=== mantissa_divider_flat ===
mantissa_divider_flat/clk_routes.png
The bar under the picture is 20 µm long.
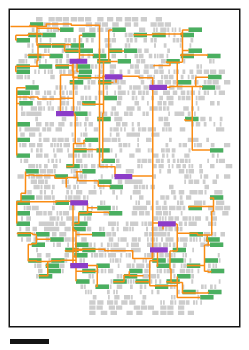

===== src/rtl/mantissa_divider_pkg.sv =====
// Shared definitions for the mantissa divider slice: operand/quotient widths,
// counter width and the FSM state type.
//   MAN_W : mantissa width including the hidden bit
//   Q_W   : quotient width (1 integer bit, MAN_W fraction bits, 1 guard bit)
//   CNT_W : width of the quotient-bit counter
package mantissa_divider_pkg;

  localparam int MAN_W = 24;
  localparam int Q_W   = MAN_W + 2;
  localparam int CNT_W = $clog2(Q_W);

  typedef enum logic [1:0] {
    IDLE = 2'd0,
    CALC = 2'd1,
    DONE = 2'd2
  } mandiv_state_t;

endpackage


===== src/rtl/mantissa_divider_if.sv =====
// Operand/result handshake bundle for the mantissa divider.
//   in_valid/in_ready   : operand handshake (A_m dividend, B_m divisor)
//   out_valid/out_ready : result handshake (Q_m quotient, sticky, div_zero)
// master modport: the side supplying operands and consuming results.
// slave modport : the divider itself.
interface mantissa_divider_if;
  import mantissa_divider_pkg::*;

  logic             in_valid;
  logic             in_ready;
  logic [MAN_W-1:0] A_m;
  logic [MAN_W-1:0] B_m;
  logic             out_valid;
  logic             out_ready;
  logic [Q_W-1:0]   Q_m;
  logic             sticky;
  logic             div_zero;

  modport master (
    output in_valid, A_m, B_m, out_ready,
    input  in_ready, out_valid, Q_m, sticky, div_zero
  );

  modport slave (
    input  in_valid, A_m, B_m, out_ready,
    output in_ready, out_valid, Q_m, sticky, div_zero
  );

endinterface


===== src/rtl/mantissa_divider_step.sv =====
// One radix-2 restoring division step, purely combinational.
//   rem      : current partial remainder (MAN_W+1 bits)
//   div      : divisor mantissa
//   q_bit    : quotient bit produced by this step
//   rem_next : remainder after the conditional subtract (before the shift)
module mantissa_divider_step
  import mantissa_divider_pkg::*;
(
  input  logic [MAN_W:0]   rem,
  input  logic [MAN_W-1:0] div,
  output logic             q_bit,
  output logic [MAN_W:0]   rem_next
);

  logic [MAN_W:0] div_ext;

  assign div_ext  = {1'b0, div};
  assign q_bit    = (rem >= div_ext);
  assign rem_next = q_bit ? (rem - div_ext) : rem;

endmodule


===== src/rtl/mantissa_divider.sv =====
// Iterative restoring divider for normalized FP mantissas, one quotient bit
// per clock. Produces Q_m = floor(A_m * 2^(Q_W-1) / B_m) plus a sticky bit
// flagging a nonzero final remainder.
//   clk : clock, rising edge
//   rst : synchronous reset, active high
//   bus : mantissa_divider_if.slave (operand and result handshakes)
// Optional feature macro MANDIV_EARLY_TERM_EN: when defined, the divide stops
// as soon as the remainder becomes zero (remaining quotient bits are zero),
// shortening latency; results are identical to the fixed-latency build.
module mantissa_divider
  import mantissa_divider_pkg::*;
(
  input  logic                 clk,
  input  logic                 rst,
  mantissa_divider_if.slave    bus
);

  mandiv_state_t    state_q;
  logic [MAN_W-1:0] b_q;
  logic [MAN_W:0]   rem_q;
  logic [CNT_W-1:0] cnt_q;
  logic [Q_W-1:0]   quo_q;
  logic             in_ready_q;
  logic             out_valid_q;
  logic [Q_W-1:0]   q_m_q;
  logic             sticky_q;
  logic             div_zero_q;

  logic             q_bit;
  logic [MAN_W:0]   rem_next;
  logic [Q_W-1:0]   quo_next;
  logic             early_stop;

  mantissa_divider_step u_step (
    .rem      (rem_q),
    .div      (b_q),
    .q_bit    (q_bit),
    .rem_next (rem_next)
  );

  assign quo_next = {quo_q[Q_W-2:0], q_bit};

`ifdef MANDIV_EARLY_TERM_EN
  assign early_stop = (rem_next == '0);
`else
  assign early_stop = 1'b0;
`endif

  // Control FSM plus datapath registers. Quotient bits are shifted in from
  // the LSB; on an early stop the partial quotient is shifted up by the
  // number of bits still outstanding (those bits are all zero). On the
  // normal last step cnt_q is zero, so the same expression applies.
  always_ff @(posedge clk) begin
    if (rst) begin
      state_q     <= IDLE;
      b_q         <= '0;
      rem_q       <= '0;
      cnt_q       <= '0;
      quo_q       <= '0;
      in_ready_q  <= 1'b1;
      out_valid_q <= 1'b0;
      q_m_q       <= '0;
      sticky_q    <= 1'b0;
      div_zero_q  <= 1'b0;
    end else begin
      case (state_q)
        IDLE: begin
          if (bus.in_valid) begin
            b_q        <= bus.B_m;
            rem_q      <= {1'b0, bus.A_m};
            cnt_q      <= CNT_W'(Q_W - 1);
            quo_q      <= '0;
            in_ready_q <= 1'b0;
            if (bus.B_m == '0) begin
              state_q     <= DONE;
              out_valid_q <= 1'b1;
              q_m_q       <= '1;
              sticky_q    <= 1'b0;
              div_zero_q  <= 1'b1;
            end else begin
              state_q <= CALC;
            end
          end
        end
        CALC: begin
          rem_q <= rem_next << 1;
          quo_q <= quo_next;
          cnt_q <= cnt_q - 1'b1;
          if ((cnt_q == '0) || early_stop) begin
            state_q     <= DONE;
            out_valid_q <= 1'b1;
            q_m_q       <= quo_next << cnt_q;
            sticky_q    <= (rem_next != '0);
            div_zero_q  <= 1'b0;
          end
        end
        DONE: begin
          if (bus.out_ready) begin
            state_q     <= IDLE;
            out_valid_q <= 1'b0;
            in_ready_q  <= 1'b1;
          end
        end
        default: begin
          state_q     <= IDLE;
          out_valid_q <= 1'b0;
          in_ready_q  <= 1'b1;
        end
      endcase
    end
  end

  assign bus.in_ready  = in_ready_q;
  assign bus.out_valid = out_valid_q;
  assign bus.Q_m       = q_m_q;
  assign bus.sticky    = sticky_q;
  assign bus.div_zero  = div_zero_q;

endmodule


===== src/flat_wrapper.sv =====
// flat-port wrapper written by rule: the top's interface ports become plain ports
module mantissa_divider_flat import mantissa_divider_pkg::*;
  (clk, rst, bus_in_valid, bus_A_m, bus_B_m, bus_out_ready, bus_in_ready, bus_out_valid, bus_Q_m, bus_sticky, bus_div_zero);
  mantissa_divider_if bus_i ();
  input  logic clk;
  input  logic rst;
  input wire logic [$bits(bus_i.in_valid)-1:0] bus_in_valid;
  input wire logic [$bits(bus_i.A_m)-1:0] bus_A_m;
  input wire logic [$bits(bus_i.B_m)-1:0] bus_B_m;
  input wire logic [$bits(bus_i.out_ready)-1:0] bus_out_ready;
  output wire logic [$bits(bus_i.in_ready)-1:0] bus_in_ready;
  output wire logic [$bits(bus_i.out_valid)-1:0] bus_out_valid;
  output wire logic [$bits(bus_i.Q_m)-1:0] bus_Q_m;
  output wire logic [$bits(bus_i.sticky)-1:0] bus_sticky;
  output wire logic [$bits(bus_i.div_zero)-1:0] bus_div_zero;
  assign bus_i.in_valid = bus_in_valid;
  assign bus_i.A_m = bus_A_m;
  assign bus_i.B_m = bus_B_m;
  assign bus_i.out_ready = bus_out_ready;
  assign bus_in_ready = bus_i.in_ready;
  assign bus_out_valid = bus_i.out_valid;
  assign bus_Q_m = bus_i.Q_m;
  assign bus_sticky = bus_i.sticky;
  assign bus_div_zero = bus_i.div_zero;
  mantissa_divider u_core (.clk(clk), .rst(rst), .bus(bus_i));
endmodule

===== config.mk =====
export PLATFORM = sky130hd
export DESIGN_NAME = mantissa_divider_flat
export DESIGN_NICKNAME = d
export VERILOG_FILES = /design/src/rtl/mantissa_divider_pkg.sv /design/src/rtl/mantissa_divider_if.sv /design/src/rtl/mantissa_divider_step.sv /design/src/rtl/mantissa_divider.sv /design/src/flat_wrapper.sv
export SDC_FILE = /design/constraint.sdc
export NUM_CORES = 1
export LEC_CHECK = 0
export CAP_MARGIN = 20
export CORE_ASPECT_RATIO = 1.4
export CORE_MARGIN = 3
export CORE_UTILIZATION = 40
export DETAILED_ROUTE_END_ITERATION = 16
export SKIP_CTS_REPAIR_TIMING = 1
export SYNTH_ARGS = -nofsm -noshare
export SYNTH_HDL_FRONTEND = slang
export SYNTH_SLANG_ARGS = --single-unit

===== constraint.sdc =====
create_clock -name clk -period 3.3 [get_ports clk]
set_input_delay 0.33 -clock clk [delete_from_list [all_inputs] [get_ports clk]]
set_output_delay 0.33 -clock clk [all_outputs]
set_load 0.1 [all_outputs]

=== cntry_car_detector ===
`src/rtl/cntry_car_detector_pkg.sv`:
```
// Shared constants for the country-road car detector and the signal controller.
// The colour encoding must match the controller's cntry output.
package cntry_car_detector_pkg;

  localparam logic [1:0] RED    = 2'd0;
  localparam logic [1:0] YELLOW = 2'd1;
  localparam logic [1:0] GREEN  = 2'd2;

  typedef enum logic [1:0] {
    IDLE      = 2'd0,
    ARMING    = 2'd1,
    PRESENT   = 2'd2,
    RELEASING = 2'd3
  } det_state_e;

  function automatic logic is_green(input logic [1:0] c);
    return c == GREEN;
  endfunction

endpackage

```
`src/rtl/cntry_car_detector_loop_debouncer.sv`:
```
// Loop sensor front end: two-flop synchroniser plus a 4-state debounce FSM.
// o_arrive and o_occupied describe the transition taken on the coming clock edge.
module loop_debouncer
  import cntry_car_detector_pkg::*;
#(
  parameter int DEBOUNCE = 3
) (
  input  logic clock,
  input  logic clear,
  input  logic i_loop_raw,
  output logic o_arrive,
  output logic o_occupied
);

  localparam logic [3:0] LP_LAST = 4'(DEBOUNCE - 1);

  logic       r_sync1, r_sync2;
  det_state_e r_state, w_state_nxt;
  logic [3:0] r_cnt, w_cnt_nxt;

  always_ff @(posedge clock) begin
    if (clear) begin
      r_sync1 <= 1'b0;
      r_sync2 <= 1'b0;
      r_state <= IDLE;
      r_cnt   <= 4'd0;
    end else begin
      r_sync1 <= i_loop_raw;
      r_sync2 <= r_sync1;
      r_state <= w_state_nxt;
      r_cnt   <= w_cnt_nxt;
    end
  end

  // ">=" lets DEBOUNCE=1 leave ARMING/RELEASING after a single cycle.
  always_comb begin
    w_state_nxt = r_state;
    w_cnt_nxt   = r_cnt;
    o_arrive    = 1'b0;
    case (r_state)
      IDLE: if (r_sync2) begin
        w_state_nxt = ARMING;
        w_cnt_nxt   = 4'd1;
      end
      ARMING: begin
        if (!r_sync2) begin
          w_state_nxt = IDLE;
          w_cnt_nxt   = 4'd0;
        end else if (r_cnt >= LP_LAST) begin
          w_state_nxt = PRESENT;
          w_cnt_nxt   = 4'd0;
          o_arrive    = 1'b1;
        end else begin
          w_cnt_nxt   = r_cnt + 4'd1;
        end
      end
      PRESENT: if (!r_sync2) begin
        w_state_nxt = RELEASING;
        w_cnt_nxt   = 4'd1;
      end
      RELEASING: begin
        if (r_sync2) begin
          w_state_nxt = PRESENT;
          w_cnt_nxt   = 4'd0;
        end else if (r_cnt >= LP_LAST) begin
          w_state_nxt = IDLE;
          w_cnt_nxt   = 4'd0;
        end else begin
          w_cnt_nxt   = r_cnt + 4'd1;
        end
      end
      default: begin
        w_state_nxt = IDLE;
        w_cnt_nxt   = 4'd0;
      end
    endcase
    o_occupied = (w_state_nxt == PRESENT) || (w_state_nxt == RELEASING);
  end

endmodule

```
`src/rtl/cntry_car_detector.sv`:
```
// Car-on-country-road request generator: queues debounced arrivals and retires
// them while the controller shows country GREEN.
module cntry_car_detector
  import cntry_car_detector_pkg::*;
#(
  parameter int DEBOUNCE     = 3,
  parameter int CNT_W        = 4,
  parameter int SERVE_CYCLES = 2
) (
  input  logic             clock,
  input  logic             clear,
  input  logic             loop_raw,
  input  logic [1:0]       cntry,
  output logic             x,
  output logic [CNT_W-1:0] queue_count,
  output logic             overflow
);

  localparam logic [3:0] LP_SERVE_LAST = 4'(SERVE_CYCLES - 1);

  logic             w_arrive, w_occ_nxt;
  logic             w_serving, w_retire, w_ovf_set;
  logic [CNT_W-1:0] r_count, w_count_nxt;
  logic [3:0]       r_timer, w_timer_nxt;
  logic             r_x, r_ovf;

  loop_debouncer #(.DEBOUNCE(DEBOUNCE)) u_deb (
    .clock      (clock),
    .clear      (clear),
    .i_loop_raw (loop_raw),
    .o_arrive   (w_arrive),
    .o_occupied (w_occ_nxt)
  );

  assign w_serving = is_green(cntry) && (r_count != '0);
  assign w_retire  = w_serving && (r_timer == LP_SERVE_LAST);

  always_comb begin
    w_count_nxt = r_count;
    w_ovf_set   = 1'b0;
    w_timer_nxt = (w_serving && !w_retire) ? r_timer + 4'd1 : 4'd0;
    // Arrival and retire on the same edge cancel out.
    if (w_arrive && !w_retire) begin
      if (&r_count) w_ovf_set   = 1'b1;
      else          w_count_nxt = r_count + CNT_W'(1);
    end else if (w_retire && !w_arrive) begin
      w_count_nxt = r_count - CNT_W'(1);
    end
  end

  always_ff @(posedge clock) begin
    if (clear) begin
      r_count <= '0;
      r_timer <= 4'd0;
      r_ovf   <= 1'b0;
      r_x     <= 1'b0;
    end else begin
      r_count <= w_count_nxt;
      r_timer <= w_timer_nxt;
      r_ovf   <= r_ovf | w_ovf_set;
      r_x     <= (w_count_nxt != '0) || w_occ_nxt;
    end
  end

  assign queue_count = r_count;
  assign overflow    = r_ovf;
  assign x           = r_x;

endmodule
```
`config.mk`:
```
export PLATFORM = sky130hd
export DESIGN_NAME = cntry_car_detector
export DESIGN_NICKNAME = d
export VERILOG_FILES = /design/src/rtl/cntry_car_detector_pkg.sv /design/src/rtl/cntry_car_detector_loop_debouncer.sv /design/src/rtl/cntry_car_detector.sv
export SDC_FILE = /design/constraint.sdc
export NUM_CORES = 1
export LEC_CHECK = 0
export CAP_MARGIN = 20
export CORE_ASPECT_RATIO = 2
export CORE_UTILIZATION = 30
export CTS_CLUSTER_SIZE = 14
export DETAILED_ROUTE_END_ITERATION = 6
export GPL_ROUTABILITY_DRIVEN = 0
export PLACE_DENSITY = 0.54
export SYNTH_ARGS = -nofsm -noshare
export SYNTH_HDL_FRONTEND = slang
export SYNTH_SLANG_ARGS = --single-unit
export TNS_END_PERCENT = 1
```
`constraint.sdc`:
```
create_clock -name clock -period 2.3 [get_ports clock]
set_input_delay 0.46 -clock clock [delete_from_list [all_inputs] [get_ports clock]]
set_output_delay 0.46 -clock clock [all_outputs]
set_load 0.05 [all_outputs]
```
cntry_car_detector/clocks.png
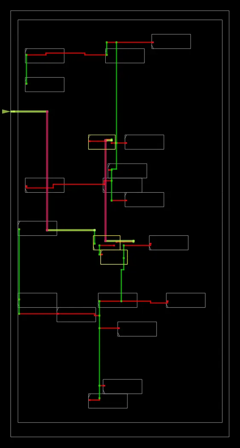
CTS Buf Count: 3
clkbuf count: 3

==> flow_summary.yaml, cntry_car_detector <==
# implementation run metrics
power:
  leakage_uw: 0.0004403
  seqPwrFrac: 0.570
  pg_comb_uw: 23.5
  peakVddDrop_mv: 0.2477
  combPwrFrac: 0.042
  clkPwrFrac: 0.388
  p_seq_uw: 318
  p_clk_uw: 216
synth:
  flop_cell: "dfxtp_1"
  synth-seq-cells: 18
  synth_top_cell_by_area: "dfxtp_1"
  ys_seq_frac: 0.3887
  most_common_cell: "dfxtp_1"
  synth.distinct_cells: 36
  yosysWarnings: 0
global_route:
  grt_use_total: 0.1531
  grtUsageMet1: 0.1575
  antenna_found_initial: 0
  grt_pass1_wl_mm: 3.512
setup_path:
  crit_family: "simple AND/OR/NAND/NOR gates"
  crit_chain: "inv_1 > ha_1 > or3b_1 > nand3_2 > mux2_2 > o22a_1 > a41oi_2"
  startpoint_type: "flip-flop"
  slowest_delay_ns: 0.40
  worstRegToRegCells: 7
  cp_max_fo: 9
  arrival_ns: 2.28
  slowest_stage: "or3b_1"
  criticalPathCategory: "reg -> reg"
layout:
  drive_gt1_frac: 0.09735
  buffer_area_frac: 0.1033
  sh_comb_area: 0.4893
  logic_gates: 76
  fin_util: 0.3788
  flops: 18
route:
  ant_nets: 0
  top_layer: "met4"
  drt-initial-drc-count: 11
  drt-met1-wl_um: 823
  route.detailed.drc: 0
  drt_pass1_iterations: 2
  dr_total_vias: 757
  routed_wl_mm: 2.072
die:
  std_cell_rows: 28
  die-area_mm2: 0.003330
  die_w_um: 41.31
  die_y_um: 80.62
  fp_util: 0.3151
  taps: 30
  ios: 11
sta:
  period_minus_slack_ns: 2.104
  slew_headroom: 0.6611
  period_used_share: 0.9149
  clock_skew_ns: 0.001018
run_status:
  status: "finished clean"
clock_network:
  cts_sinks: 18
  post-cts-setup-buffer-count: 0
  cts_tree: "yes"
place:
  numPortBuffers: 10
## cntry_car_detector: cells by family (layout without fill, tap and decap cells)
| group | count (synthesis) | after routing | synth area share |
|---|---|---|---|
| fa+ha+maj | 6 | 6 | 0.08097 |
| flops | 18 | 18 | 0.3887 |
| buf+inv | 6 | 19 | 0.02833 |
| mux | 4 | 4 | 0.04453 |
| simple gates | 44 | 44 | 0.2456 |
| compound gates | 17 | 17 | 0.1647 |
| xor+xnor | 5 | 5 | 0.04724 |
## cntry_car_detector: what timing repair did
item	CTS	global route
hold buffers	0	0
endpoints found under the setup margin	0	1
resized	0	1
mantissa_divider_flat/placement_by_type.png
The bar under the picture is 20 µm long.
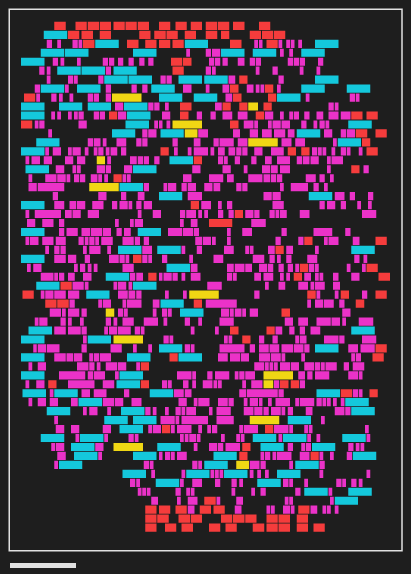
combinational and other logic: marked magenta, cells 772, share of their area 56%. sequential cells: marked cyan, cells 111, share of their area 27%. remaining buffers and delay cells: marked red, cells 130, share of their area 14%. clock drivers and dummy loads: marked yellow, cells 15, share of their area 3.4%.

mantissa_divider_flat/power_grid.png
Pins as bars on the die edge. Tap cells in grey.
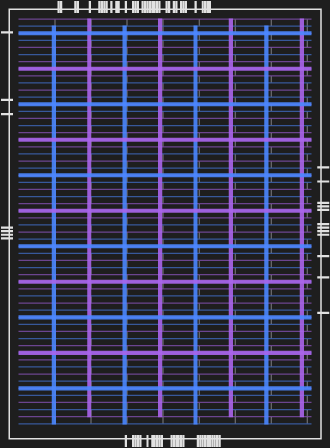
VSS: marked blue. VDD: marked purple.
8 straps on met4. 58 met1 rails follow the rows. 11 straps on met5.
core area: 0.01740 mm²
peak supply drop: 0.2629 mV
die height: 164.0 µm
die width: 118.8 µm

Notes on mantissa_divider_flat/clk_routes.png above:
clock drivers: marked purple, count 9. clock wires: marked orange, length 1580 µm. flip-flops: marked green, count 111.
There are 10 routed clock nets. Position of the flops: widely spread.

==> flow_summary.yaml, mantissa_divider_flat <==
# implementation run metrics
run_status:
  status: "finished clean"
sta:
  slew_headroom: 0.3373
  max_freq_mhz: 319.1
  whs_ns: 0.3577
synth:
  synthTopCellsByCount: "nor2_1, nand2_1, dfxtp_1, a21oi_1, clkbuf_1"
  syn_avg_cell_area_um2: 7.480
  mux_share: 0.06424
  ys_seq_frac: 0.3117
  ys_cells: 953
  yosysTopAreaCellShare: 0.3117
  yosys-top-cells-area: "dfxtp_1, a21oi_1, nor2_1, nand2_1, ha_1"
layout:
  fin_util: 0.4968
  antenna_cells: 0
  drive_gt1_frac: 0.1012
  largest_reg_flops: 26
global_route:
  antenna_found_initial: 0
  grt_use_total: 0.2507
die:
  std_cell_rows: 57
  ios: 82
clock_network:
  h-tree-depth: 3
  path_clk_slew_ns: 0.08
power:
  p_seq_uw: 1570
  total_power_uw: 5495
  p_switching_uw: 2467
  clkPwrFrac: 0.197
  seqPwrFrac: 0.285
  switching_share: 0.4490
setup_path:
  crit_chain: "inv_1 > ha_1 > inv_1 > fa_2 > a21o_1 > a221oi_4 > buf_4 > o21ba_2 > or2_2 > o21ai_1 > xor2_1 > or4_4 > a21oi_2 > a31oi_1"
  cp.required_ns: 3.55
  r2r-start: "u_core.rem_q[0]$_SDFFE_PP0P_"
  crit_path_frequent_cell: "inv_1"
  criticalPathCategory: "reg -> reg"
route:
  drt-met1-wl_mm: 9.702
  route.met2.wl_mm: 13.12
flow_run:
  warnings: 27
place:
  placed_area_mm2: 0.008338
[mantissa_divider_flat: layout make-up]
cell class                      instances  area, µm²  share of cell area
Inverter                               31      116.4             0.01346
Multi-Input combinational cell        741       4543              0.5255
Timing Repair Buffer                  130       1189              0.1375
Clock buffer                            9      225.2             0.02605
Tap cell                              236      295.3             0.03415
Sequential cell                       111       2222              0.2570
Clock inverter                          6      55.05            0.006368

=== out_port_arbiter ===
out_port_arbiter/logic_types.png
The bar under the picture is 20 µm long.
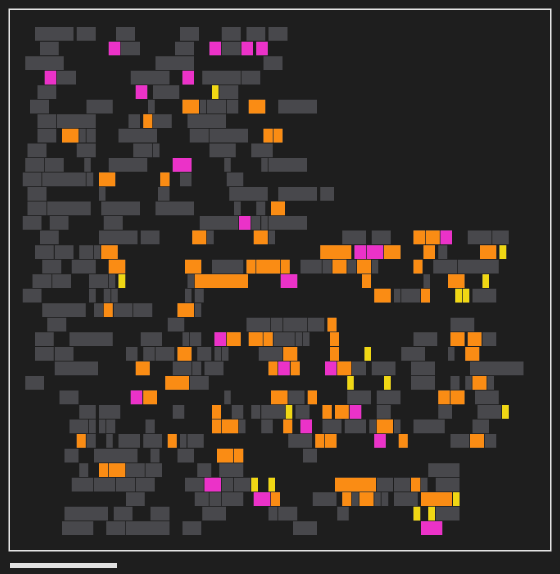

**src/rtl/out_port_arbiter.sv**
```systemverilog
// Purpose: wormhole arbiter for one router output link; grants one of
//          N_REQ input FIFOs round-robin and holds the grant for a whole
//          packet of PKT_FLITS flits.
// Latency: 1 cycle to arbitrate, then one flit/cycle; write_req/flit_out are
//          registered, so a flit reaches the link 1 cycle after its pop.
// Backpressure: neighbor_full or an empty owner FIFO stalls the transfer that
//          cycle (no pop, no write, counter frozen); the grant is never dropped.
// Ports:
//   clk, rst_n       clock and synchronous active-low reset
//   req              per-FIFO "head flit routes here" requests
//   flit_in          head flits, FIFO i at [i*FLIT_W +: FLIT_W]
//   neighbor_full    downstream FIFO full
//   pop              one-hot read strobe to the owning FIFO (combinational)
//   grant            registered one-hot owner, 0 when idle
//   write_req        registered downstream write strobe
//   flit_out         registered flit accompanying write_req
//   busy             a packet currently holds the port
module out_port_arbiter #(
  parameter int FLIT_W    = 4,
  parameter int N_REQ     = 5,
  parameter int PKT_FLITS = 2
) (
  input  logic                      clk,
  input  logic                      rst_n,
  input  logic [N_REQ-1:0]          req,
  input  logic [N_REQ*FLIT_W-1:0]   flit_in,
  input  logic                      neighbor_full,
  output logic [N_REQ-1:0]          pop,
  output logic [N_REQ-1:0]          grant,
  output logic                      write_req,
  output logic [FLIT_W-1:0]         flit_out,
  output logic                      busy
);

  localparam int IDX_W = (N_REQ > 1) ? $clog2(N_REQ) : 1;
  localparam int CNT_W = (PKT_FLITS > 1) ? $clog2(PKT_FLITS) : 1;
  localparam logic [N_REQ-1:0] ONE      = N_REQ'(1);
  localparam logic [IDX_W-1:0] PTR_INIT = IDX_W'(N_REQ - 1);
  localparam logic [CNT_W-1:0] CNT_LAST = CNT_W'(PKT_FLITS - 1);

  typedef enum logic {IDLE, XFER} state_t;

  state_t             state, state_nxt;
  logic [IDX_W-1:0]   ptr, ptr_nxt;
  logic [IDX_W-1:0]   owner, owner_nxt;
  logic [CNT_W-1:0]   cnt, cnt_nxt;
  logic [N_REQ-1:0]   grant_nxt;
  logic               write_req_nxt;
  logic [FLIT_W-1:0]  flit_out_nxt;
  logic               busy_nxt;

  logic               win_vld;
  logic [IDX_W-1:0]   win_idx;
  logic [IDX_W-1:0]   scan_idx;
  logic [FLIT_W-1:0]  owner_flit;
  logic               transfer;

  // Round-robin pick: scan offsets from farthest to nearest so the last hit
  // written is the first set bit after ptr (ptr itself is checked last).
  always_comb begin
    win_vld  = 1'b0;
    win_idx  = '0;
    scan_idx = '0;
    for (int off = N_REQ; off >= 1; off--) begin
      scan_idx = IDX_W'((int'(ptr) + off) % N_REQ);
      if (req[scan_idx]) begin
        win_vld = 1'b1;
        win_idx = scan_idx;
      end
    end
  end

  assign owner_flit = flit_in[int'(owner)*FLIT_W +: FLIT_W];
  assign transfer   = (state == XFER) && req[owner] && !neighbor_full;
  assign pop        = transfer ? grant : '0;

  always_comb begin
    state_nxt     = state;
    ptr_nxt       = ptr;
    owner_nxt     = owner;
    cnt_nxt       = cnt;
    grant_nxt     = grant;
    busy_nxt      = busy;
    write_req_nxt = 1'b0;
    flit_out_nxt  = flit_out;
    case (state)
      IDLE: begin
        if (win_vld) begin
          grant_nxt = ONE << win_idx;
          owner_nxt = win_idx;
          busy_nxt  = 1'b1;
          state_nxt = XFER;
        end
      end
      XFER: begin
        if (transfer) begin
          write_req_nxt = 1'b1;
          flit_out_nxt  = owner_flit;
          if (cnt == CNT_LAST) begin
            // Finished owner drops to lowest priority for the next pick.
            cnt_nxt   = '0;
            grant_nxt = '0;
            busy_nxt  = 1'b0;
            ptr_nxt   = owner;
            state_nxt = IDLE;
          end else begin
            cnt_nxt = cnt + CNT_W'(1);
          end
        end
      end
      default: state_nxt = IDLE;
    endcase
  end

  always_ff @(posedge clk) begin
    if (!rst_n) begin
      state     <= IDLE;
      ptr       <= PTR_INIT;
      owner     <= '0;
      cnt       <= '0;
      grant     <= '0;
      busy      <= 1'b0;
      write_req <= 1'b0;
      flit_out  <= '0;
    end else begin
      state     <= state_nxt;
      ptr       <= ptr_nxt;
      owner     <= owner_nxt;
      cnt       <= cnt_nxt;
      grant     <= grant_nxt;
      busy      <= busy_nxt;
      write_req <= write_req_nxt;
      flit_out  <= flit_out_nxt;
    end
  end

endmodule

```
**config.mk**
```make
export PLATFORM = sky130hd
export DESIGN_NAME = out_port_arbiter
export DESIGN_NICKNAME = d
export VERILOG_FILES = /design/src/rtl/out_port_arbiter.sv
export SDC_FILE = /design/constraint.sdc
export NUM_CORES = 1
export LEC_CHECK = 0
export CAP_MARGIN = 30
export CORE_MARGIN = 2
export CORE_UTILIZATION = 30
export DETAILED_ROUTE_END_ITERATION = 10
export PLACE_DENSITY = 0.47
export REMOVE_ABC_BUFFERS = 1
export SYNTH_ARGS = -nofsm -noshare
export SYNTH_HDL_FRONTEND = slang
export SYNTH_SLANG_ARGS = --single-unit
export TNS_END_PERCENT = 1
```
**constraint.sdc**
```tcl
create_clock -name clk -period 8.3 [get_ports clk]
set_input_delay 2.075 -clock clk [delete_from_list [all_inputs] [get_ports clk]]
set_output_delay 2.075 -clock clk [all_outputs]
set_load 0.02 [all_outputs]
```
=== instruction_fetch_unit ===
===== config.mk =====
export PLATFORM = sky130hd
export DESIGN_NAME = instruction_fetch_unit
export DESIGN_NICKNAME = d
export VERILOG_FILES = /design/src/rtl/simple_computer_pkg.sv /design/src/rtl/fetch_pc_reg.sv /design/src/rtl/instruction_fetch_unit.sv
export SDC_FILE = /design/constraint.sdc
export NUM_CORES = 1
export LEC_CHECK = 0
export ABC_AREA = 1
export CORE_UTILIZATION = 45
export DETAILED_ROUTE_END_ITERATION = 16
export PLACE_DENSITY_LB_ADDON = 0.1
export SETUP_SLACK_MARGIN = 0.2
export SYNTH_ARGS = -nofsm -noshare
export SYNTH_HDL_FRONTEND = slang
export SYNTH_SLANG_ARGS = --single-unit

===== constraint.sdc =====
create_clock -name clk -period 2.06 [get_ports clk]
set_input_delay 0.309 -clock clk [delete_from_list [all_inputs] [get_ports clk]]
set_output_delay 0.309 -clock clk [all_outputs]
set_load 0.03 [all_outputs]

===== src/rtl/simple_computer_pkg.sv =====
// Shared definitions for the Simple Computer: fetch state encoding, the HALT
// opcode, and default widths common to the instruction ROM, fetch and decode.
package simple_computer_pkg;

   localparam int unsigned DataWidthDef   = 16;
   localparam int unsigned AddrWidthDef   = 6;
   localparam int unsigned OpcodeWidthDef = 7;

   localparam logic [OpcodeWidthDef-1:0] HaltOpcodeDef = 7'h7F;

   // Fetch FSM encoding
   localparam logic StRun    = 1'b0;
   localparam logic StHalted = 1'b1;

endpackage


===== src/rtl/fetch_pc_reg.sv =====
// Program counter register.
//   clk_i       : clock
//   rst_i       : synchronous active-high reset, clears PC to 0
//   load_i      : load PC from load_addr_i (takes priority over inc_i)
//   load_addr_i : redirect target
//   inc_i       : increment PC by one, wrapping modulo 2^ADDR_WIDTH
//   pc_o        : current PC
module fetch_pc_reg #(
   parameter int unsigned ADDR_WIDTH = 6
) (
   input  logic                  clk_i,
   input  logic                  rst_i,
   input  logic                  load_i,
   input  logic [ADDR_WIDTH-1:0] load_addr_i,
   input  logic                  inc_i,
   output logic [ADDR_WIDTH-1:0] pc_o
);

   logic [ADDR_WIDTH-1:0] pc_d, pc_q;

   always_comb begin
      pc_d = pc_q;
      if (load_i) begin
         pc_d = load_addr_i;
      end else if (inc_i) begin
         pc_d = pc_q + {{(ADDR_WIDTH-1){1'b0}}, 1'b1};
      end
   end

   always_ff @(posedge clk_i) begin
      if (rst_i) begin
         pc_q <= '0;
      end else begin
         pc_q <= pc_d;
      end
   end

   assign pc_o = pc_q;

endmodule


===== src/rtl/instruction_fetch_unit.sv =====
// Instruction fetch unit: owns the PC, reads the combinational instruction ROM,
// holds the fetched word in an instruction register offered to decode with a
// valid/ready handshake, applies branch/jump redirects and stops on HALT.
//   clk, rst       : clock, synchronous active-high reset
//   rom_addr       : ROM address (equals PC)
//   rom_data       : ROM word for rom_addr, same cycle
//   ir, ir_pc      : registered instruction and its fetch address
//   ir_valid       : ir holds an unconsumed instruction
//   ir_ready       : decode accepts ir this cycle
//   redirect_valid : load PC from redirect_addr and flush ir
//   redirect_addr  : redirect target
//   halted         : HALT fetched, PC frozen until reset
module instruction_fetch_unit
   import simple_computer_pkg::*;
#(
   parameter int unsigned DATA_WIDTH   = DataWidthDef,
   parameter int unsigned ADDR_WIDTH   = AddrWidthDef,
   parameter int unsigned OPCODE_WIDTH = OpcodeWidthDef,
   parameter logic [OPCODE_WIDTH-1:0] HALT_OPCODE = HaltOpcodeDef
) (
   input  logic                  clk,
   input  logic                  rst,
   output logic [ADDR_WIDTH-1:0] rom_addr,
   input  logic [DATA_WIDTH-1:0] rom_data,
   output logic [DATA_WIDTH-1:0] ir,
   output logic [ADDR_WIDTH-1:0] ir_pc,
   output logic                  ir_valid,
   input  logic                  ir_ready,
   input  logic                  redirect_valid,
   input  logic [ADDR_WIDTH-1:0] redirect_addr,
   output logic                  halted
);

   logic                  state_d, state_q;
   logic [DATA_WIDTH-1:0] ir_d, ir_q;
   logic [ADDR_WIDTH-1:0] ir_pc_d, ir_pc_q;
   logic                  ir_valid_d, ir_valid_q;
   logic [ADDR_WIDTH-1:0] pc;
   logic                  fetch, redirect, is_halt;

   // Redirect outranks both fetch and stall; it is ignored once halted.
   assign redirect = (state_q == StRun) && redirect_valid;
   assign fetch    = (state_q == StRun) && !redirect_valid && (!ir_valid_q || ir_ready);
   assign is_halt  = (rom_data[DATA_WIDTH-1 -: OPCODE_WIDTH] == HALT_OPCODE);

   fetch_pc_reg #(
      .ADDR_WIDTH (ADDR_WIDTH)
   ) u_pc (
      .clk_i       (clk),
      .rst_i       (rst),
      .load_i      (redirect),
      .load_addr_i (redirect_addr),
      .inc_i       (fetch),
      .pc_o        (pc)
   );

   always_comb begin
      state_d    = state_q;
      ir_d       = ir_q;
      ir_pc_d    = ir_pc_q;
      ir_valid_d = ir_valid_q;
      if (redirect) begin
         ir_valid_d = 1'b0;
      end else if (fetch) begin
         ir_d       = rom_data;
         ir_pc_d    = pc;
         ir_valid_d = 1'b1;
         if (is_halt) begin
            state_d = StHalted;
         end
      end else if (ir_valid_q && ir_ready) begin
         // Accepted with nothing new behind it (only reachable when halted)
         ir_valid_d = 1'b0;
      end
   end

   always_ff @(posedge clk) begin
      if (rst) begin
         state_q    <= StRun;
         ir_q       <= '0;
         ir_pc_q    <= '0;
         ir_valid_q <= 1'b0;
      end else begin
         state_q    <= state_d;
         ir_q       <= ir_d;
         ir_pc_q    <= ir_pc_d;
         ir_valid_q <= ir_valid_d;
      end
   end

   assign rom_addr = pc;
   assign ir       = ir_q;
   assign ir_pc    = ir_pc_q;
   assign ir_valid = ir_valid_q;
   assign halted   = (state_q == StHalted);

endmodule


=== s_rr_pipe ===
`src/rtl/s_rr_pipe.sv`:
```
// rtl/s_rr_pipe.sv - pipelined circular find-first-set with round-robin start pointer
module s_rr_pipe #(
   parameter int W = 32,
   parameter int P_STAGES = 2,
   localparam int LW = $clog2(W)
) (
   input  logic          clk,
   input  logic          arst_n,
   input  logic          in_vld_i,
   output logic          in_rdy_o,
   input  logic [W-1:0]  x_i,
   input  logic [LW-1:0] pos_i,
   input  logic          dir_i,
   input  logic          use_ptr_i,
   output logic          out_vld_o,
   input  logic          out_rdy_i,
   output logic [W-1:0]  x_o,
   output logic [LW-1:0] pos_o,
   output logic          any_o,
   output logic [W-1:0]  y_o,
   output logic [LW-1:0] y_enc_o,
   output logic [LW-1:0] ptr_o
);

   logic          out_adv;
   logic          load;
   logic          srch_vld;
   logic [W-1:0]  srch_x;
   logic [LW-1:0] srch_pos;
   logic          srch_dir;
   logic          srch_use_ptr;
   logic [LW-1:0] eff_p;
   logic [LW-1:0] idx;
   logic [LW-1:0] enc;
   logic          any;
   logic          found;
   logic [W-1:0]  onehot;

   assign out_adv = !out_vld_o | out_rdy_i;
   assign load    = srch_vld & out_adv;

   generate
      if (P_STAGES == 2) begin : g_two
         logic          s1_vld;
         logic [W-1:0]  s1_x;
         logic [LW-1:0] s1_pos;
         logic          s1_dir;
         logic          s1_use_ptr;

         assign in_rdy_o = !s1_vld | out_adv;

         always_ff @(posedge clk or negedge arst_n) begin
            if (!arst_n) begin
               s1_vld     <= 1'b0;
               s1_x       <= '0;
               s1_pos     <= '0;
               s1_dir     <= 1'b0;
               s1_use_ptr <= 1'b0;
            end else if (in_vld_i && in_rdy_o) begin
               s1_vld     <= 1'b1;
               s1_x       <= x_i;
               s1_pos     <= pos_i;
               s1_dir     <= dir_i;
               s1_use_ptr <= use_ptr_i;
            end else if (out_adv) begin
               s1_vld <= 1'b0;
            end
         end

         assign srch_vld     = s1_vld;
         assign srch_x       = s1_x;
         assign srch_pos     = s1_pos;
         assign srch_dir     = s1_dir;
         assign srch_use_ptr = s1_use_ptr;
      end else begin : g_one
         if (P_STAGES != 1) begin : g_bad
            $error("s_rr_pipe: P_STAGES must be 1 or 2");
         end

         assign in_rdy_o     = out_adv;
         assign srch_vld     = in_vld_i;
         assign srch_x       = x_i;
         assign srch_pos     = pos_i;
         assign srch_dir     = dir_i;
         assign srch_use_ptr = use_ptr_i;
      end
   endgenerate

   // The pointer is read when the search is evaluated, so back-to-back pointer beats chain correctly.
   always_comb begin
      eff_p  = srch_use_ptr ? ptr_o : srch_pos;
      any    = |srch_x;
      enc    = '0;
      idx    = '0;
      found  = 1'b0;
      for (int i = 0; i < W; i++) begin
         idx = srch_dir ? eff_p - LW'(i) : eff_p + LW'(i);
         if (!found && srch_x[idx]) begin
            found = 1'b1;
            enc   = idx;
         end
      end
      onehot = any ? (W'(1) << enc) : '0;
   end

   always_ff @(posedge clk or negedge arst_n) begin
      if (!arst_n) begin
         out_vld_o <= 1'b0;
         x_o       <= '0;
         pos_o     <= '0;
         any_o     <= 1'b0;
         y_o       <= '0;
         y_enc_o   <= '0;
         ptr_o     <= '0;
      end else if (load) begin
         out_vld_o <= 1'b1;
         x_o       <= srch_x;
         pos_o     <= eff_p;
         any_o     <= any;
         y_o       <= onehot;
         y_enc_o   <= enc;
         if (srch_use_ptr && any) begin
            ptr_o <= srch_dir ? enc - LW'(1) : enc + LW'(1);
         end
      end else if (out_rdy_i) begin
         out_vld_o <= 1'b0;
      end
   end

endmodule

```
`config.mk`:
```
export PLATFORM = sky130hd
export DESIGN_NAME = s_rr_pipe
export DESIGN_NICKNAME = d
export VERILOG_FILES = /design/src/rtl/s_rr_pipe.sv
export SDC_FILE = /design/constraint.sdc
export NUM_CORES = 1
export LEC_CHECK = 0
export ABC_AREA = 1
export CAP_MARGIN = 20
export CORE_MARGIN = 2
export CORE_UTILIZATION = 61
export DETAILED_ROUTE_END_ITERATION = 8
export GPL_ROUTABILITY_DRIVEN = 1
export PLACE_DENSITY = 0.95
export SYNTH_ARGS = -nofsm -noshare
export SYNTH_HDL_FRONTEND = slang
export SYNTH_SLANG_ARGS = --single-unit
```
`constraint.sdc`:
```
create_clock -name clk -period 10.6 [get_ports clk]
set_input_delay 1.06 -clock clk [delete_from_list [all_inputs] [get_ports clk]]
set_output_delay 1.06 -clock clk [all_outputs]
set_load 0.01 [all_outputs]
```
=== q_lwpipe_reserve_flat ===
===== config.mk =====
export PLATFORM = sky130hd
export DESIGN_NAME = q_lwpipe_reserve_flat
export DESIGN_NICKNAME = d
export VERILOG_FILES = /design/src/rtl/q_lwpipe_reserve_pkg.sv /design/src/rtl/q_lwpipe_reserve_if.sv /design/src/rtl/q_lwpipe_reserve_core.sv /design/src/rtl/q_lwpipe_reserve.sv /design/src/flat_wrapper.sv
export SDC_FILE = /design/constraint.sdc
export NUM_CORES = 1
export LEC_CHECK = 0
export CAP_MARGIN = 20
export CORE_MARGIN = 4
export CORE_UTILIZATION = 55
export CTS_BUF_LIST = sky130_fd_sc_hd__clkbuf_4 sky130_fd_sc_hd__clkbuf_8
export DETAILED_ROUTE_END_ITERATION = 16
export GPL_ROUTABILITY_DRIVEN = 0
export PLACE_DENSITY = 0.76
export SLEW_MARGIN = 20
export SYNTH_ARGS = -nofsm -noshare
export SYNTH_HDL_FRONTEND = slang
export SYNTH_HIERARCHICAL = 1
export SYNTH_SLANG_ARGS = --single-unit

===== constraint.sdc =====
create_clock -name clock -period 20.6 [get_ports clock]
set_input_delay 6.18 -clock clock [delete_from_list [all_inputs] [get_ports clock]]
set_output_delay 6.18 -clock clock [all_outputs]
set_load 0.02 [all_outputs]

===== src/rtl/q_lwpipe_reserve_pkg.sv =====
// Shared constants and helpers for the pipelined stream link with a reserve queue.
package q_lwpipe_reserve_pkg;

  localparam int OCC_W = 9;

  // Tokens that can still be in flight after the queue raises back-pressure
  function automatic int reserve_of(input int lpipe, input int wpipe);
    return lpipe + 2 * wpipe;
  endfunction

endpackage


===== src/rtl/q_lwpipe_reserve_if.sv =====
// Valid/back-pressure stream bundle: master drives d/v, slave drives b.
interface q_lwpipe_reserve_if #(
  parameter int width = 16
) ();
  logic [width-1:0] d;
  logic             v;
  logic             b;

  modport master (output d, output v, input b);
  modport slave  (input d, input v, output b);
endinterface


===== src/rtl/q_lwpipe_reserve_core.sv =====
// SRL queue holding depth + reserve entries; back-pressure flags at depth, overflow drops and sticks.
module q_srl_reserve_core
  import q_lwpipe_reserve_pkg::*;
#(
  parameter int depth   = 16,
  parameter int width   = 16,
  parameter int reserve = 0
) (
  input  logic             clock,
  input  logic             reset,
  input  logic [width-1:0] push_d,
  input  logic             push_v,
  input  logic             pop_b,
  output logic [width-1:0] o_d,
  output logic             o_v,
  output logic             qb,
  output logic [OCC_W-1:0] occ,
  output logic             ovf
);

  localparam int CAP = depth + reserve;
  localparam int AW  = $clog2(CAP);

  logic [width-1:0] mem_q [CAP];
  logic [OCC_W-1:0] occ_q, occ_d;
  logic             ovf_q, ovf_d;
  logic             pop, full, shift;
  logic [AW-1:0]    head_idx;

  always_comb begin
    pop   = (occ_q != '0) && !pop_b;
    full  = (occ_q == OCC_W'(CAP));
    shift = push_v && (!full || pop);
    occ_d = occ_q;
    ovf_d = ovf_q;
    if (shift && !pop) begin
      occ_d = occ_q + OCC_W'(1);
    end else if (!shift && pop) begin
      occ_d = occ_q - OCC_W'(1);
    end
    if (push_v && full && !pop) begin
      ovf_d = 1'b1;
    end
  end

  always_ff @(posedge clock) begin
    if (reset) begin
      occ_q <= '0;
      ovf_q <= 1'b0;
    end else begin
      occ_q <= occ_d;
      ovf_q <= ovf_d;
    end
  end

  // Entries shift toward higher indices; the oldest sits at occ-1
  always_ff @(posedge clock) begin
    if (shift) begin
      mem_q[0] <= push_d;
      for (int k = 1; k < CAP; k++) begin
        mem_q[k] <= mem_q[k-1];
      end
    end
  end

  assign head_idx = AW'(occ_q - OCC_W'(1));
  assign o_v      = (occ_q != '0);
  assign o_d      = o_v ? mem_q[head_idx] : '0;
  assign qb       = (occ_q >= OCC_W'(depth));
  assign occ      = occ_q;
  assign ovf      = ovf_q;

endmodule


===== src/rtl/q_lwpipe_reserve.sv =====
// Pipelined stream link: logic pipe, interconnect pipe both ways, then a reserve queue.
module q_lwpipe_reserve
  import q_lwpipe_reserve_pkg::*;
#(
  parameter int depth = 16,
  parameter int width = 16,
  parameter int lpipe = 0,
  parameter int wpipe = 0
) (
  input  logic             clock,
  input  logic             reset,
  q_lwpipe_reserve_if.slave  in_if,
  q_lwpipe_reserve_if.master out_if,
  output logic [OCC_W-1:0] occ,
  output logic             ovf
);

  localparam int R = reserve_of(lpipe, wpipe);

  if (depth < 2 || depth > 256) begin : g_bad_depth
    $error("q_lwpipe_reserve: depth must be in 2..256");
  end
  if (R > 255) begin : g_bad_reserve
    $error("q_lwpipe_reserve: lpipe + 2*wpipe must not exceed 255");
  end

  logic             l_v, w_v, qb;
  logic [width-1:0] l_d, w_d;

  // Logic pipe: forward only, raw input valid so protocol violations reach the queue
  if (lpipe > 0) begin : g_lpipe
    logic             lv_q [lpipe];
    logic [width-1:0] ld_q [lpipe];
    always_ff @(posedge clock) begin
      if (reset) begin
        for (int k = 0; k < lpipe; k++) begin
          lv_q[k] <= 1'b0;
          ld_q[k] <= '0;
        end
      end else begin
        lv_q[0] <= in_if.v;
        ld_q[0] <= in_if.d;
        for (int k = 1; k < lpipe; k++) begin
          lv_q[k] <= lv_q[k-1];
          ld_q[k] <= ld_q[k-1];
        end
      end
    end
    assign l_v = lv_q[lpipe-1];
    assign l_d = ld_q[lpipe-1];
  end else begin : g_lbyp
    assign l_v = in_if.v;
    assign l_d = in_if.d;
  end

  if (wpipe > 0) begin : g_wpipe
    logic             wv_q [wpipe];
    logic [width-1:0] wd_q [wpipe];
    logic             wb_q [wpipe];
    always_ff @(posedge clock) begin
      if (reset) begin
        for (int k = 0; k < wpipe; k++) begin
          wv_q[k] <= 1'b0;
          wd_q[k] <= '0;
          wb_q[k] <= 1'b1;
        end
      end else begin
        wv_q[0] <= l_v;
        wd_q[0] <= l_d;
        wb_q[0] <= qb;
        for (int k = 1; k < wpipe; k++) begin
          wv_q[k] <= wv_q[k-1];
          wd_q[k] <= wd_q[k-1];
          wb_q[k] <= wb_q[k-1];
        end
      end
    end
    assign w_v     = wv_q[wpipe-1];
    assign w_d     = wd_q[wpipe-1];
    assign in_if.b = wb_q[wpipe-1];
  end else begin : g_wbyp
    assign w_v     = l_v;
    assign w_d     = l_d;
    assign in_if.b = qb;
  end

  q_srl_reserve_core #(
    .depth  (depth),
    .width  (width),
    .reserve(R)
  ) u_core (
    .clock (clock),
    .reset (reset),
    .push_d(w_d),
    .push_v(w_v),
    .pop_b (out_if.b),
    .o_d   (out_if.d),
    .o_v   (out_if.v),
    .qb    (qb),
    .occ   (occ),
    .ovf   (ovf)
  );

endmodule

===== src/flat_wrapper.sv =====
// flat-port wrapper written by rule: the top's interface ports become plain ports
module q_lwpipe_reserve_flat import q_lwpipe_reserve_pkg::*;
#(
  parameter int depth = 16,
  parameter int width = 16,
  parameter int lpipe = 0,
  parameter int wpipe = 0
)
  (clock, reset, occ, ovf, in_if_d, in_if_v, in_if_b, out_if_d, out_if_v, out_if_b);
  q_lwpipe_reserve_if #(.width(width)) in_if_i ();
  q_lwpipe_reserve_if #(.width(width)) out_if_i ();
  input  logic clock;
  input  logic reset;
  output logic [OCC_W-1:0] occ;
  output logic ovf;
  input wire logic [$bits(in_if_i.d)-1:0] in_if_d;
  input wire logic [$bits(in_if_i.v)-1:0] in_if_v;
  output wire logic [$bits(in_if_i.b)-1:0] in_if_b;
  output wire logic [$bits(out_if_i.d)-1:0] out_if_d;
  output wire logic [$bits(out_if_i.v)-1:0] out_if_v;
  input wire logic [$bits(out_if_i.b)-1:0] out_if_b;
  assign in_if_i.d = in_if_d;
  assign in_if_i.v = in_if_v;
  assign in_if_b = in_if_i.b;
  assign out_if_d = out_if_i.d;
  assign out_if_v = out_if_i.v;
  assign out_if_i.b = out_if_b;
  q_lwpipe_reserve #(.depth(depth), .width(width), .lpipe(lpipe), .wpipe(wpipe)) u_core (.clock(clock), .reset(reset), .in_if(in_if_i), .out_if(out_if_i), .occ(occ), .ovf(ovf));
endmodule

=== mul_sched ===
**src/rtl/mul_pkg.sv**
```systemverilog
// Shared constants and FSM encoding for the seq_mul scheduler.
package mul_pkg;
  localparam int MUL_LAT_DEF = 9;
  localparam int OP_W        = 8;
  localparam int PROD_W      = 16;

  typedef enum logic [1:0] {
    IDLE  = 2'd0,
    START = 2'd1,
    RUN   = 2'd2,
    DONE  = 2'd3
  } state_t;
endpackage

```
**src/rtl/rr_arb2.sv**
```systemverilog
// Two-request round-robin arbiter; ptr names the requester that wins a tie.
module rr_arb2 (
  input  logic       clk,
  input  logic       rst_n,
  input  logic [1:0] req,
  input  logic       advance,
  output logic [1:0] gnt,
  output logic       ptr
);
  always_comb begin
    gnt = req;
    if (req == 2'b11) gnt = ptr ? 2'b10 : 2'b01;
  end

  // After a grant the pointer moves to the other requester, even for a lone winner.
  always_ff @(posedge clk or negedge rst_n) begin
    if (!rst_n) ptr <= 1'b0;
    else if (advance && (gnt != 2'b00)) ptr <= gnt[0];
  end
endmodule

```
**src/rtl/mul_sched.sv**
```systemverilog
// Shares one seq_mul core between two requesters and returns tagged products
// after a fixed latency, since the core has no done flag.
module mul_sched
  import mul_pkg::*;
#(
  parameter int MUL_LAT = MUL_LAT_DEF,
  parameter int CNT_W   = 4
) (
  input  logic              clk,
  input  logic              rst_n,
  input  logic              req0_valid,
  input  logic [OP_W-1:0]   req0_a,
  input  logic [OP_W-1:0]   req0_b,
  output logic              req0_ready,
  input  logic              req1_valid,
  input  logic [OP_W-1:0]   req1_a,
  input  logic [OP_W-1:0]   req1_b,
  output logic              req1_ready,
  output logic              rsp_valid,
  output logic              rsp_id,
  output logic [PROD_W-1:0] rsp_data,
  input  logic              rsp_ready,
  output logic              mul_start,
  output logic [OP_W-1:0]   mul_a,
  output logic [OP_W-1:0]   mul_b,
  input  logic [PROD_W-1:0] mul_op,
  output logic              busy
);
  // Handshakes: a request moves when reqN_valid && reqN_ready at a rising edge;
  // a response moves when rsp_valid && rsp_ready; valid never waits on ready.
  state_t           state, state_nx;
  logic [CNT_W-1:0] cnt;
  logic [1:0]       gnt;
  logic             arb_ptr;
  logic             accept;

  rr_arb2 u_arb (
    .clk     (clk),
    .rst_n   (rst_n),
    .req     ({req1_valid, req0_valid}),
    .advance (accept),
    .gnt     (gnt),
    .ptr     (arb_ptr)
  );

  always_ff @(posedge clk or negedge rst_n) begin
    if (!rst_n) state <= IDLE;
    else        state <= state_nx;
  end

  always_comb begin
    state_nx = state;
    case (state)
      IDLE:    if (accept) state_nx = START;
      START:   state_nx = RUN;
      RUN:     if (cnt == '0) state_nx = DONE;
      DONE:    if (rsp_ready) state_nx = IDLE;
      default: state_nx = IDLE;
    endcase
  end

  always_comb begin
    req0_ready = 1'b0;
    req1_ready = 1'b0;
    accept     = 1'b0;
    if (rst_n && (state == IDLE)) begin
      req0_ready = gnt[0];
      req1_ready = gnt[1];
      accept     = |gnt;
    end
  end

  // Strobes are registered off the next state so they line up with the state itself.
  always_ff @(posedge clk or negedge rst_n) begin
    if (!rst_n) begin
      mul_start <= 1'b0;
      rsp_valid <= 1'b0;
      busy      <= 1'b0;
      mul_a     <= '0;
      mul_b     <= '0;
      rsp_id    <= 1'b0;
      rsp_data  <= '0;
      cnt       <= '0;
    end else begin
      mul_start <= (state_nx == START);
      rsp_valid <= (state_nx == DONE);
      busy      <= (state_nx != IDLE);
      if (accept) begin
        mul_a  <= gnt[1] ? req1_a : req0_a;
        mul_b  <= gnt[1] ? req1_b : req0_b;
        rsp_id <= gnt[1];
      end
      if (state == START) begin
        cnt <= CNT_W'(MUL_LAT - 1);
      end else if (state == RUN) begin
        cnt <= cnt - CNT_W'(1);
        if (cnt == '0) rsp_data <= mul_op;
      end
    end
  end

  // While a job runs, the pointer has already moved off the requester it belongs to.
  ptr_off_winner: assert property (@(posedge clk) disable iff (!rst_n)
    (state == RUN) |-> (arb_ptr != rsp_id));
endmodule
```
**config.mk**
```make
export PLATFORM = sky130hd
export DESIGN_NAME = mul_sched
export DESIGN_NICKNAME = d
export VERILOG_FILES = /design/src/rtl/mul_pkg.sv /design/src/rtl/rr_arb2.sv /design/src/rtl/mul_sched.sv
export SDC_FILE = /design/constraint.sdc
export NUM_CORES = 1
export LEC_CHECK = 0
export CAP_MARGIN = 25
export CORE_MARGIN = 4
export CORE_UTILIZATION = 43
export CTS_BUF_LIST = sky130_fd_sc_hd__clkbuf_2
export DETAILED_ROUTE_END_ITERATION = 7
export PLACE_DENSITY_LB_ADDON = 0.2
export SYNTH_ARGS = -nofsm -noshare
export SYNTH_HDL_FRONTEND = slang
export SYNTH_HIERARCHICAL = 1
export SYNTH_SLANG_ARGS = --single-unit
```
**constraint.sdc**
```tcl
create_clock -name clk -period 1.95 [get_ports clk]
set_input_delay 0.4875 -clock clk [delete_from_list [all_inputs] [get_ports clk]]
set_output_delay 0.4875 -clock clk [all_outputs]
set_load 0.02 [all_outputs]
```
s_rr_pipe/logic_types.png
The bar under the picture is 50 µm long.
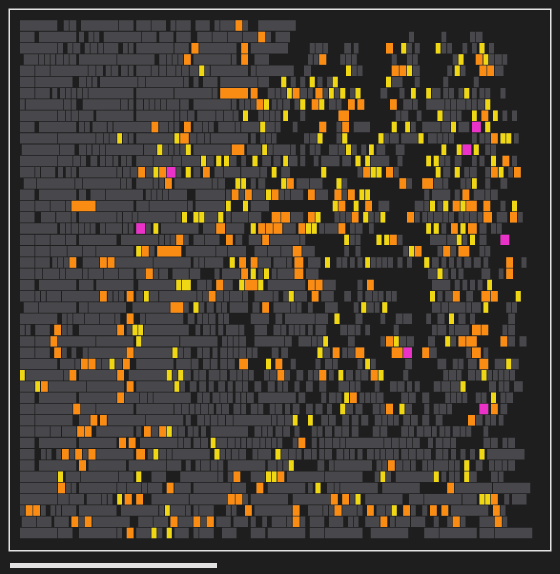
inv cells: marked yellow, cells 179. and/or cells: marked magenta, cells 7. aoi and oai cells: marked orange, cells 190, where widely spread.

==> flow_summary.yaml, s_rr_pipe <==
# implementation run metrics
die:
  std_cell_rows: 46
  fp_util: 0.6187
  core_mm2: 0.01571
  ios: 125
  die_w_um: 130.2
synth:
  xor_area_frac: 0.02613
  ys_sh_aoi: 0.1095
  synth-edff-count: 0
  yosysTopAreaCellShare: 0.3115
layout:
  regArea_mm2: 0.003028
  top_regs: "g_two.s1_x x32, x_o x32, y_o x32"
  logic_area_mm2: 0.005742
  n_all_buffers: 132
  clk_share: 0.04977
  n_clock_buffer: 18
  nFillCells: 1149
  lay_top_count: "nand2_1"
setup_path:
  cp_max_fo: 35
  setup.worst_path.start: "g_two.s1_use_ptr$_DFFE_PN0P_"
  worst_r2r_endpoint: "ptr_o[4]$_DFFE_PN0P_"
  slowest_stage: "inv_2"
run_status:
  status: "finished with violations"
  failed_checks: "design-rule violations"
hold_path:
  worstHoldEndpoint: "x_o[21]$_DFFE_PN0P_"
clock_network:
  cts_sinks: 121
  cts_tree: "yes"
global_route:
  met3_usage: 0.1345
  grt_pass1_wl_mm: 60.37
route:
  route.detailed.drc: 1
  dr_total_vias: 11810
sta:
  tightest_slew_ns: 0.9714
## s_rr_pipe: through the flow
| step | setup WS (ns) | utilization | hold slack (ns) | instances |
|---|---|---|---|---|
| after floorplan | 4.873 | - | 0.4739 | 1522 |
| after global placement | 3.238 | 0.7009 | 0.4606 | 1814 |
| after detailed placement | 3.121 | 0.7009 | 0.4659 | 1814 |
| after CTS | 3.013 | 0.7376 | 0.4866 | 1845 |
| after global routing | 1.972 | 0.7376 | 0.5113 | 1845 |
| final | 2.616 | 0.7376 | 0.4830 | 1845 |
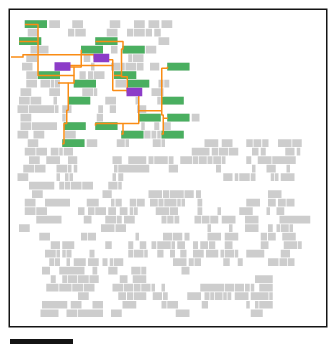
out_port_arbiter/clk_routes.png
The bar under the picture is 20 µm long.
clock drivers: marked purple, count 3. flip-flops: marked green, count 19. clock wires: marked orange, length 238 µm.
There are 4 routed clock nets.
clk latency late pin: 0.26 ns

About out_port_arbiter/logic_types.png:
and/or cells: marked magenta, cells 23. aoi and oai cells: marked orange, cells 78. inv cells: marked yellow, cells 16.
most used logic cell in the final layout: clkdlybuf4s50_1
post-route insts no fill: 471
logic share of the area: 0.6807

==> flow_summary.yaml, out_port_arbiter <==
# implementation run metrics
layout:
  flops: 19
  clk_share: 0.01380
  antenna_cells: 0
  n_clock_buffer: 3
  regArea_um2: 380.4
  n_all_buffers: 45
place:
  dp_slack_ns: 1.837
  place_inst: 467
  placed_area_mm2: 0.003308
sta:
  max_freq_mhz: 154.9
  period_used_share: 0.7780
  setup_ws_ns: 1.843
  tightest_slew_ns: 0.9071
  whs_ns: 0.4936
  clock_skew_ns: 0.006517
  drv_slew: 0
setup_path:
  criticalPathCategory: "in -> out"
  reg2reg_slack_ns: 2.79
  slowest_delay_ns: 0.60
  cp.buffers_inverters: 3
  slowest_stage: "clkdlybuf4s50_1"
  worstRegToRegCells: 17
  worst_r2r_endpoint: "grant[4]$_SDFFE_PN0P_"
  cp.required_ns: 6.23
hold_path:
  worstHoldEndpoint: "grant[2]$_SDFFE_PN0P_"
synth:
  synth.distinct_cells: 74
  ys_seq_frac: 0.1346
  flop_cell: "dfxtp_1"
  mux_share: 0.1377
  synth_top_cell_by_area: "dfxtp_1"
  ys_area_mm2: 0.002825
  syn_avg_cell_area_um2: 8.510
  ys_cells: 332
  synthCells: 332
  xor_area_frac: 0.05447
clock_network:
  path_clk_slew_ns: 0.08
  cts_tree: "yes"
  cts_buffers: 3
die:
  core_mm2: 0.009196
  std_cell_rows: 35
  taps: 111
route:
  routed_wl_mm: 7.730
  dr_total_vias: 2620
  drt-initial-drc-count: 151
  route.detailed.drc: 0
global_route:
  grt_pass1_vias: 2508
  met3_usage: 0.02219
  met2_usage: 0.2461
  overflow: 0
  grt_max_degree: 35
run_status:
  status: "finished clean"
out_port_arbiter: state kept, by name, summed over array words and instances (netlist names):
signal / count
flit_out: 4
state: 1
ptr: 3
grant: 5
owner: 3
cnt: 1
write_req: 1
busy: 1
out_port_arbiter: per-layer routing:
layer / routed length (µm) / up-vias
met3: 256 / 0
met5: 0 / -
li1: - / 1314
met1: 4091 / 1255
met4: 0 / 0
met2: 3381 / 51
instruction_fetch_unit/power_grid.png
Pins as bars on the die edge. Tap cells in grey.
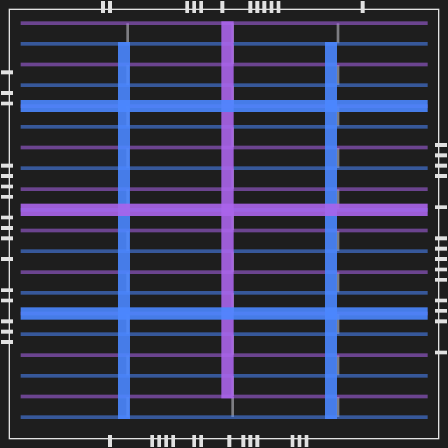
VSS: marked blue. VDD: marked purple.
3 straps on met5. The core has 19 rows. 3 straps on met4. 31 tap cells.
die width: 56.11 µm
die height: 56.11 µm
core area: 0.002758 mm²

==> flow_summary.yaml, instruction_fetch_unit <==
# implementation run metrics
clock_network:
  cts_max_path_buffers: 2
  cts_sinks: 30
  path_clk_slew_ns: 0.09
die:
  fp_util: 0.4778
layout:
  lay_top_count: "clkdlybuf4s50_1"
  regArea_um2: 600.6
  antenna_cells: 0
run_status:
  status: "finished clean"
setup_path:
  reg2reg_slack_ns: 0.77
  slowest_stage: "clkdlybuf4s50_1"
  setup.worst_path.start: "u_pc.pc_o[0]$_SDFFE_PP0P_"
  cp_max_fo: 6
synth:
  synthCells: 163
  synth-seq-cells: 30
  postSynth.asyncResetShare: 0
  yosysWarnings: 0
  yosys-top-cells-area: "dfxtp_1, nor2_2, nor2_1, o21ai_1, nand2_1"
  synthesis.area_mm2: 0.001318
route:
  met3_length_um: 186
  avgViaCountPerCell: 4.960
  dr_total_vias: 1245
  top_layer: "met4"
  drt_pass1_iterations: 4
global_route:
  grt_use_total: 0.1972
  grt_max_degree: 29
sta:
  setup_tns_ns: 0
  period_used_share: 0.8676
-- instruction_fetch_unit: metrics by stage --
step	cells	utilization
final	251	0.6865
after CTS	251	0.6865
after detailed placement	244	0.6701
after global routing	251	0.6865
after global placement	244	0.6701
after floorplan	163	-
-- instruction_fetch_unit: sequential cells by signal, indices dropped and copies added, names as in the netlist --
register / flops
ir_pc: 6
u_pc.pc_o: 6
ir_valid: 1
halted: 1
ir: 16
-- instruction_fetch_unit: area by class of cell --
class                      instances  area share
clock buffer                       7     0.02379
multi-input combinational        111      0.3080
inverter                          16     0.03569
timing repair buffer              56      0.2948
sequential                        30      0.3172
tap                               31     0.02049
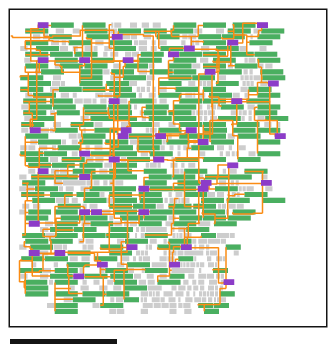
q_lwpipe_reserve_flat/clk_routes.png
The bar under the picture is 50 µm long.
flip-flops: marked green, count 266. clock wires: marked orange, length 3180 µm. clock drivers: marked purple, count 42.
There are 43 routed clock nets. Position of the flops: widely spread.
clk_skew: 0.02221 ns
clk latency late pin: 0.55 ns

==> flow_summary.yaml, q_lwpipe_reserve_flat <==
# implementation run metrics
sta:
  rsz0062_at_grt: "false"
  drv_slew: 0
  max_freq_mhz: 93.48
layout:
  regArea_mm2: 0.007888
  sh_comb_area: 0.2135
  final_nets: 713
  buffer_area_frac: 0.04570
  seq_share: 0.6445
synth:
  ys_cells: 630
  synth-edff-count: 256
  postSynth.asyncResetShare: 0
  yosys-top-cells-area: "edfxtp_1, mux2_2, mux2i_1, nand3_1, dfxtp_1"
  synthTopCellsByCount: "edfxtp_1, mux2_2, mux2i_1, nand3_1, o22ai_1"
  yosysWarnings: 6
  synth.distinct_cells: 34
  synthCells: 630
global_route:
  grt_pass1_wl_mm: 30.73
  met2_usage: 0.2652
  grt_max_degree: 228
  grt_use_total: 0.1761
setup_path:
  cp.buffers_inverters: 4
  r2r-start: "u_core/u_core/occ[0]$_SDFFE_PP0P_"
  endpoint: "out_if_d[12]"
  crit_family: "buffers and inverters"
  cp.required_ns: 14.42
  worst_r2r_endpoint: "u_core/u_core/occ[7]$_SDFFE_PP0P_"
hold_path:
  hold_start: "u_core/u_core/mem_q[5][5]$_DFFE_PP_"
  whs_path_depth: 0
die:
  taps: 260
clock_network:
  cts_tree: "yes"
  cts_buffers: 42
  postCtsHoldBufs: 0
place:
  place_inst: 905
  dp_hpwl_mm: 11.06
route:
  met3_length_mm: 1.057
  routed_wl_mm: 19.54
run_status:
  status: "finished clean"
[q_lwpipe_reserve_flat: placed cells by master, fill, tap and decap left out, drive strengths merged, types with 14 or more instances in the layout]
master,synthesis,final
clkbuf,21,58
mux2i,65,65
o32ai,17,17
clkdlybuf4s50,0,47
mux2,66,66
nand3,64,64
nand4,19,19
edfxtp,256,256
clkinv,1,14
o22ai,32,32
[q_lwpipe_reserve_flat: registers in the layout, summed over array words and instances, names as in the netlist]
signal and cells:
u_core/u_core/mem_q 256, u_core/u_core/occ 9, u_core/u_core/ovf 1
mul_sched/clk_routes.png
The bar under the picture is 20 µm long.
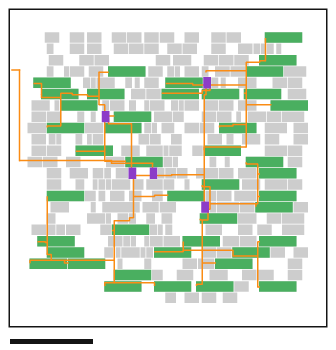
flip-flops: marked green, count 43. clock drivers: marked purple, count 5. clock wires: marked orange, length 488 µm.
There are 6 routed clock nets.

mul_sched/clocks.png
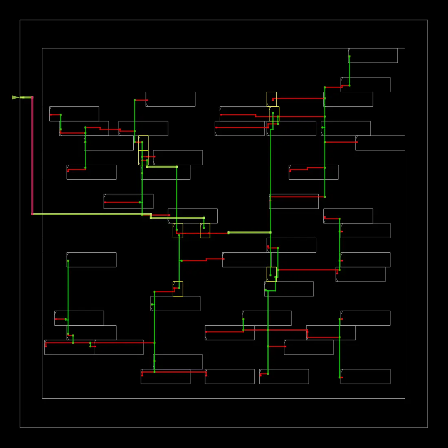
CTS Buf Count: 5
clk_skew: 0.01916 ns

==> flow_summary.yaml, mul_sched <==
# implementation run metrics
run_status:
  status: "finished clean"
synth:
  ys_area_mm2: 0.001987
  syn_avg_cell_area_um2: 12.19
  synth_top_cell_by_area: "dfrtp_1"
  yosysWarnings: 6
  xor_area_frac: 0
  synth-edff-count: 0
  logic_family: "multiplexers"
  yosys-top-cells-area: "dfrtp_1, mux2i_1, mux2_4, o21ai_0, ha_1"
die:
  die_y_um: 75.98
  die_w_um: 75.98
setup_path:
  slowest_delay_ns: 0.61
  cp.buffers_inverters: 1
  slowest_stage: "clkdlybuf4s50_1"
  crit_cells: 1
  crit_family: "buffers and inverters"
  worst_r2r_endpoint: "busy$_DFF_PN0_"
  arrival_ns: 1.39
  cp.required_ns: 1.46
  cp_max_fo: 2
layout:
  final_area_mm2: 0.003095
  final_cell_mix: "clkdlybuf4s50_1, dfrtp_1, nand2_1"
sta:
  setup_tns_ns: 0
  final-hold-violation-count: 0
clock_network:
  postCtsHoldBufs: 0
  post_cts_resized: 16
place:
  placed_area_mm2: 0.002982
global_route:
  grt_pass1_vias: 1462
route:
  route.detailed.drc: 0
flow_run:
  warnings: 30
## mul_sched: worst reg2reg max path, delay by kind of cell, from the launching register on
family                 cells  cell delay, ns
buffers and inverters      3            0.44
AND-OR/OR-AND              3            0.37
AND/OR/NAND/NOR            2            0.43
flip-flops                 1            0.45
## mul_sched: cell type report
type                    count  area (µm²)
flip-flops and latches     43        1076
clock buffers               5       25.02
repair buffers            104        1033
fillers                   333        1319
inverters                   8       30.03
clock inverters             3       15.01
well taps                  52       65.06
multi-input cells         105       850.8

==> screenshots <==
Placement by cell class.
(a)
The bar under the picture is 20 µm long.
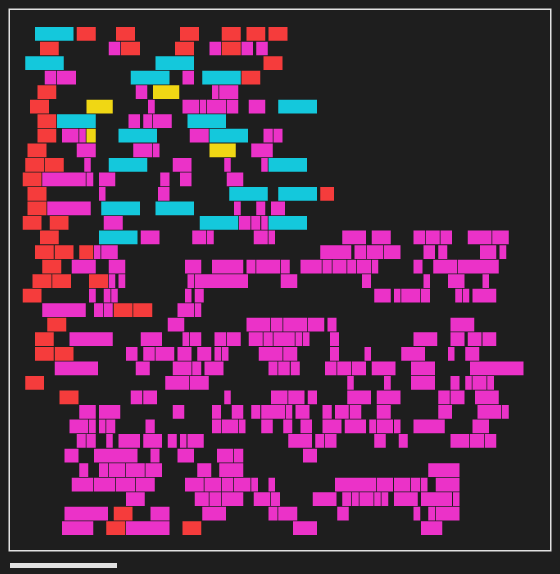
(b)
The bar under the picture is 20 µm long.
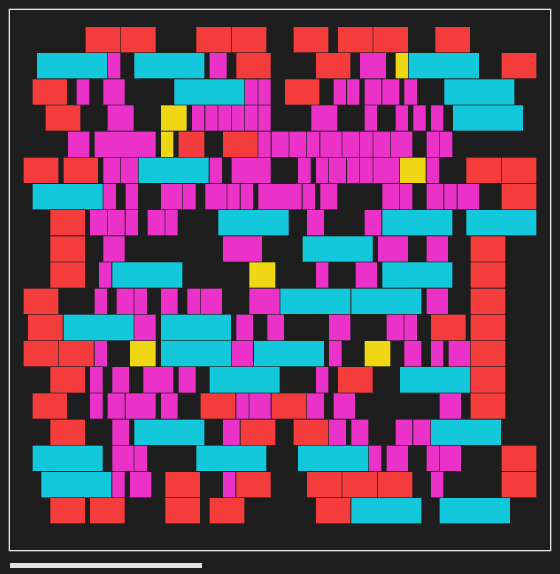
(c)
The bar under the picture is 50 µm long.
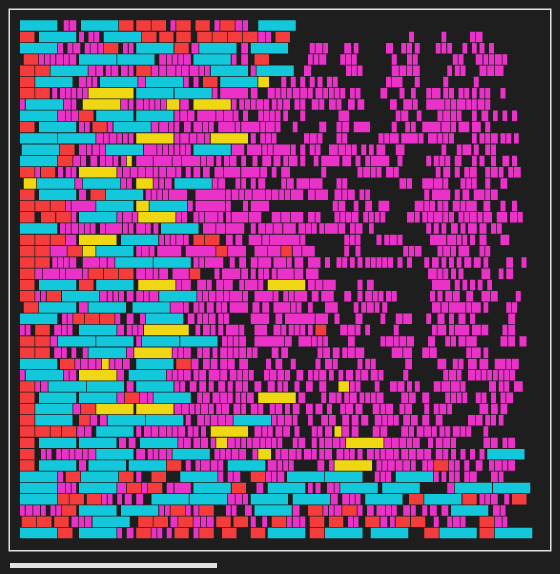
(d)
The bar under the picture is 20 µm long.
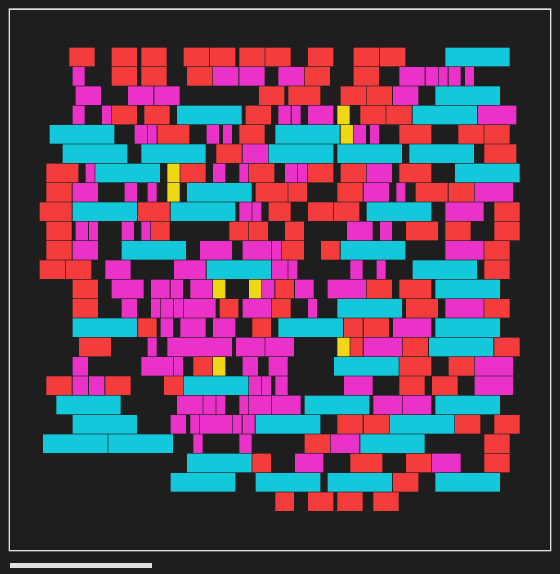
(e)
The bar under the picture is 50 µm long.
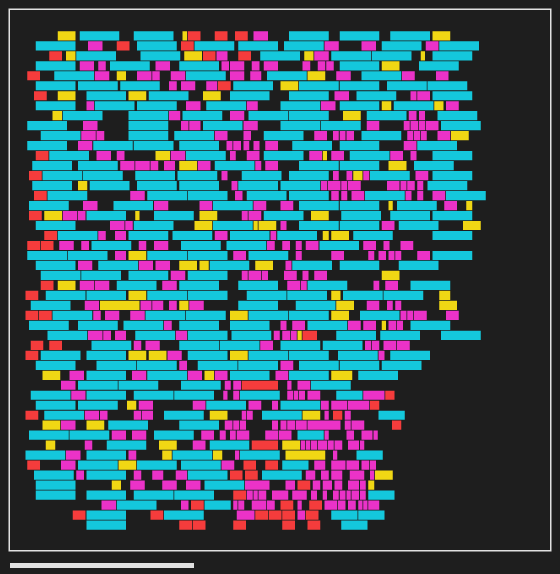
| from | picture |
|---|---|
| q_lwpipe_reserve_flat | (e) |
| s_rr_pipe | (c) |
| mul_sched | (d) |
| instruction_fetch_unit | (b) |
| out_port_arbiter | (a) |

Key to (b):
remaining buffers and delay cells: marked red, cells 56, share of their area 30%. clock drivers and dummy loads: marked yellow, cells 7, share of their area 2.4%. sequential cells: marked cyan, cells 30, share of their area 32%. combinational and other logic: marked magenta, cells 127, share of their area 35%.


=== keccak_absorb_ctrl ===
keccak_absorb_ctrl/power_grid.png
Pins as bars on the die edge. Tap cells in grey.
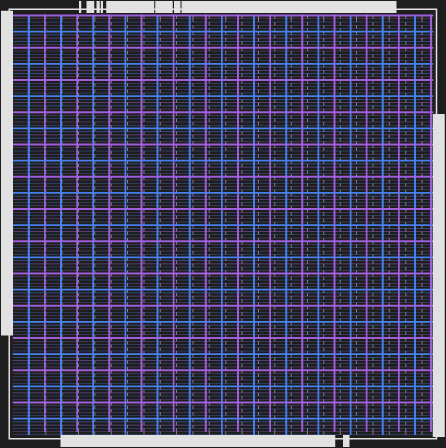

### src/rtl/keccak_pkg.sv
// Shared Keccak absorb-path widths: beat width, byte-keep width, rate field and fill counter.
package keccak_pkg;
  parameter int DWIDTH            = 256;
  parameter int KEEP_WIDTH        = 32;
  parameter int RATE_WIDTH        = 11;
  parameter int BYTE_ABSORB_WIDTH = 8;
endpackage

### src/rtl/keccak_absorb_ctrl.sv
// Sequences message beats into the absorb unit, handles block overflow carries,
// padding and permutation hand-offs for one Keccak message at a time.
module keccak_absorb_ctrl
  import keccak_pkg::*;
(
  input  logic                         clk,
  input  logic                         rst,
  input  logic                         start_i,
  input  logic [RATE_WIDTH-1:0]        rate_i,
  input  logic                         in_valid_i,
  output logic                         in_ready_o,
  input  logic [DWIDTH-1:0]            in_data_i,
  input  logic [KEEP_WIDTH-1:0]        in_keep_i,
  input  logic                         in_last_i,
  output logic [DWIDTH-1:0]            au_msg_o,
  output logic [KEEP_WIDTH-1:0]        au_keep_o,
  output logic [BYTE_ABSORB_WIDTH-1:0] au_bytes_absorbed_o,
  output logic [RATE_WIDTH-1:0]        au_rate_o,
  input  logic [BYTE_ABSORB_WIDTH-1:0] au_bytes_absorbed_i,
  input  logic                         au_has_carry_i,
  input  logic [DWIDTH-1:0]            au_carry_i,
  input  logic [KEEP_WIDTH-1:0]        au_carry_keep_i,
  output logic                         state_we_o,
  output logic                         perm_start_o,
  input  logic                         perm_done_i,
  output logic                         pad_o,
  output logic [BYTE_ABSORB_WIDTH-1:0] pad_pos_o,
  output logic                         done_o
);

  typedef enum logic [2:0] {
    S_IDLE,
    S_ABSORB,
    S_PERM,
    S_CARRY,
    S_PAD,
    S_DONE
  } state_t;

  state_t                         state_q;
  logic [RATE_WIDTH-1:0]          rate_q;
  logic [BYTE_ABSORB_WIDTH-1:0]   rate_bytes_q;
  logic [BYTE_ABSORB_WIDTH-1:0]   fill_q;
  logic [DWIDTH-1:0]              carry_q;
  logic [KEEP_WIDTH-1:0]          carry_keep_q;
  logic                           carry_valid_q;
  logic                           last_pending_q;
  logic                           final_q;
  logic                           perm_start_q;
  logic                           pad_q;
  logic                           done_q;

  // Beats are only ever accepted in ABSORB, so a pending carry can never be overrun.
  assign in_ready_o          = (state_q == S_ABSORB);
  assign state_we_o          = (in_ready_o && in_valid_i) || (state_q == S_CARRY);
  assign au_bytes_absorbed_o = fill_q;
  assign au_rate_o           = rate_q;
  assign perm_start_o        = perm_start_q;
  assign pad_o               = pad_q;
  assign pad_pos_o           = pad_q ? fill_q : '0;
  assign done_o              = done_q;

  always_comb begin
    au_msg_o  = '0;
    au_keep_o = '0;
    if (state_q == S_ABSORB) begin
      au_msg_o  = in_data_i;
      au_keep_o = in_keep_i;
    end else if (state_q == S_CARRY) begin
      au_msg_o  = carry_q;
      au_keep_o = carry_keep_q;
    end
  end

  always_ff @(posedge clk) begin
    if (rst) begin
      state_q        <= S_IDLE;
      rate_q         <= '0;
      rate_bytes_q   <= '0;
      fill_q         <= '0;
      carry_q        <= '0;
      carry_keep_q   <= '0;
      carry_valid_q  <= 1'b0;
      last_pending_q <= 1'b0;
      final_q        <= 1'b0;
      perm_start_q   <= 1'b0;
      pad_q          <= 1'b0;
      done_q         <= 1'b0;
    end else begin
      perm_start_q <= 1'b0;
      pad_q        <= 1'b0;
      done_q       <= 1'b0;
      case (state_q)
        S_IDLE: begin
          if (start_i) begin
            rate_q         <= rate_i;
            rate_bytes_q   <= BYTE_ABSORB_WIDTH'(rate_i >> 3);
            fill_q         <= '0;
            carry_q        <= '0;
            carry_keep_q   <= '0;
            carry_valid_q  <= 1'b0;
            last_pending_q <= 1'b0;
            final_q        <= 1'b0;
            state_q        <= S_ABSORB;
          end
        end
        S_ABSORB: begin
          if (in_valid_i) begin
            fill_q <= au_bytes_absorbed_i;
            if (au_has_carry_i) begin
              carry_q        <= au_carry_i;
              carry_keep_q   <= au_carry_keep_i;
              carry_valid_q  <= 1'b1;
              last_pending_q <= in_last_i;
              perm_start_q   <= 1'b1;
              state_q        <= S_PERM;
            end else if (au_bytes_absorbed_i == rate_bytes_q) begin
              last_pending_q <= in_last_i;
              perm_start_q   <= 1'b1;
              state_q        <= S_PERM;
            end else if (in_last_i) begin
              pad_q   <= 1'b1;
              state_q <= S_PAD;
            end
          end
        end
        S_PERM: begin
          if (perm_done_i) begin
            fill_q <= '0;
            if (final_q) begin
              done_q  <= 1'b1;
              state_q <= S_DONE;
            end else if (carry_valid_q) begin
              state_q <= S_CARRY;
            end else if (last_pending_q) begin
              pad_q   <= 1'b1;
              state_q <= S_PAD;
            end else begin
              state_q <= S_ABSORB;
            end
          end
        end
        // The carry is shorter than any rate, so the absorb-unit carry flag is not consulted here.
        S_CARRY: begin
          fill_q        <= au_bytes_absorbed_i;
          carry_valid_q <= 1'b0;
          if (last_pending_q) begin
            pad_q   <= 1'b1;
            state_q <= S_PAD;
          end else begin
            state_q <= S_ABSORB;
          end
        end
        S_PAD: begin
          final_q      <= 1'b1;
          perm_start_q <= 1'b1;
          state_q      <= S_PERM;
        end
        S_DONE: begin
          state_q <= S_IDLE;
        end
        default: state_q <= S_IDLE;
      endcase
    end
  end

endmodule
### config.mk
export PLATFORM = sky130hd
export DESIGN_NAME = keccak_absorb_ctrl
export DESIGN_NICKNAME = d
export VERILOG_FILES = /design/src/rtl/keccak_pkg.sv /design/src/rtl/keccak_absorb_ctrl.sv
export SDC_FILE = /design/constraint.sdc
export NUM_CORES = 1
export LEC_CHECK = 0
export ABC_AREA = 1
export CAP_MARGIN = 15
export CORE_AREA = 2 2 357 359
export CTS_CLUSTER_DIAMETER = 150
export DETAILED_ROUTE_END_ITERATION = 8
export DIE_AREA = 0 0 359 361
export PLACE_DENSITY = 0.42
export SYNTH_ARGS = -nofsm -noshare
export SYNTH_HDL_FRONTEND = slang
export SYNTH_SLANG_ARGS = --single-unit
export TNS_END_PERCENT = 20
### constraint.sdc
create_clock -name clk -period 3 [get_ports clk]
set_input_delay 0.6 -clock clk [delete_from_list [all_inputs] [get_ports clk]]
set_output_delay 0.6 -clock clk [all_outputs]
set_load 0.05 [all_outputs]
=== hwgen_ifg_scheduler_flat ===
==> config.mk <==
export PLATFORM = sky130hd
export DESIGN_NAME = hwgen_ifg_scheduler_flat
export DESIGN_NICKNAME = d
export VERILOG_FILES = /design/src/rtl/hwgen_ifg_scheduler_pkg.sv /design/src/rtl/hwgen_ifg_scheduler_if.sv /design/src/rtl/hwgen_gap_timer.sv /design/src/rtl/hwgen_ifg_scheduler.sv /design/src/flat_wrapper.sv
export SDC_FILE = /design/constraint.sdc
export NUM_CORES = 1
export LEC_CHECK = 0
export ABC_CLOCK_PERIOD_IN_PS = 5250
export CORE_AREA = 4 4 167 169
export CTS_CLUSTER_DIAMETER = 40
export CTS_CLUSTER_SIZE = 8
export DETAILED_ROUTE_END_ITERATION = 7
export DIE_AREA = 0 0 171 173
export GPL_TIMING_DRIVEN = 0
export PLACE_DENSITY = 0.77
export SLEW_MARGIN = 5
export SYNTH_ARGS = -nofsm -noshare
export SYNTH_HDL_FRONTEND = slang
export SYNTH_SLANG_ARGS = --single-unit
export TNS_END_PERCENT = 10
==> constraint.sdc <==
create_clock -name CLK -period 5.25 [get_ports CLK]
set_clock_uncertainty 0.1 [all_clocks]
set_input_delay 1.3125 -clock CLK [delete_from_list [all_inputs] [get_ports CLK]]
set_output_delay 1.3125 -clock CLK [all_outputs]
set_load 0.02 [all_outputs]
==> src/rtl/hwgen_ifg_scheduler_pkg.sv <==
// Shared types and helpers for the hwgen inter-frame-gap replay scheduler.
package hwgen_ifg_scheduler_pkg;

    typedef enum logic [1:0] {
        IDLE = 2'd0,
        GAP  = 2'd1,
        SEND = 2'd2
    } hwgen_sched_state_t;

    localparam int unsigned GAP_COMP_C = 2;

    // 16-byte beats needed to carry len bytes (partial last beat rounds up)
    function automatic logic [31:0] beats_from_len(input logic [31:0] len);
        return {4'd0, len[31:4]} + {31'd0, (len[3:0] != 4'd0)};
    endfunction

endpackage

==> src/rtl/hwgen_ifg_scheduler_if.sv <==
// Header and packet-stream bundle of the IFG scheduler; master = scheduler side.
interface hwgen_ifg_scheduler_if;

    logic         HDR_TVALID;
    logic         HDR_TREADY;
    logic [31:0]  HDR_LEN;
    logic [31:0]  HDR_IFG;

    logic         S_TVALID;
    logic         S_TREADY;
    logic [127:0] S_TDATA;
    logic [15:0]  S_TSTRB;
    logic         S_TLAST;

    logic         M_TVALID;
    logic         M_TREADY;
    logic [127:0] M_TDATA;
    logic [15:0]  M_TSTRB;
    logic         M_TLAST;

    modport master (
        input  HDR_TVALID, HDR_LEN, HDR_IFG,
        input  S_TVALID, S_TDATA, S_TSTRB, S_TLAST,
        input  M_TREADY,
        output HDR_TREADY, S_TREADY,
        output M_TVALID, M_TDATA, M_TSTRB, M_TLAST
    );

    modport slave (
        output HDR_TVALID, HDR_LEN, HDR_IFG,
        output S_TVALID, S_TDATA, S_TSTRB, S_TLAST,
        output M_TREADY,
        input  HDR_TREADY, S_TREADY,
        input  M_TVALID, M_TDATA, M_TSTRB, M_TLAST
    );

endinterface

==> src/rtl/hwgen_gap_timer.sv <==
// Loadable gap down-counter: loads IFG minus the fixed scheduler overhead (floored at 0).
module hwgen_gap_timer #(
    parameter int unsigned GAP_COMP = 2
) (
    input  logic        CLK,
    input  logic        RST_N,
    input  logic        load,
    input  logic [31:0] ifg,
    input  logic        force_zero,
    input  logic        dec,
    output logic        zero
);

    logic [31:0] count;
    logic [31:0] load_val;

    always_comb begin
        load_val = '0;
        if (!force_zero && (ifg > 32'(GAP_COMP)))
            load_val = ifg - 32'(GAP_COMP);
    end

    always_ff @(posedge CLK or negedge RST_N) begin
        if (!RST_N)
            count <= '0;
        else if (load)
            count <= load_val;
        else if (dec && (count != '0))
            count <= count - 32'd1;
    end

    assign zero = (count == '0);

endmodule

==> src/rtl/hwgen_ifg_scheduler.sv <==
// IFG replay scheduler: gates the packet stream so each packet leaves HDR_IFG idle cycles
// after the previous one. Define HWGEN_SCHED_STATS_EN to build the PKT_COUNT/GAP_CYCLES counters.
//
// state | meaning
// IDLE  | waiting for a header (HDR_TREADY = ENABLE)
// GAP   | gap timer counting down the inter-frame idle time
// SEND  | packet beats pass through until TLAST or expected beat count
module hwgen_ifg_scheduler
    import hwgen_ifg_scheduler_pkg::*;
#(
    parameter int unsigned GAP_COMP = GAP_COMP_C
) (
    input  logic                  CLK,
    input  logic                  RST_N,
    input  logic                  ENABLE,
    input  logic                  ERR_CLR,
    hwgen_ifg_scheduler_if.master bus,
    output logic                  BUSY,
    output logic                  LEN_ERR,
    output logic [31:0]           PKT_COUNT,
    output logic [31:0]           GAP_CYCLES
);

    hwgen_sched_state_t state, state_nxt;

    logic        enable_q;
    logic        first_pkt;
    logic [31:0] beat_cnt;
    logic [31:0] exp_beats;
    logic        gap_zero;

    logic        hdr_fire;
    logic        hdr_load;
    logic        hdr_len_zero;
    logic        enable_rise;
    logic        first_eff;
    logic        beat_fire;
    logic [31:0] beat_num;
    logic        end_by_cnt;
    logic        end_by_last;
    logic        pkt_end;
    logic        err_set;

    assign hdr_fire     = (state == IDLE) && ENABLE && bus.HDR_TVALID;
    assign hdr_len_zero = (bus.HDR_LEN == '0);
    assign hdr_load     = hdr_fire && !hdr_len_zero;
    assign enable_rise  = ENABLE && !enable_q;
    // a header taken on the very cycle ENABLE rises is already the first packet
    assign first_eff    = first_pkt || enable_rise;

    assign beat_fire    = (state == SEND) && bus.S_TVALID && bus.M_TREADY;
    assign beat_num     = beat_cnt + 32'd1;
    assign end_by_cnt   = (beat_num == exp_beats);
    assign end_by_last  = bus.S_TLAST;
    assign pkt_end      = beat_fire && (end_by_cnt || end_by_last);
    assign err_set      = (pkt_end && (end_by_cnt != end_by_last)) || (hdr_fire && hdr_len_zero);

    hwgen_gap_timer #(
        .GAP_COMP (GAP_COMP)
    ) u_gap_timer (
        .CLK        (CLK),
        .RST_N      (RST_N),
        .load       (hdr_load),
        .ifg        (bus.HDR_IFG),
        .force_zero (first_eff),
        .dec        (state == GAP),
        .zero       (gap_zero)
    );

    always_ff @(posedge CLK or negedge RST_N) begin
        if (!RST_N)
            state <= IDLE;
        else
            state <= state_nxt;
    end

    always_comb begin
        state_nxt      = state;
        bus.HDR_TREADY = 1'b0;
        bus.S_TREADY   = 1'b0;
        bus.M_TVALID   = 1'b0;
        bus.M_TLAST    = 1'b0;
        case (state)
            IDLE: begin
                bus.HDR_TREADY = ENABLE;
                if (hdr_load)
                    state_nxt = GAP;
            end
            GAP: begin
                if (gap_zero)
                    state_nxt = SEND;
            end
            SEND: begin
                bus.M_TVALID = bus.S_TVALID;
                bus.S_TREADY = bus.M_TREADY;
                bus.M_TLAST  = bus.S_TVALID && (end_by_last || end_by_cnt);
                if (pkt_end)
                    state_nxt = IDLE;
            end
            default: state_nxt = IDLE;
        endcase
    end

    assign bus.M_TDATA = bus.S_TDATA;
    assign bus.M_TSTRB = bus.S_TSTRB;
    assign BUSY        = (state != IDLE);

    always_ff @(posedge CLK or negedge RST_N) begin
        if (!RST_N) begin
            enable_q  <= 1'b0;
            first_pkt <= 1'b1;
            beat_cnt  <= '0;
            exp_beats <= '0;
            LEN_ERR   <= 1'b0;
        end else begin
            enable_q <= ENABLE;
            if (hdr_load)
                first_pkt <= 1'b0;
            else if (enable_rise)
                first_pkt <= 1'b1;
            if (hdr_load) begin
                beat_cnt  <= '0;
                exp_beats <= beats_from_len(bus.HDR_LEN);
            end else if (beat_fire) begin
                beat_cnt <= beat_num;
            end
            if (err_set)
                LEN_ERR <= 1'b1;
            else if (ERR_CLR)
                LEN_ERR <= 1'b0;
        end
    end

`ifdef HWGEN_SCHED_STATS_EN
    logic [31:0] pkt_count_q;
    logic [31:0] gap_cycles_q;

    always_ff @(posedge CLK or negedge RST_N) begin
        if (!RST_N) begin
            pkt_count_q  <= '0;
            gap_cycles_q <= '0;
        end else begin
            if (pkt_end)
                pkt_count_q <= pkt_count_q + 32'd1;
            if (state == GAP)
                gap_cycles_q <= gap_cycles_q + 32'd1;
        end
    end

    assign PKT_COUNT  = pkt_count_q;
    assign GAP_CYCLES = gap_cycles_q;
`else
    assign PKT_COUNT  = '0;
    assign GAP_CYCLES = '0;
`endif

endmodule

==> src/flat_wrapper.sv <==
// flat-port wrapper written by rule: the top's interface ports become plain ports
module hwgen_ifg_scheduler_flat import hwgen_ifg_scheduler_pkg::*;
#(
    parameter int unsigned GAP_COMP = GAP_COMP_C
)
  (CLK, RST_N, ENABLE, ERR_CLR, BUSY, LEN_ERR, PKT_COUNT, GAP_CYCLES, bus_HDR_TVALID, bus_HDR_LEN, bus_HDR_IFG, bus_S_TVALID, bus_S_TDATA, bus_S_TSTRB, bus_S_TLAST, bus_M_TREADY, bus_HDR_TREADY, bus_S_TREADY, bus_M_TVALID, bus_M_TDATA, bus_M_TSTRB, bus_M_TLAST);
  hwgen_ifg_scheduler_if bus_i ();
  input  logic CLK;
  input  logic RST_N;
  input  logic ENABLE;
  input  logic ERR_CLR;
  output logic BUSY;
  output logic LEN_ERR;
  output logic [31:0] PKT_COUNT;
  output logic [31:0] GAP_CYCLES;
  input wire logic [$bits(bus_i.HDR_TVALID)-1:0] bus_HDR_TVALID;
  input wire logic [$bits(bus_i.HDR_LEN)-1:0] bus_HDR_LEN;
  input wire logic [$bits(bus_i.HDR_IFG)-1:0] bus_HDR_IFG;
  input wire logic [$bits(bus_i.S_TVALID)-1:0] bus_S_TVALID;
  input wire logic [$bits(bus_i.S_TDATA)-1:0] bus_S_TDATA;
  input wire logic [$bits(bus_i.S_TSTRB)-1:0] bus_S_TSTRB;
  input wire logic [$bits(bus_i.S_TLAST)-1:0] bus_S_TLAST;
  input wire logic [$bits(bus_i.M_TREADY)-1:0] bus_M_TREADY;
  output wire logic [$bits(bus_i.HDR_TREADY)-1:0] bus_HDR_TREADY;
  output wire logic [$bits(bus_i.S_TREADY)-1:0] bus_S_TREADY;
  output wire logic [$bits(bus_i.M_TVALID)-1:0] bus_M_TVALID;
  output wire logic [$bits(bus_i.M_TDATA)-1:0] bus_M_TDATA;
  output wire logic [$bits(bus_i.M_TSTRB)-1:0] bus_M_TSTRB;
  output wire logic [$bits(bus_i.M_TLAST)-1:0] bus_M_TLAST;
  assign bus_i.HDR_TVALID = bus_HDR_TVALID;
  assign bus_i.HDR_LEN = bus_HDR_LEN;
  assign bus_i.HDR_IFG = bus_HDR_IFG;
  assign bus_i.S_TVALID = bus_S_TVALID;
  assign bus_i.S_TDATA = bus_S_TDATA;
  assign bus_i.S_TSTRB = bus_S_TSTRB;
  assign bus_i.S_TLAST = bus_S_TLAST;
  assign bus_i.M_TREADY = bus_M_TREADY;
  assign bus_HDR_TREADY = bus_i.HDR_TREADY;
  assign bus_S_TREADY = bus_i.S_TREADY;
  assign bus_M_TVALID = bus_i.M_TVALID;
  assign bus_M_TDATA = bus_i.M_TDATA;
  assign bus_M_TSTRB = bus_i.M_TSTRB;
  assign bus_M_TLAST = bus_i.M_TLAST;
  hwgen_ifg_scheduler #(.GAP_COMP(GAP_COMP)) u_core (.CLK(CLK), .RST_N(RST_N), .ENABLE(ENABLE), .ERR_CLR(ERR_CLR), .bus(bus_i), .BUSY(BUSY), .LEN_ERR(LEN_ERR), .PKT_COUNT(PKT_COUNT), .GAP_CYCLES(GAP_CYCLES));
endmodule
=== alu_wb_stage_flat ===
--- src/rtl/cpu_pkg.sv ---
// Shared CPU encodings for the ALU write-back path: write-back source and
// destination selects, exception causes and the write-back FSM state type.
package cpu_pkg;

  localparam logic [2:0] WB_ALU   = 3'd0;
  localparam logic [2:0] WB_MDR   = 3'd1;
  localparam logic [2:0] WB_HI    = 3'd2;
  localparam logic [2:0] WB_LO    = 3'd3;
  localparam logic [2:0] WB_SHIFT = 3'd4;
  localparam logic [2:0] WB_PC    = 3'd5;
  localparam logic [2:0] WB_IMM   = 3'd6;
  localparam logic [2:0] WB_SLT   = 3'd7;

  localparam logic [1:0] DST_RT = 2'd0;
  localparam logic [1:0] DST_RD = 2'd1;
  localparam logic [1:0] DST_RA = 2'd2;
  localparam logic [1:0] DST_SP = 2'd3;

  localparam logic [1:0] EXC_NONE = 2'b00;
  localparam logic [1:0] EXC_OVF  = 2'b01;

  typedef enum logic [1:0] {
    ST_IDLE  = 2'd0,
    ST_CHECK = 2'd1,
    ST_WRITE = 2'd2,
    ST_EXC   = 2'd3
  } wb_state_t;

endpackage

--- src/rtl/alu_wb_stage_if.sv ---
// Bundle between the control unit/datapath (master) and the ALU write-back
// stage (slave): operand/select inputs plus register-bank and exception outputs.
interface alu_wb_if #(
  parameter int DATA_W = 32,
  parameter int ADDR_W = 5
);
  logic              alu_valid;
  logic [DATA_W-1:0] alu_result;
  logic              alu_overflow;
  logic              ovf_check;
  logic              wb_en;
  logic [2:0]        wb_sel;
  logic [1:0]        reg_dst;
  logic [ADDR_W-1:0] rt;
  logic [ADDR_W-1:0] rd;
  logic [DATA_W-1:0] mdr;
  logic [DATA_W-1:0] hi;
  logic [DATA_W-1:0] lo;
  logic [DATA_W-1:0] shift_out;
  logic [DATA_W-1:0] pc;
  logic [15:0]       imm16;

  logic [DATA_W-1:0] alu_out_reg;
  logic              zero_flag;
  logic              lt_flag;
  logic              rf_we;
  logic [ADDR_W-1:0] rf_waddr;
  logic [DATA_W-1:0] rf_wdata;
  logic              exc_req;
  logic [1:0]        exc_cause;
  logic              busy;

  modport master (
    output alu_valid, alu_result, alu_overflow, ovf_check, wb_en, wb_sel,
           reg_dst, rt, rd, mdr, hi, lo, shift_out, pc, imm16,
    input  alu_out_reg, zero_flag, lt_flag, rf_we, rf_waddr, rf_wdata,
           exc_req, exc_cause, busy
  );

  modport slave (
    input  alu_valid, alu_result, alu_overflow, ovf_check, wb_en, wb_sel,
           reg_dst, rt, rd, mdr, hi, lo, shift_out, pc, imm16,
    output alu_out_reg, zero_flag, lt_flag, rf_we, rf_waddr, rf_wdata,
           exc_req, exc_cause, busy
  );
endinterface

--- src/rtl/wb_data_mux.sv ---
// Combinational write-back selection: 8:1 data source mux and 4:1
// destination register mux.
module wb_data_mux
  import cpu_pkg::*;
#(
  parameter int DATA_W = 32,
  parameter int ADDR_W = 5
) (
  input  logic [2:0]        wb_sel,
  input  logic [1:0]        reg_dst,
  input  logic [ADDR_W-1:0] rt,
  input  logic [ADDR_W-1:0] rd,
  input  logic [DATA_W-1:0] alu_out,
  input  logic [DATA_W-1:0] mdr,
  input  logic [DATA_W-1:0] hi,
  input  logic [DATA_W-1:0] lo,
  input  logic [DATA_W-1:0] shift_out,
  input  logic [DATA_W-1:0] pc,
  input  logic [15:0]       imm16,
  input  logic              slt_bit,
  output logic [DATA_W-1:0] wdata,
  output logic [ADDR_W-1:0] waddr
);

  // Write-back data source
  always_comb begin
    wdata = {DATA_W{1'b0}};
    case (wb_sel)
      WB_ALU:   wdata = alu_out;
      WB_MDR:   wdata = mdr;
      WB_HI:    wdata = hi;
      WB_LO:    wdata = lo;
      WB_SHIFT: wdata = shift_out;
      WB_PC:    wdata = pc;
      WB_IMM:   wdata = {imm16, {(DATA_W-16){1'b0}}};
      WB_SLT:   wdata = {{(DATA_W-1){1'b0}}, slt_bit};
      default:  wdata = {DATA_W{1'b0}};
    endcase
  end

  // Destination register; $31 is the link register, $29 the stack pointer
  always_comb begin
    waddr = {ADDR_W{1'b0}};
    case (reg_dst)
      DST_RT:  waddr = rt;
      DST_RD:  waddr = rd;
      DST_RA:  waddr = ADDR_W'(5'd31);
      DST_SP:  waddr = ADDR_W'(5'd29);
      default: waddr = {ADDR_W{1'b0}};
    endcase
  end

endmodule

--- src/rtl/alu_wb_stage.sv ---
// ALU write-back stage: ALUOut/flag capture, overflow trap and register-bank
// write. Define WB_FAST_EN to skip the CHECK cycle and decide on the capture edge.
module alu_wb_stage
  import cpu_pkg::*;
#(
  parameter int DATA_W = 32,
  parameter int ADDR_W = 5
) (
  input  logic    clk,
  input  logic    reset,
  alu_wb_if.slave bus
);

  wb_state_t         state_r;
  wb_state_t         state_next_s;
  logic              capture_s;

  logic [DATA_W-1:0] alu_out_r;
  logic              zero_r;
  logic              lt_r;
  logic              ovf_check_r;
  logic              alu_overflow_r;
  logic              wb_en_r;
  logic [2:0]        wb_sel_r;
  logic [1:0]        reg_dst_r;
  logic [ADDR_W-1:0] rt_r;
  logic [ADDR_W-1:0] rd_r;
  logic [15:0]       imm16_r;

  logic [2:0]        sel_src_s;
  logic [1:0]        dst_src_s;
  logic [ADDR_W-1:0] rt_src_s;
  logic [ADDR_W-1:0] rd_src_s;
  logic [DATA_W-1:0] alu_src_s;
  logic [15:0]       imm_src_s;
  logic              slt_src_s;
  logic              trap_src_s;
  logic              wen_src_s;
  logic              do_write_s;

  logic [DATA_W-1:0] mux_wdata_s;
  logic [ADDR_W-1:0] mux_waddr_s;

  logic              rf_we_s, rf_we_r;
  logic [ADDR_W-1:0] rf_waddr_s, rf_waddr_r;
  logic [DATA_W-1:0] rf_wdata_s, rf_wdata_r;
  logic              exc_req_s, exc_req_r;
  logic [1:0]        exc_cause_s, exc_cause_r;
  logic              busy_s, busy_r;

  assign capture_s = (state_r == ST_IDLE) && bus.alu_valid;

`ifdef WB_FAST_EN
  // The decision is made on the capture edge, so it must see the live operands
  assign sel_src_s  = bus.wb_sel;
  assign dst_src_s  = bus.reg_dst;
  assign rt_src_s   = bus.rt;
  assign rd_src_s   = bus.rd;
  assign alu_src_s  = bus.alu_result;
  assign imm_src_s  = bus.imm16;
  assign slt_src_s  = bus.alu_result[DATA_W-1] ^ bus.alu_overflow;
  assign trap_src_s = bus.ovf_check & bus.alu_overflow;
  assign wen_src_s  = bus.wb_en;
`else
  assign sel_src_s  = wb_sel_r;
  assign dst_src_s  = reg_dst_r;
  assign rt_src_s   = rt_r;
  assign rd_src_s   = rd_r;
  assign alu_src_s  = alu_out_r;
  assign imm_src_s  = imm16_r;
  assign slt_src_s  = lt_r;
  assign trap_src_s = ovf_check_r & alu_overflow_r;
  assign wen_src_s  = wb_en_r;
`endif

  assign do_write_s = wen_src_s && (mux_waddr_s != {ADDR_W{1'b0}});

  wb_data_mux #(
    .DATA_W (DATA_W),
    .ADDR_W (ADDR_W)
  ) u_mux (
    .wb_sel    (sel_src_s),
    .reg_dst   (dst_src_s),
    .rt        (rt_src_s),
    .rd        (rd_src_s),
    .alu_out   (alu_src_s),
    .mdr       (bus.mdr),
    .hi        (bus.hi),
    .lo        (bus.lo),
    .shift_out (bus.shift_out),
    .pc        (bus.pc),
    .imm16     (imm_src_s),
    .slt_bit   (slt_src_s),
    .wdata     (mux_wdata_s),
    .waddr     (mux_waddr_s)
  );

  // State register
  always_ff @(posedge clk or negedge reset) begin
    if (!reset) begin
      state_r <= ST_IDLE;
    end else begin
      state_r <= state_next_s;
    end
  end

  // Next-state logic; overflow trap wins over the write, $0 writes fall to IDLE
  always_comb begin
    state_next_s = ST_IDLE;
    case (state_r)
      ST_IDLE: begin
        if (bus.alu_valid) begin
`ifdef WB_FAST_EN
          if (trap_src_s)      state_next_s = ST_EXC;
          else if (do_write_s) state_next_s = ST_WRITE;
          else                 state_next_s = ST_IDLE;
`else
          state_next_s = ST_CHECK;
`endif
        end else begin
          state_next_s = ST_IDLE;
        end
      end
      ST_CHECK: begin
        if (trap_src_s)      state_next_s = ST_EXC;
        else if (do_write_s) state_next_s = ST_WRITE;
        else                 state_next_s = ST_IDLE;
      end
      ST_WRITE: state_next_s = ST_IDLE;
      ST_EXC:   state_next_s = ST_IDLE;
      default:  state_next_s = ST_IDLE;
    endcase
  end

  // Output decode for the coming state; registered below so outputs are glitch-free
  always_comb begin
    rf_we_s     = 1'b0;
    rf_waddr_s  = {ADDR_W{1'b0}};
    rf_wdata_s  = {DATA_W{1'b0}};
    exc_req_s   = 1'b0;
    exc_cause_s = EXC_NONE;
    busy_s      = (state_next_s != ST_IDLE);
    case (state_next_s)
      ST_WRITE: begin
        rf_we_s    = 1'b1;
        rf_waddr_s = mux_waddr_s;
        rf_wdata_s = mux_wdata_s;
      end
      ST_EXC: begin
        exc_req_s   = 1'b1;
        exc_cause_s = EXC_OVF;
      end
      default: begin
        rf_we_s = 1'b0;
      end
    endcase
  end

  // Output registers
  always_ff @(posedge clk or negedge reset) begin
    if (!reset) begin
      rf_we_r     <= 1'b0;
      rf_waddr_r  <= {ADDR_W{1'b0}};
      rf_wdata_r  <= {DATA_W{1'b0}};
      exc_req_r   <= 1'b0;
      exc_cause_r <= EXC_NONE;
      busy_r      <= 1'b0;
    end else begin
      rf_we_r     <= rf_we_s;
      rf_waddr_r  <= rf_waddr_s;
      rf_wdata_r  <= rf_wdata_s;
      exc_req_r   <= exc_req_s;
      exc_cause_r <= exc_cause_s;
      busy_r      <= busy_s;
    end
  end

  // Operand capture; ALUOut and flags hold until the next accepted op
  always_ff @(posedge clk or negedge reset) begin
    if (!reset) begin
      alu_out_r      <= {DATA_W{1'b0}};
      zero_r         <= 1'b0;
      lt_r           <= 1'b0;
      ovf_check_r    <= 1'b0;
      alu_overflow_r <= 1'b0;
      wb_en_r        <= 1'b0;
      wb_sel_r       <= WB_ALU;
      reg_dst_r      <= DST_RT;
      rt_r           <= {ADDR_W{1'b0}};
      rd_r           <= {ADDR_W{1'b0}};
      imm16_r        <= 16'h0000;
    end else if (capture_s) begin
      alu_out_r      <= bus.alu_result;
      zero_r         <= (bus.alu_result == {DATA_W{1'b0}});
      lt_r           <= bus.alu_result[DATA_W-1] ^ bus.alu_overflow;
      ovf_check_r    <= bus.ovf_check;
      alu_overflow_r <= bus.alu_overflow;
      wb_en_r        <= bus.wb_en;
      wb_sel_r       <= bus.wb_sel;
      reg_dst_r      <= bus.reg_dst;
      rt_r           <= bus.rt;
      rd_r           <= bus.rd;
      imm16_r        <= bus.imm16;
    end
  end

  assign bus.alu_out_reg = alu_out_r;
  assign bus.zero_flag   = zero_r;
  assign bus.lt_flag     = lt_r;
  assign bus.rf_we       = rf_we_r;
  assign bus.rf_waddr    = rf_waddr_r;
  assign bus.rf_wdata    = rf_wdata_r;
  assign bus.exc_req     = exc_req_r;
  assign bus.exc_cause   = exc_cause_r;
  assign bus.busy        = busy_r;

endmodule
--- src/flat_wrapper.sv ---
// flat-port wrapper written by rule: the top's interface ports become plain ports
module alu_wb_stage_flat import cpu_pkg::*;
#(
  parameter int DATA_W = 32,
  parameter int ADDR_W = 5
)
  (clk, reset, bus_alu_valid, bus_alu_result, bus_alu_overflow, bus_ovf_check, bus_wb_en, bus_wb_sel, bus_reg_dst, bus_rt, bus_rd, bus_mdr, bus_hi, bus_lo, bus_shift_out, bus_pc, bus_imm16, bus_alu_out_reg, bus_zero_flag, bus_lt_flag, bus_rf_we, bus_rf_waddr, bus_rf_wdata, bus_exc_req, bus_exc_cause, bus_busy);
  alu_wb_if #(.DATA_W(DATA_W), .ADDR_W(ADDR_W)) bus_i ();
  input  logic clk;
  input  logic reset;
  input wire logic [$bits(bus_i.alu_valid)-1:0] bus_alu_valid;
  input wire logic [$bits(bus_i.alu_result)-1:0] bus_alu_result;
  input wire logic [$bits(bus_i.alu_overflow)-1:0] bus_alu_overflow;
  input wire logic [$bits(bus_i.ovf_check)-1:0] bus_ovf_check;
  input wire logic [$bits(bus_i.wb_en)-1:0] bus_wb_en;
  input wire logic [$bits(bus_i.wb_sel)-1:0] bus_wb_sel;
  input wire logic [$bits(bus_i.reg_dst)-1:0] bus_reg_dst;
  input wire logic [$bits(bus_i.rt)-1:0] bus_rt;
  input wire logic [$bits(bus_i.rd)-1:0] bus_rd;
  input wire logic [$bits(bus_i.mdr)-1:0] bus_mdr;
  input wire logic [$bits(bus_i.hi)-1:0] bus_hi;
  input wire logic [$bits(bus_i.lo)-1:0] bus_lo;
  input wire logic [$bits(bus_i.shift_out)-1:0] bus_shift_out;
  input wire logic [$bits(bus_i.pc)-1:0] bus_pc;
  input wire logic [$bits(bus_i.imm16)-1:0] bus_imm16;
  output wire logic [$bits(bus_i.alu_out_reg)-1:0] bus_alu_out_reg;
  output wire logic [$bits(bus_i.zero_flag)-1:0] bus_zero_flag;
  output wire logic [$bits(bus_i.lt_flag)-1:0] bus_lt_flag;
  output wire logic [$bits(bus_i.rf_we)-1:0] bus_rf_we;
  output wire logic [$bits(bus_i.rf_waddr)-1:0] bus_rf_waddr;
  output wire logic [$bits(bus_i.rf_wdata)-1:0] bus_rf_wdata;
  output wire logic [$bits(bus_i.exc_req)-1:0] bus_exc_req;
  output wire logic [$bits(bus_i.exc_cause)-1:0] bus_exc_cause;
  output wire logic [$bits(bus_i.busy)-1:0] bus_busy;
  assign bus_i.alu_valid = bus_alu_valid;
  assign bus_i.alu_result = bus_alu_result;
  assign bus_i.alu_overflow = bus_alu_overflow;
  assign bus_i.ovf_check = bus_ovf_check;
  assign bus_i.wb_en = bus_wb_en;
  assign bus_i.wb_sel = bus_wb_sel;
  assign bus_i.reg_dst = bus_reg_dst;
  assign bus_i.rt = bus_rt;
  assign bus_i.rd = bus_rd;
  assign bus_i.mdr = bus_mdr;
  assign bus_i.hi = bus_hi;
  assign bus_i.lo = bus_lo;
  assign bus_i.shift_out = bus_shift_out;
  assign bus_i.pc = bus_pc;
  assign bus_i.imm16 = bus_imm16;
  assign bus_alu_out_reg = bus_i.alu_out_reg;
  assign bus_zero_flag = bus_i.zero_flag;
  assign bus_lt_flag = bus_i.lt_flag;
  assign bus_rf_we = bus_i.rf_we;
  assign bus_rf_waddr = bus_i.rf_waddr;
  assign bus_rf_wdata = bus_i.rf_wdata;
  assign bus_exc_req = bus_i.exc_req;
  assign bus_exc_cause = bus_i.exc_cause;
  assign bus_busy = bus_i.busy;
  alu_wb_stage #(.DATA_W(DATA_W), .ADDR_W(ADDR_W)) u_core (.clk(clk), .reset(reset), .bus(bus_i));
endmodule
--- config.mk ---
export PLATFORM = sky130hd
export DESIGN_NAME = alu_wb_stage_flat
export DESIGN_NICKNAME = d
export VERILOG_FILES = /design/src/rtl/cpu_pkg.sv /design/src/rtl/alu_wb_stage_if.sv /design/src/rtl/wb_data_mux.sv /design/src/rtl/alu_wb_stage.sv /design/src/flat_wrapper.sv
export SDC_FILE = /design/constraint.sdc
export NUM_CORES = 1
export LEC_CHECK = 0
export CORE_ASPECT_RATIO = 0.6
export CORE_MARGIN = 4
export CORE_UTILIZATION = 43
export CTS_CLUSTER_DIAMETER = 50
export DETAILED_ROUTE_END_ITERATION = 7
export PLACE_DENSITY = 0.87
export RECOVER_POWER = 100
export SYNTH_ARGS = -nofsm -noshare
export SYNTH_HDL_FRONTEND = slang
export SYNTH_SLANG_ARGS = --single-unit
--- constraint.sdc ---
create_clock -name clk -period 2.7 [get_ports clk]
set_input_delay 0.54 -clock clk [delete_from_list [all_inputs] [get_ports clk]]
set_output_delay 0.54 -clock clk [all_outputs]
set_load 0.02 [all_outputs]
hwgen_ifg_scheduler_flat/clocks.png
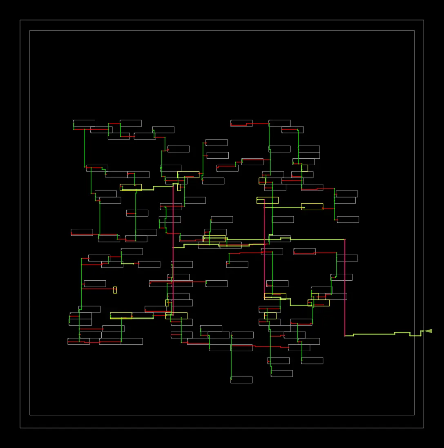
flop count: 98
clkbuf count: 13
Clock Sinks: 98
CTS Buf Count: 9
clk latency late pin: 0.36 ns

==> flow_summary.yaml, hwgen_ifg_scheduler_flat <==
# implementation run metrics
synth:
  fa_ha_area_frac: 0.008666
  syn_avg_cell_area_um2: 7.919
  ys_sh_simple: 0.2408
layout:
  final_cell_mix: "clkdlybuf4s50_1, buf_4, nand2_1"
  top_regs: "u_core.beat_cnt x32, u_core.u_gap_timer.count x32, u_core.exp_beats x29"
sta:
  period_minus_slack_ns: 5.105
  rsz0062_at_grt: "false"
  slew_headroom: 0.2905
  setup_viol: 0
  whs_ns: 0.3996
  final-hold-violation-count: 0
  tightest_slew_ns: 1.057
power:
  p_seq_uw: 1190
  p_clk_uw: 639
  p_per_area_mw_per_mm2: 270.5
die:
  die_w_um: 171
  taps: 341
run_status:
  status: "finished clean"
flow_run:
  warnings: 26
  drv_cap: 0
setup_path:
  cp_max_fo: 7
  slowest_delay_ns: 0.55
  startpoint_type: "flip-flop"
hold_path:
  hp-class: "reg -> reg"
  hold_start: "u_core.exp_beats[2]$_DFFE_PN0P_"
route:
  drt_pass1_iterations: 5
-- hwgen_ifg_scheduler_flat: routing by layer --
| metal | GRT usage | part of all wire | vias to the layer above |
|---|---|---|---|
| met3 | 0.02949 | 0.056 | 36 |
| li1 | - | - | 4191 |
| met5 | 0 | 0 | - |
| met2 | 0.3147 | 0.50 | 317 |
| met1 | 0.2264 | 0.42 | 4086 |
| met4 | 0.05150 | 0.023 | 0 |
alu_wb_stage_flat/logic_types.png
The bar under the picture is 50 µm long.
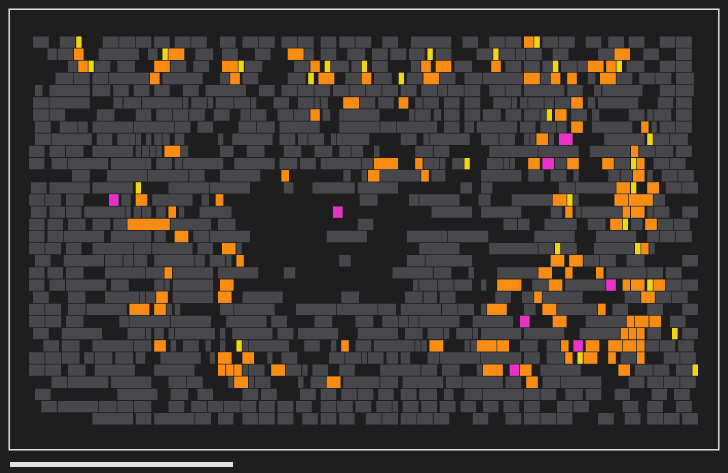
inv cells: marked yellow, cells 28, where widely spread. and/or cells: marked magenta, cells 8. aoi and oai cells: marked orange, cells 115, where widely spread.
post-route insts no fill: 994
most used logic cell in the final layout: clkdlybuf4s50_1
logic share of the area: 0.2892

==> flow_summary.yaml, alu_wb_stage_flat <==
# implementation run metrics
run_status:
  status: "finished clean"
synth:
  yosysWarnings: 0
  yosysTopAreaCellShare: 0.4710
  postSynth.asyncResetShare: 1.000
layout:
  final_cell_mix: "clkdlybuf4s50_1, dfrtp_1, mux2_2"
  fin_util: 0.7103
global_route:
  grt_pass1_wl_mm: 32.14
sta:
  clock_skew_ns: 0.01168
  period_used_share: 0.8606
hold_path:
  hp-class: "in -> async"
power:
  leakage_uw: 0.003955
clock_network:
  h-tree-depth: 3
  cts_max_path_buffers: 2
setup_path:
  crit_chain: "clkbuf_2 > mux2_2 > a222oi_1 > nor3_1"
route:
  met3_length_mm: 1.909
-- alu_wb_stage_flat: worst max-delay path, delay by kind of cell, from the launching register on --
kind                   cells  cell delay, ns
AND-OR/OR-AND              1            0.31
AND/OR/NAND/NOR            1            0.10
multiplexers               1            0.38
buffers and inverters      1            0.44
flip-flops                 1            0.94
-- alu_wb_stage_flat: layer usage --
layer  up-vias  global-route usage
met5         -                   0
met4         0             0.05898
met3        30             0.06909
met2       285              0.4189
met1      2651              0.3778
li1       2529                   -
keccak_absorb_ctrl/clocks.png
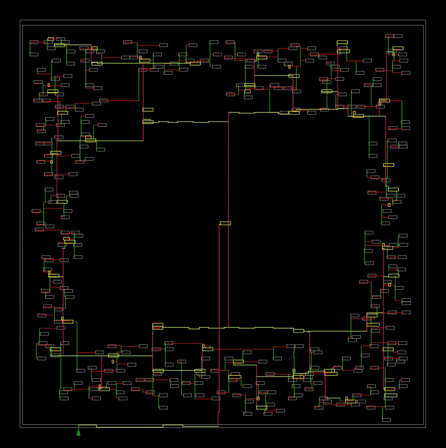
clk_skew: 0.01124 ns
clkbuf count: 61
power in the clock group: 5410 µW
Clock Sinks: 316
CTS Buf Count: 43

Notes on keccak_absorb_ctrl/power_grid.png above:
VSS: marked blue. VDD: marked purple.
26 straps on met4. The core has 130 rows. 922 signal pins sit on the boundary. 1650 tap cells. 26 straps on met5.
peak supply drop: 0.4544 mV
die height: 361 µm

==> flow_summary.yaml, keccak_absorb_ctrl <==
# implementation run metrics
hold_path:
  hold_start: "carry_q[197]$_SDFFE_PP0P_"
  hp-class: "reg -> reg"
  whs_path_depth: 2
layout:
  logic_gates: 1296
  largestClassByArea: "non-clock buffers"
  nFillCells: 13510
  fin_util: 0.2604
  final_cell_mix: "clkdlybuf4s50_1, nand2_1, dfxtp_1"
  largest_reg_flops: 256
  lay_top_count: "clkdlybuf4s50_1"
place:
  dp_slack_ns: 0.2234
  place_inst: 4583
  place.gp.congestion: 0.8392
setup_path:
  startpoint_type: "flip-flop"
  criticalPathCategory: "reg -> out"
  slowest_stage: "bufbuf_16"
  worst_r2r_endpoint: "carry_q[54]$_SDFFE_PP0P_"
  slowest_delay_ns: 0.37
  crit_cells: 7
  worstRegToRegCells: 12
clock_network:
  postCtsHoldBufs: 0
  cts_max_path_buffers: 3
flow_run:
  warnings: 28
run_status:
  status: "finished clean"
sta:
  rsz0062_at_grt: "true"
  setup_ws_ns: 0.09559
  drv_slew: 0
  period_used_share: 0.9681
  final-hold-violation-count: 0
  tightest_slew_ns: 0.5574
route:
  dr_total_vias: 18490
  avgRoutedWirePerCell_um: 21.67
  route.detailed.drc: 0
power:
  leakage_uw: 0.01156
  switching_share: 0.4632
  p_seq_uw: 5210
  seqPwrFrac: 0.174
  power_leader: "combinational logic"
  p_switching_uw: 13830
synth:
  logic_family: "AND-OR/OR-AND gates"
  yosys-top-cells-area: "dfxtp_1, o21ai_2, nand4_1, o21ai_0, nand2_1"
  mux_share: 0
  synth.distinct_cells: 27
  flop_cell: "dfxtp_1"
  most_common_cell: "nand2_1"
global_route:
  antenna_found_initial: 45
[keccak_absorb_ctrl: routing by layer]
| layer | wire length, µm | part of all wire | vias up | track usage |
|---|---|---|---|---|
| met5 | 161 | 0.0016 | - | 0 |
| met3 | 8242 | 0.081 | 125 | 0.05355 |
| met2 | 49980 | 0.49 | 659 | 0.2547 |
| met1 | 41800 | 0.41 | 8724 | 0.1822 |
| met4 | 1635 | 0.016 | 26 | 0.04302 |
| li1 | - | - | 8953 | - |


==> screenshots <==
Placement by cell class.
panel A
The bar under the picture is 10 µm long.
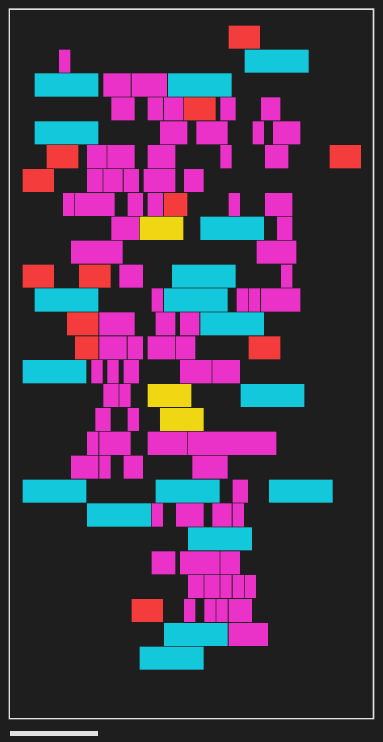
panel B
The bar under the picture is 100 µm long.
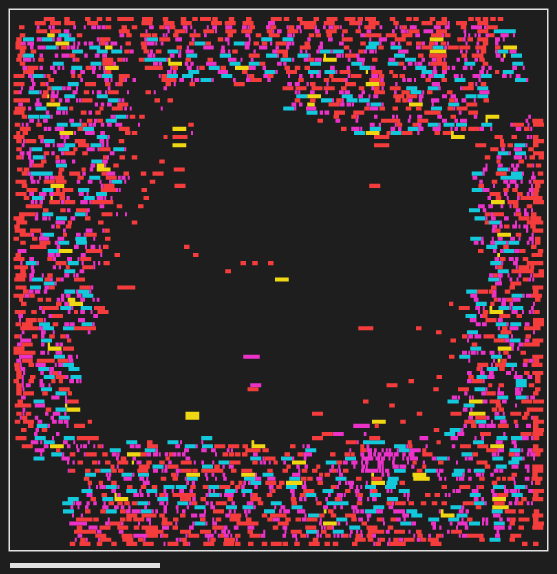
panel C
The bar under the picture is 50 µm long.
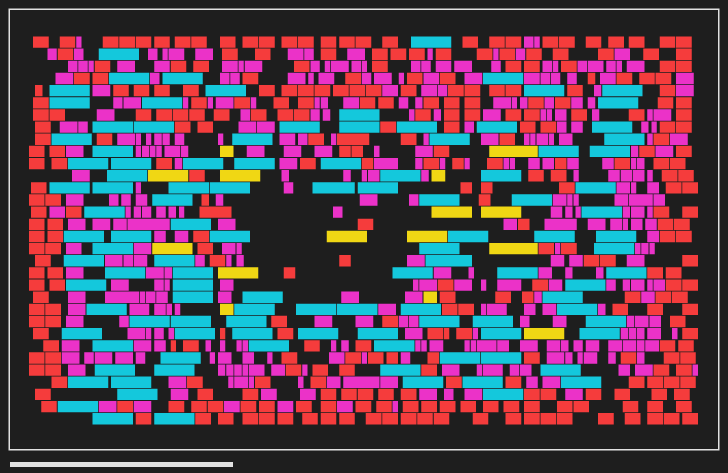
panel D
The bar under the picture is 50 µm long.
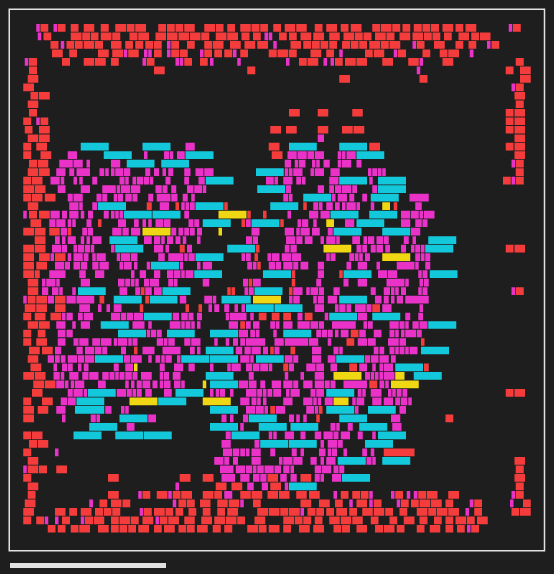
- cntry_car_detector = panel A
- alu_wb_stage_flat = panel C
- keccak_absorb_ctrl = panel B
- hwgen_ifg_scheduler_flat = panel D
The one with the highest utilization is panel C.


==> gallery <==
Routed clock nets over the placement.
Plate I
The bar under the picture is 20 µm long.
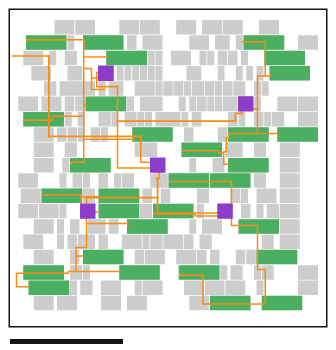
Plate II
The bar under the picture is 10 µm long.
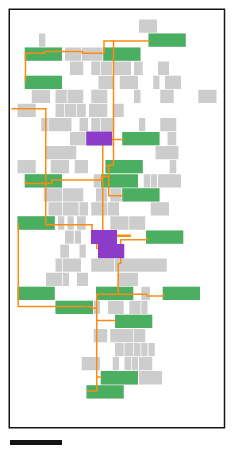
Plate III
The bar under the picture is 50 µm long.
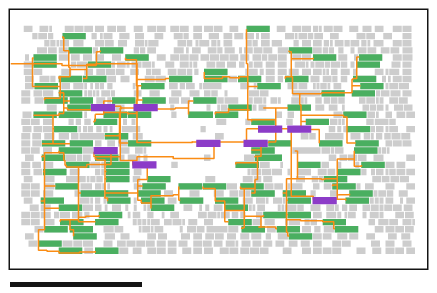
Plate IV
The bar under the picture is 100 µm long.
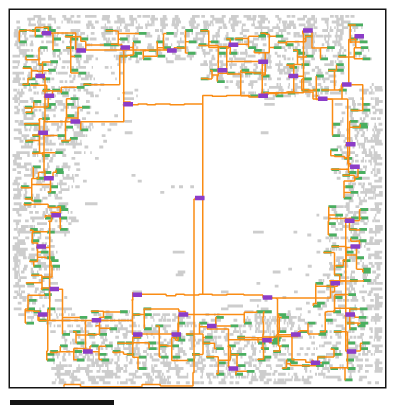
Plate V
The bar under the picture is 50 µm long.
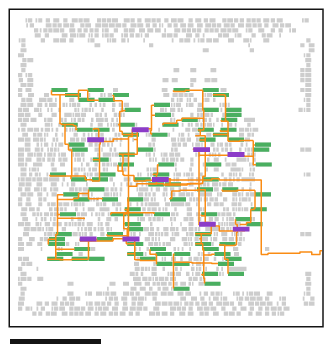
Plate VI
The bar under the picture is 50 µm long.
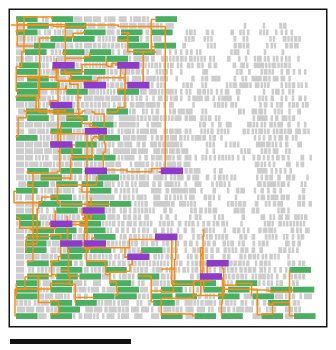
Plate VI comes from s_rr_pipe.
Plate IV comes from keccak_absorb_ctrl.
Plate II comes from cntry_car_detector.
Plate I comes from instruction_fetch_unit.
Plate V comes from hwgen_ifg_scheduler_flat.
Plate III comes from alu_wb_stage_flat.
The one with the fewest sequential cells is Plate II.

Key to Plate VI:
clock drivers: marked purple, count 17. flip-flops: marked green, count 121. clock wires: marked orange, length 1900 µm.
There are 18 routed clock nets.

Power figures rest on the tool's default switching activity, not on a simulated workload.
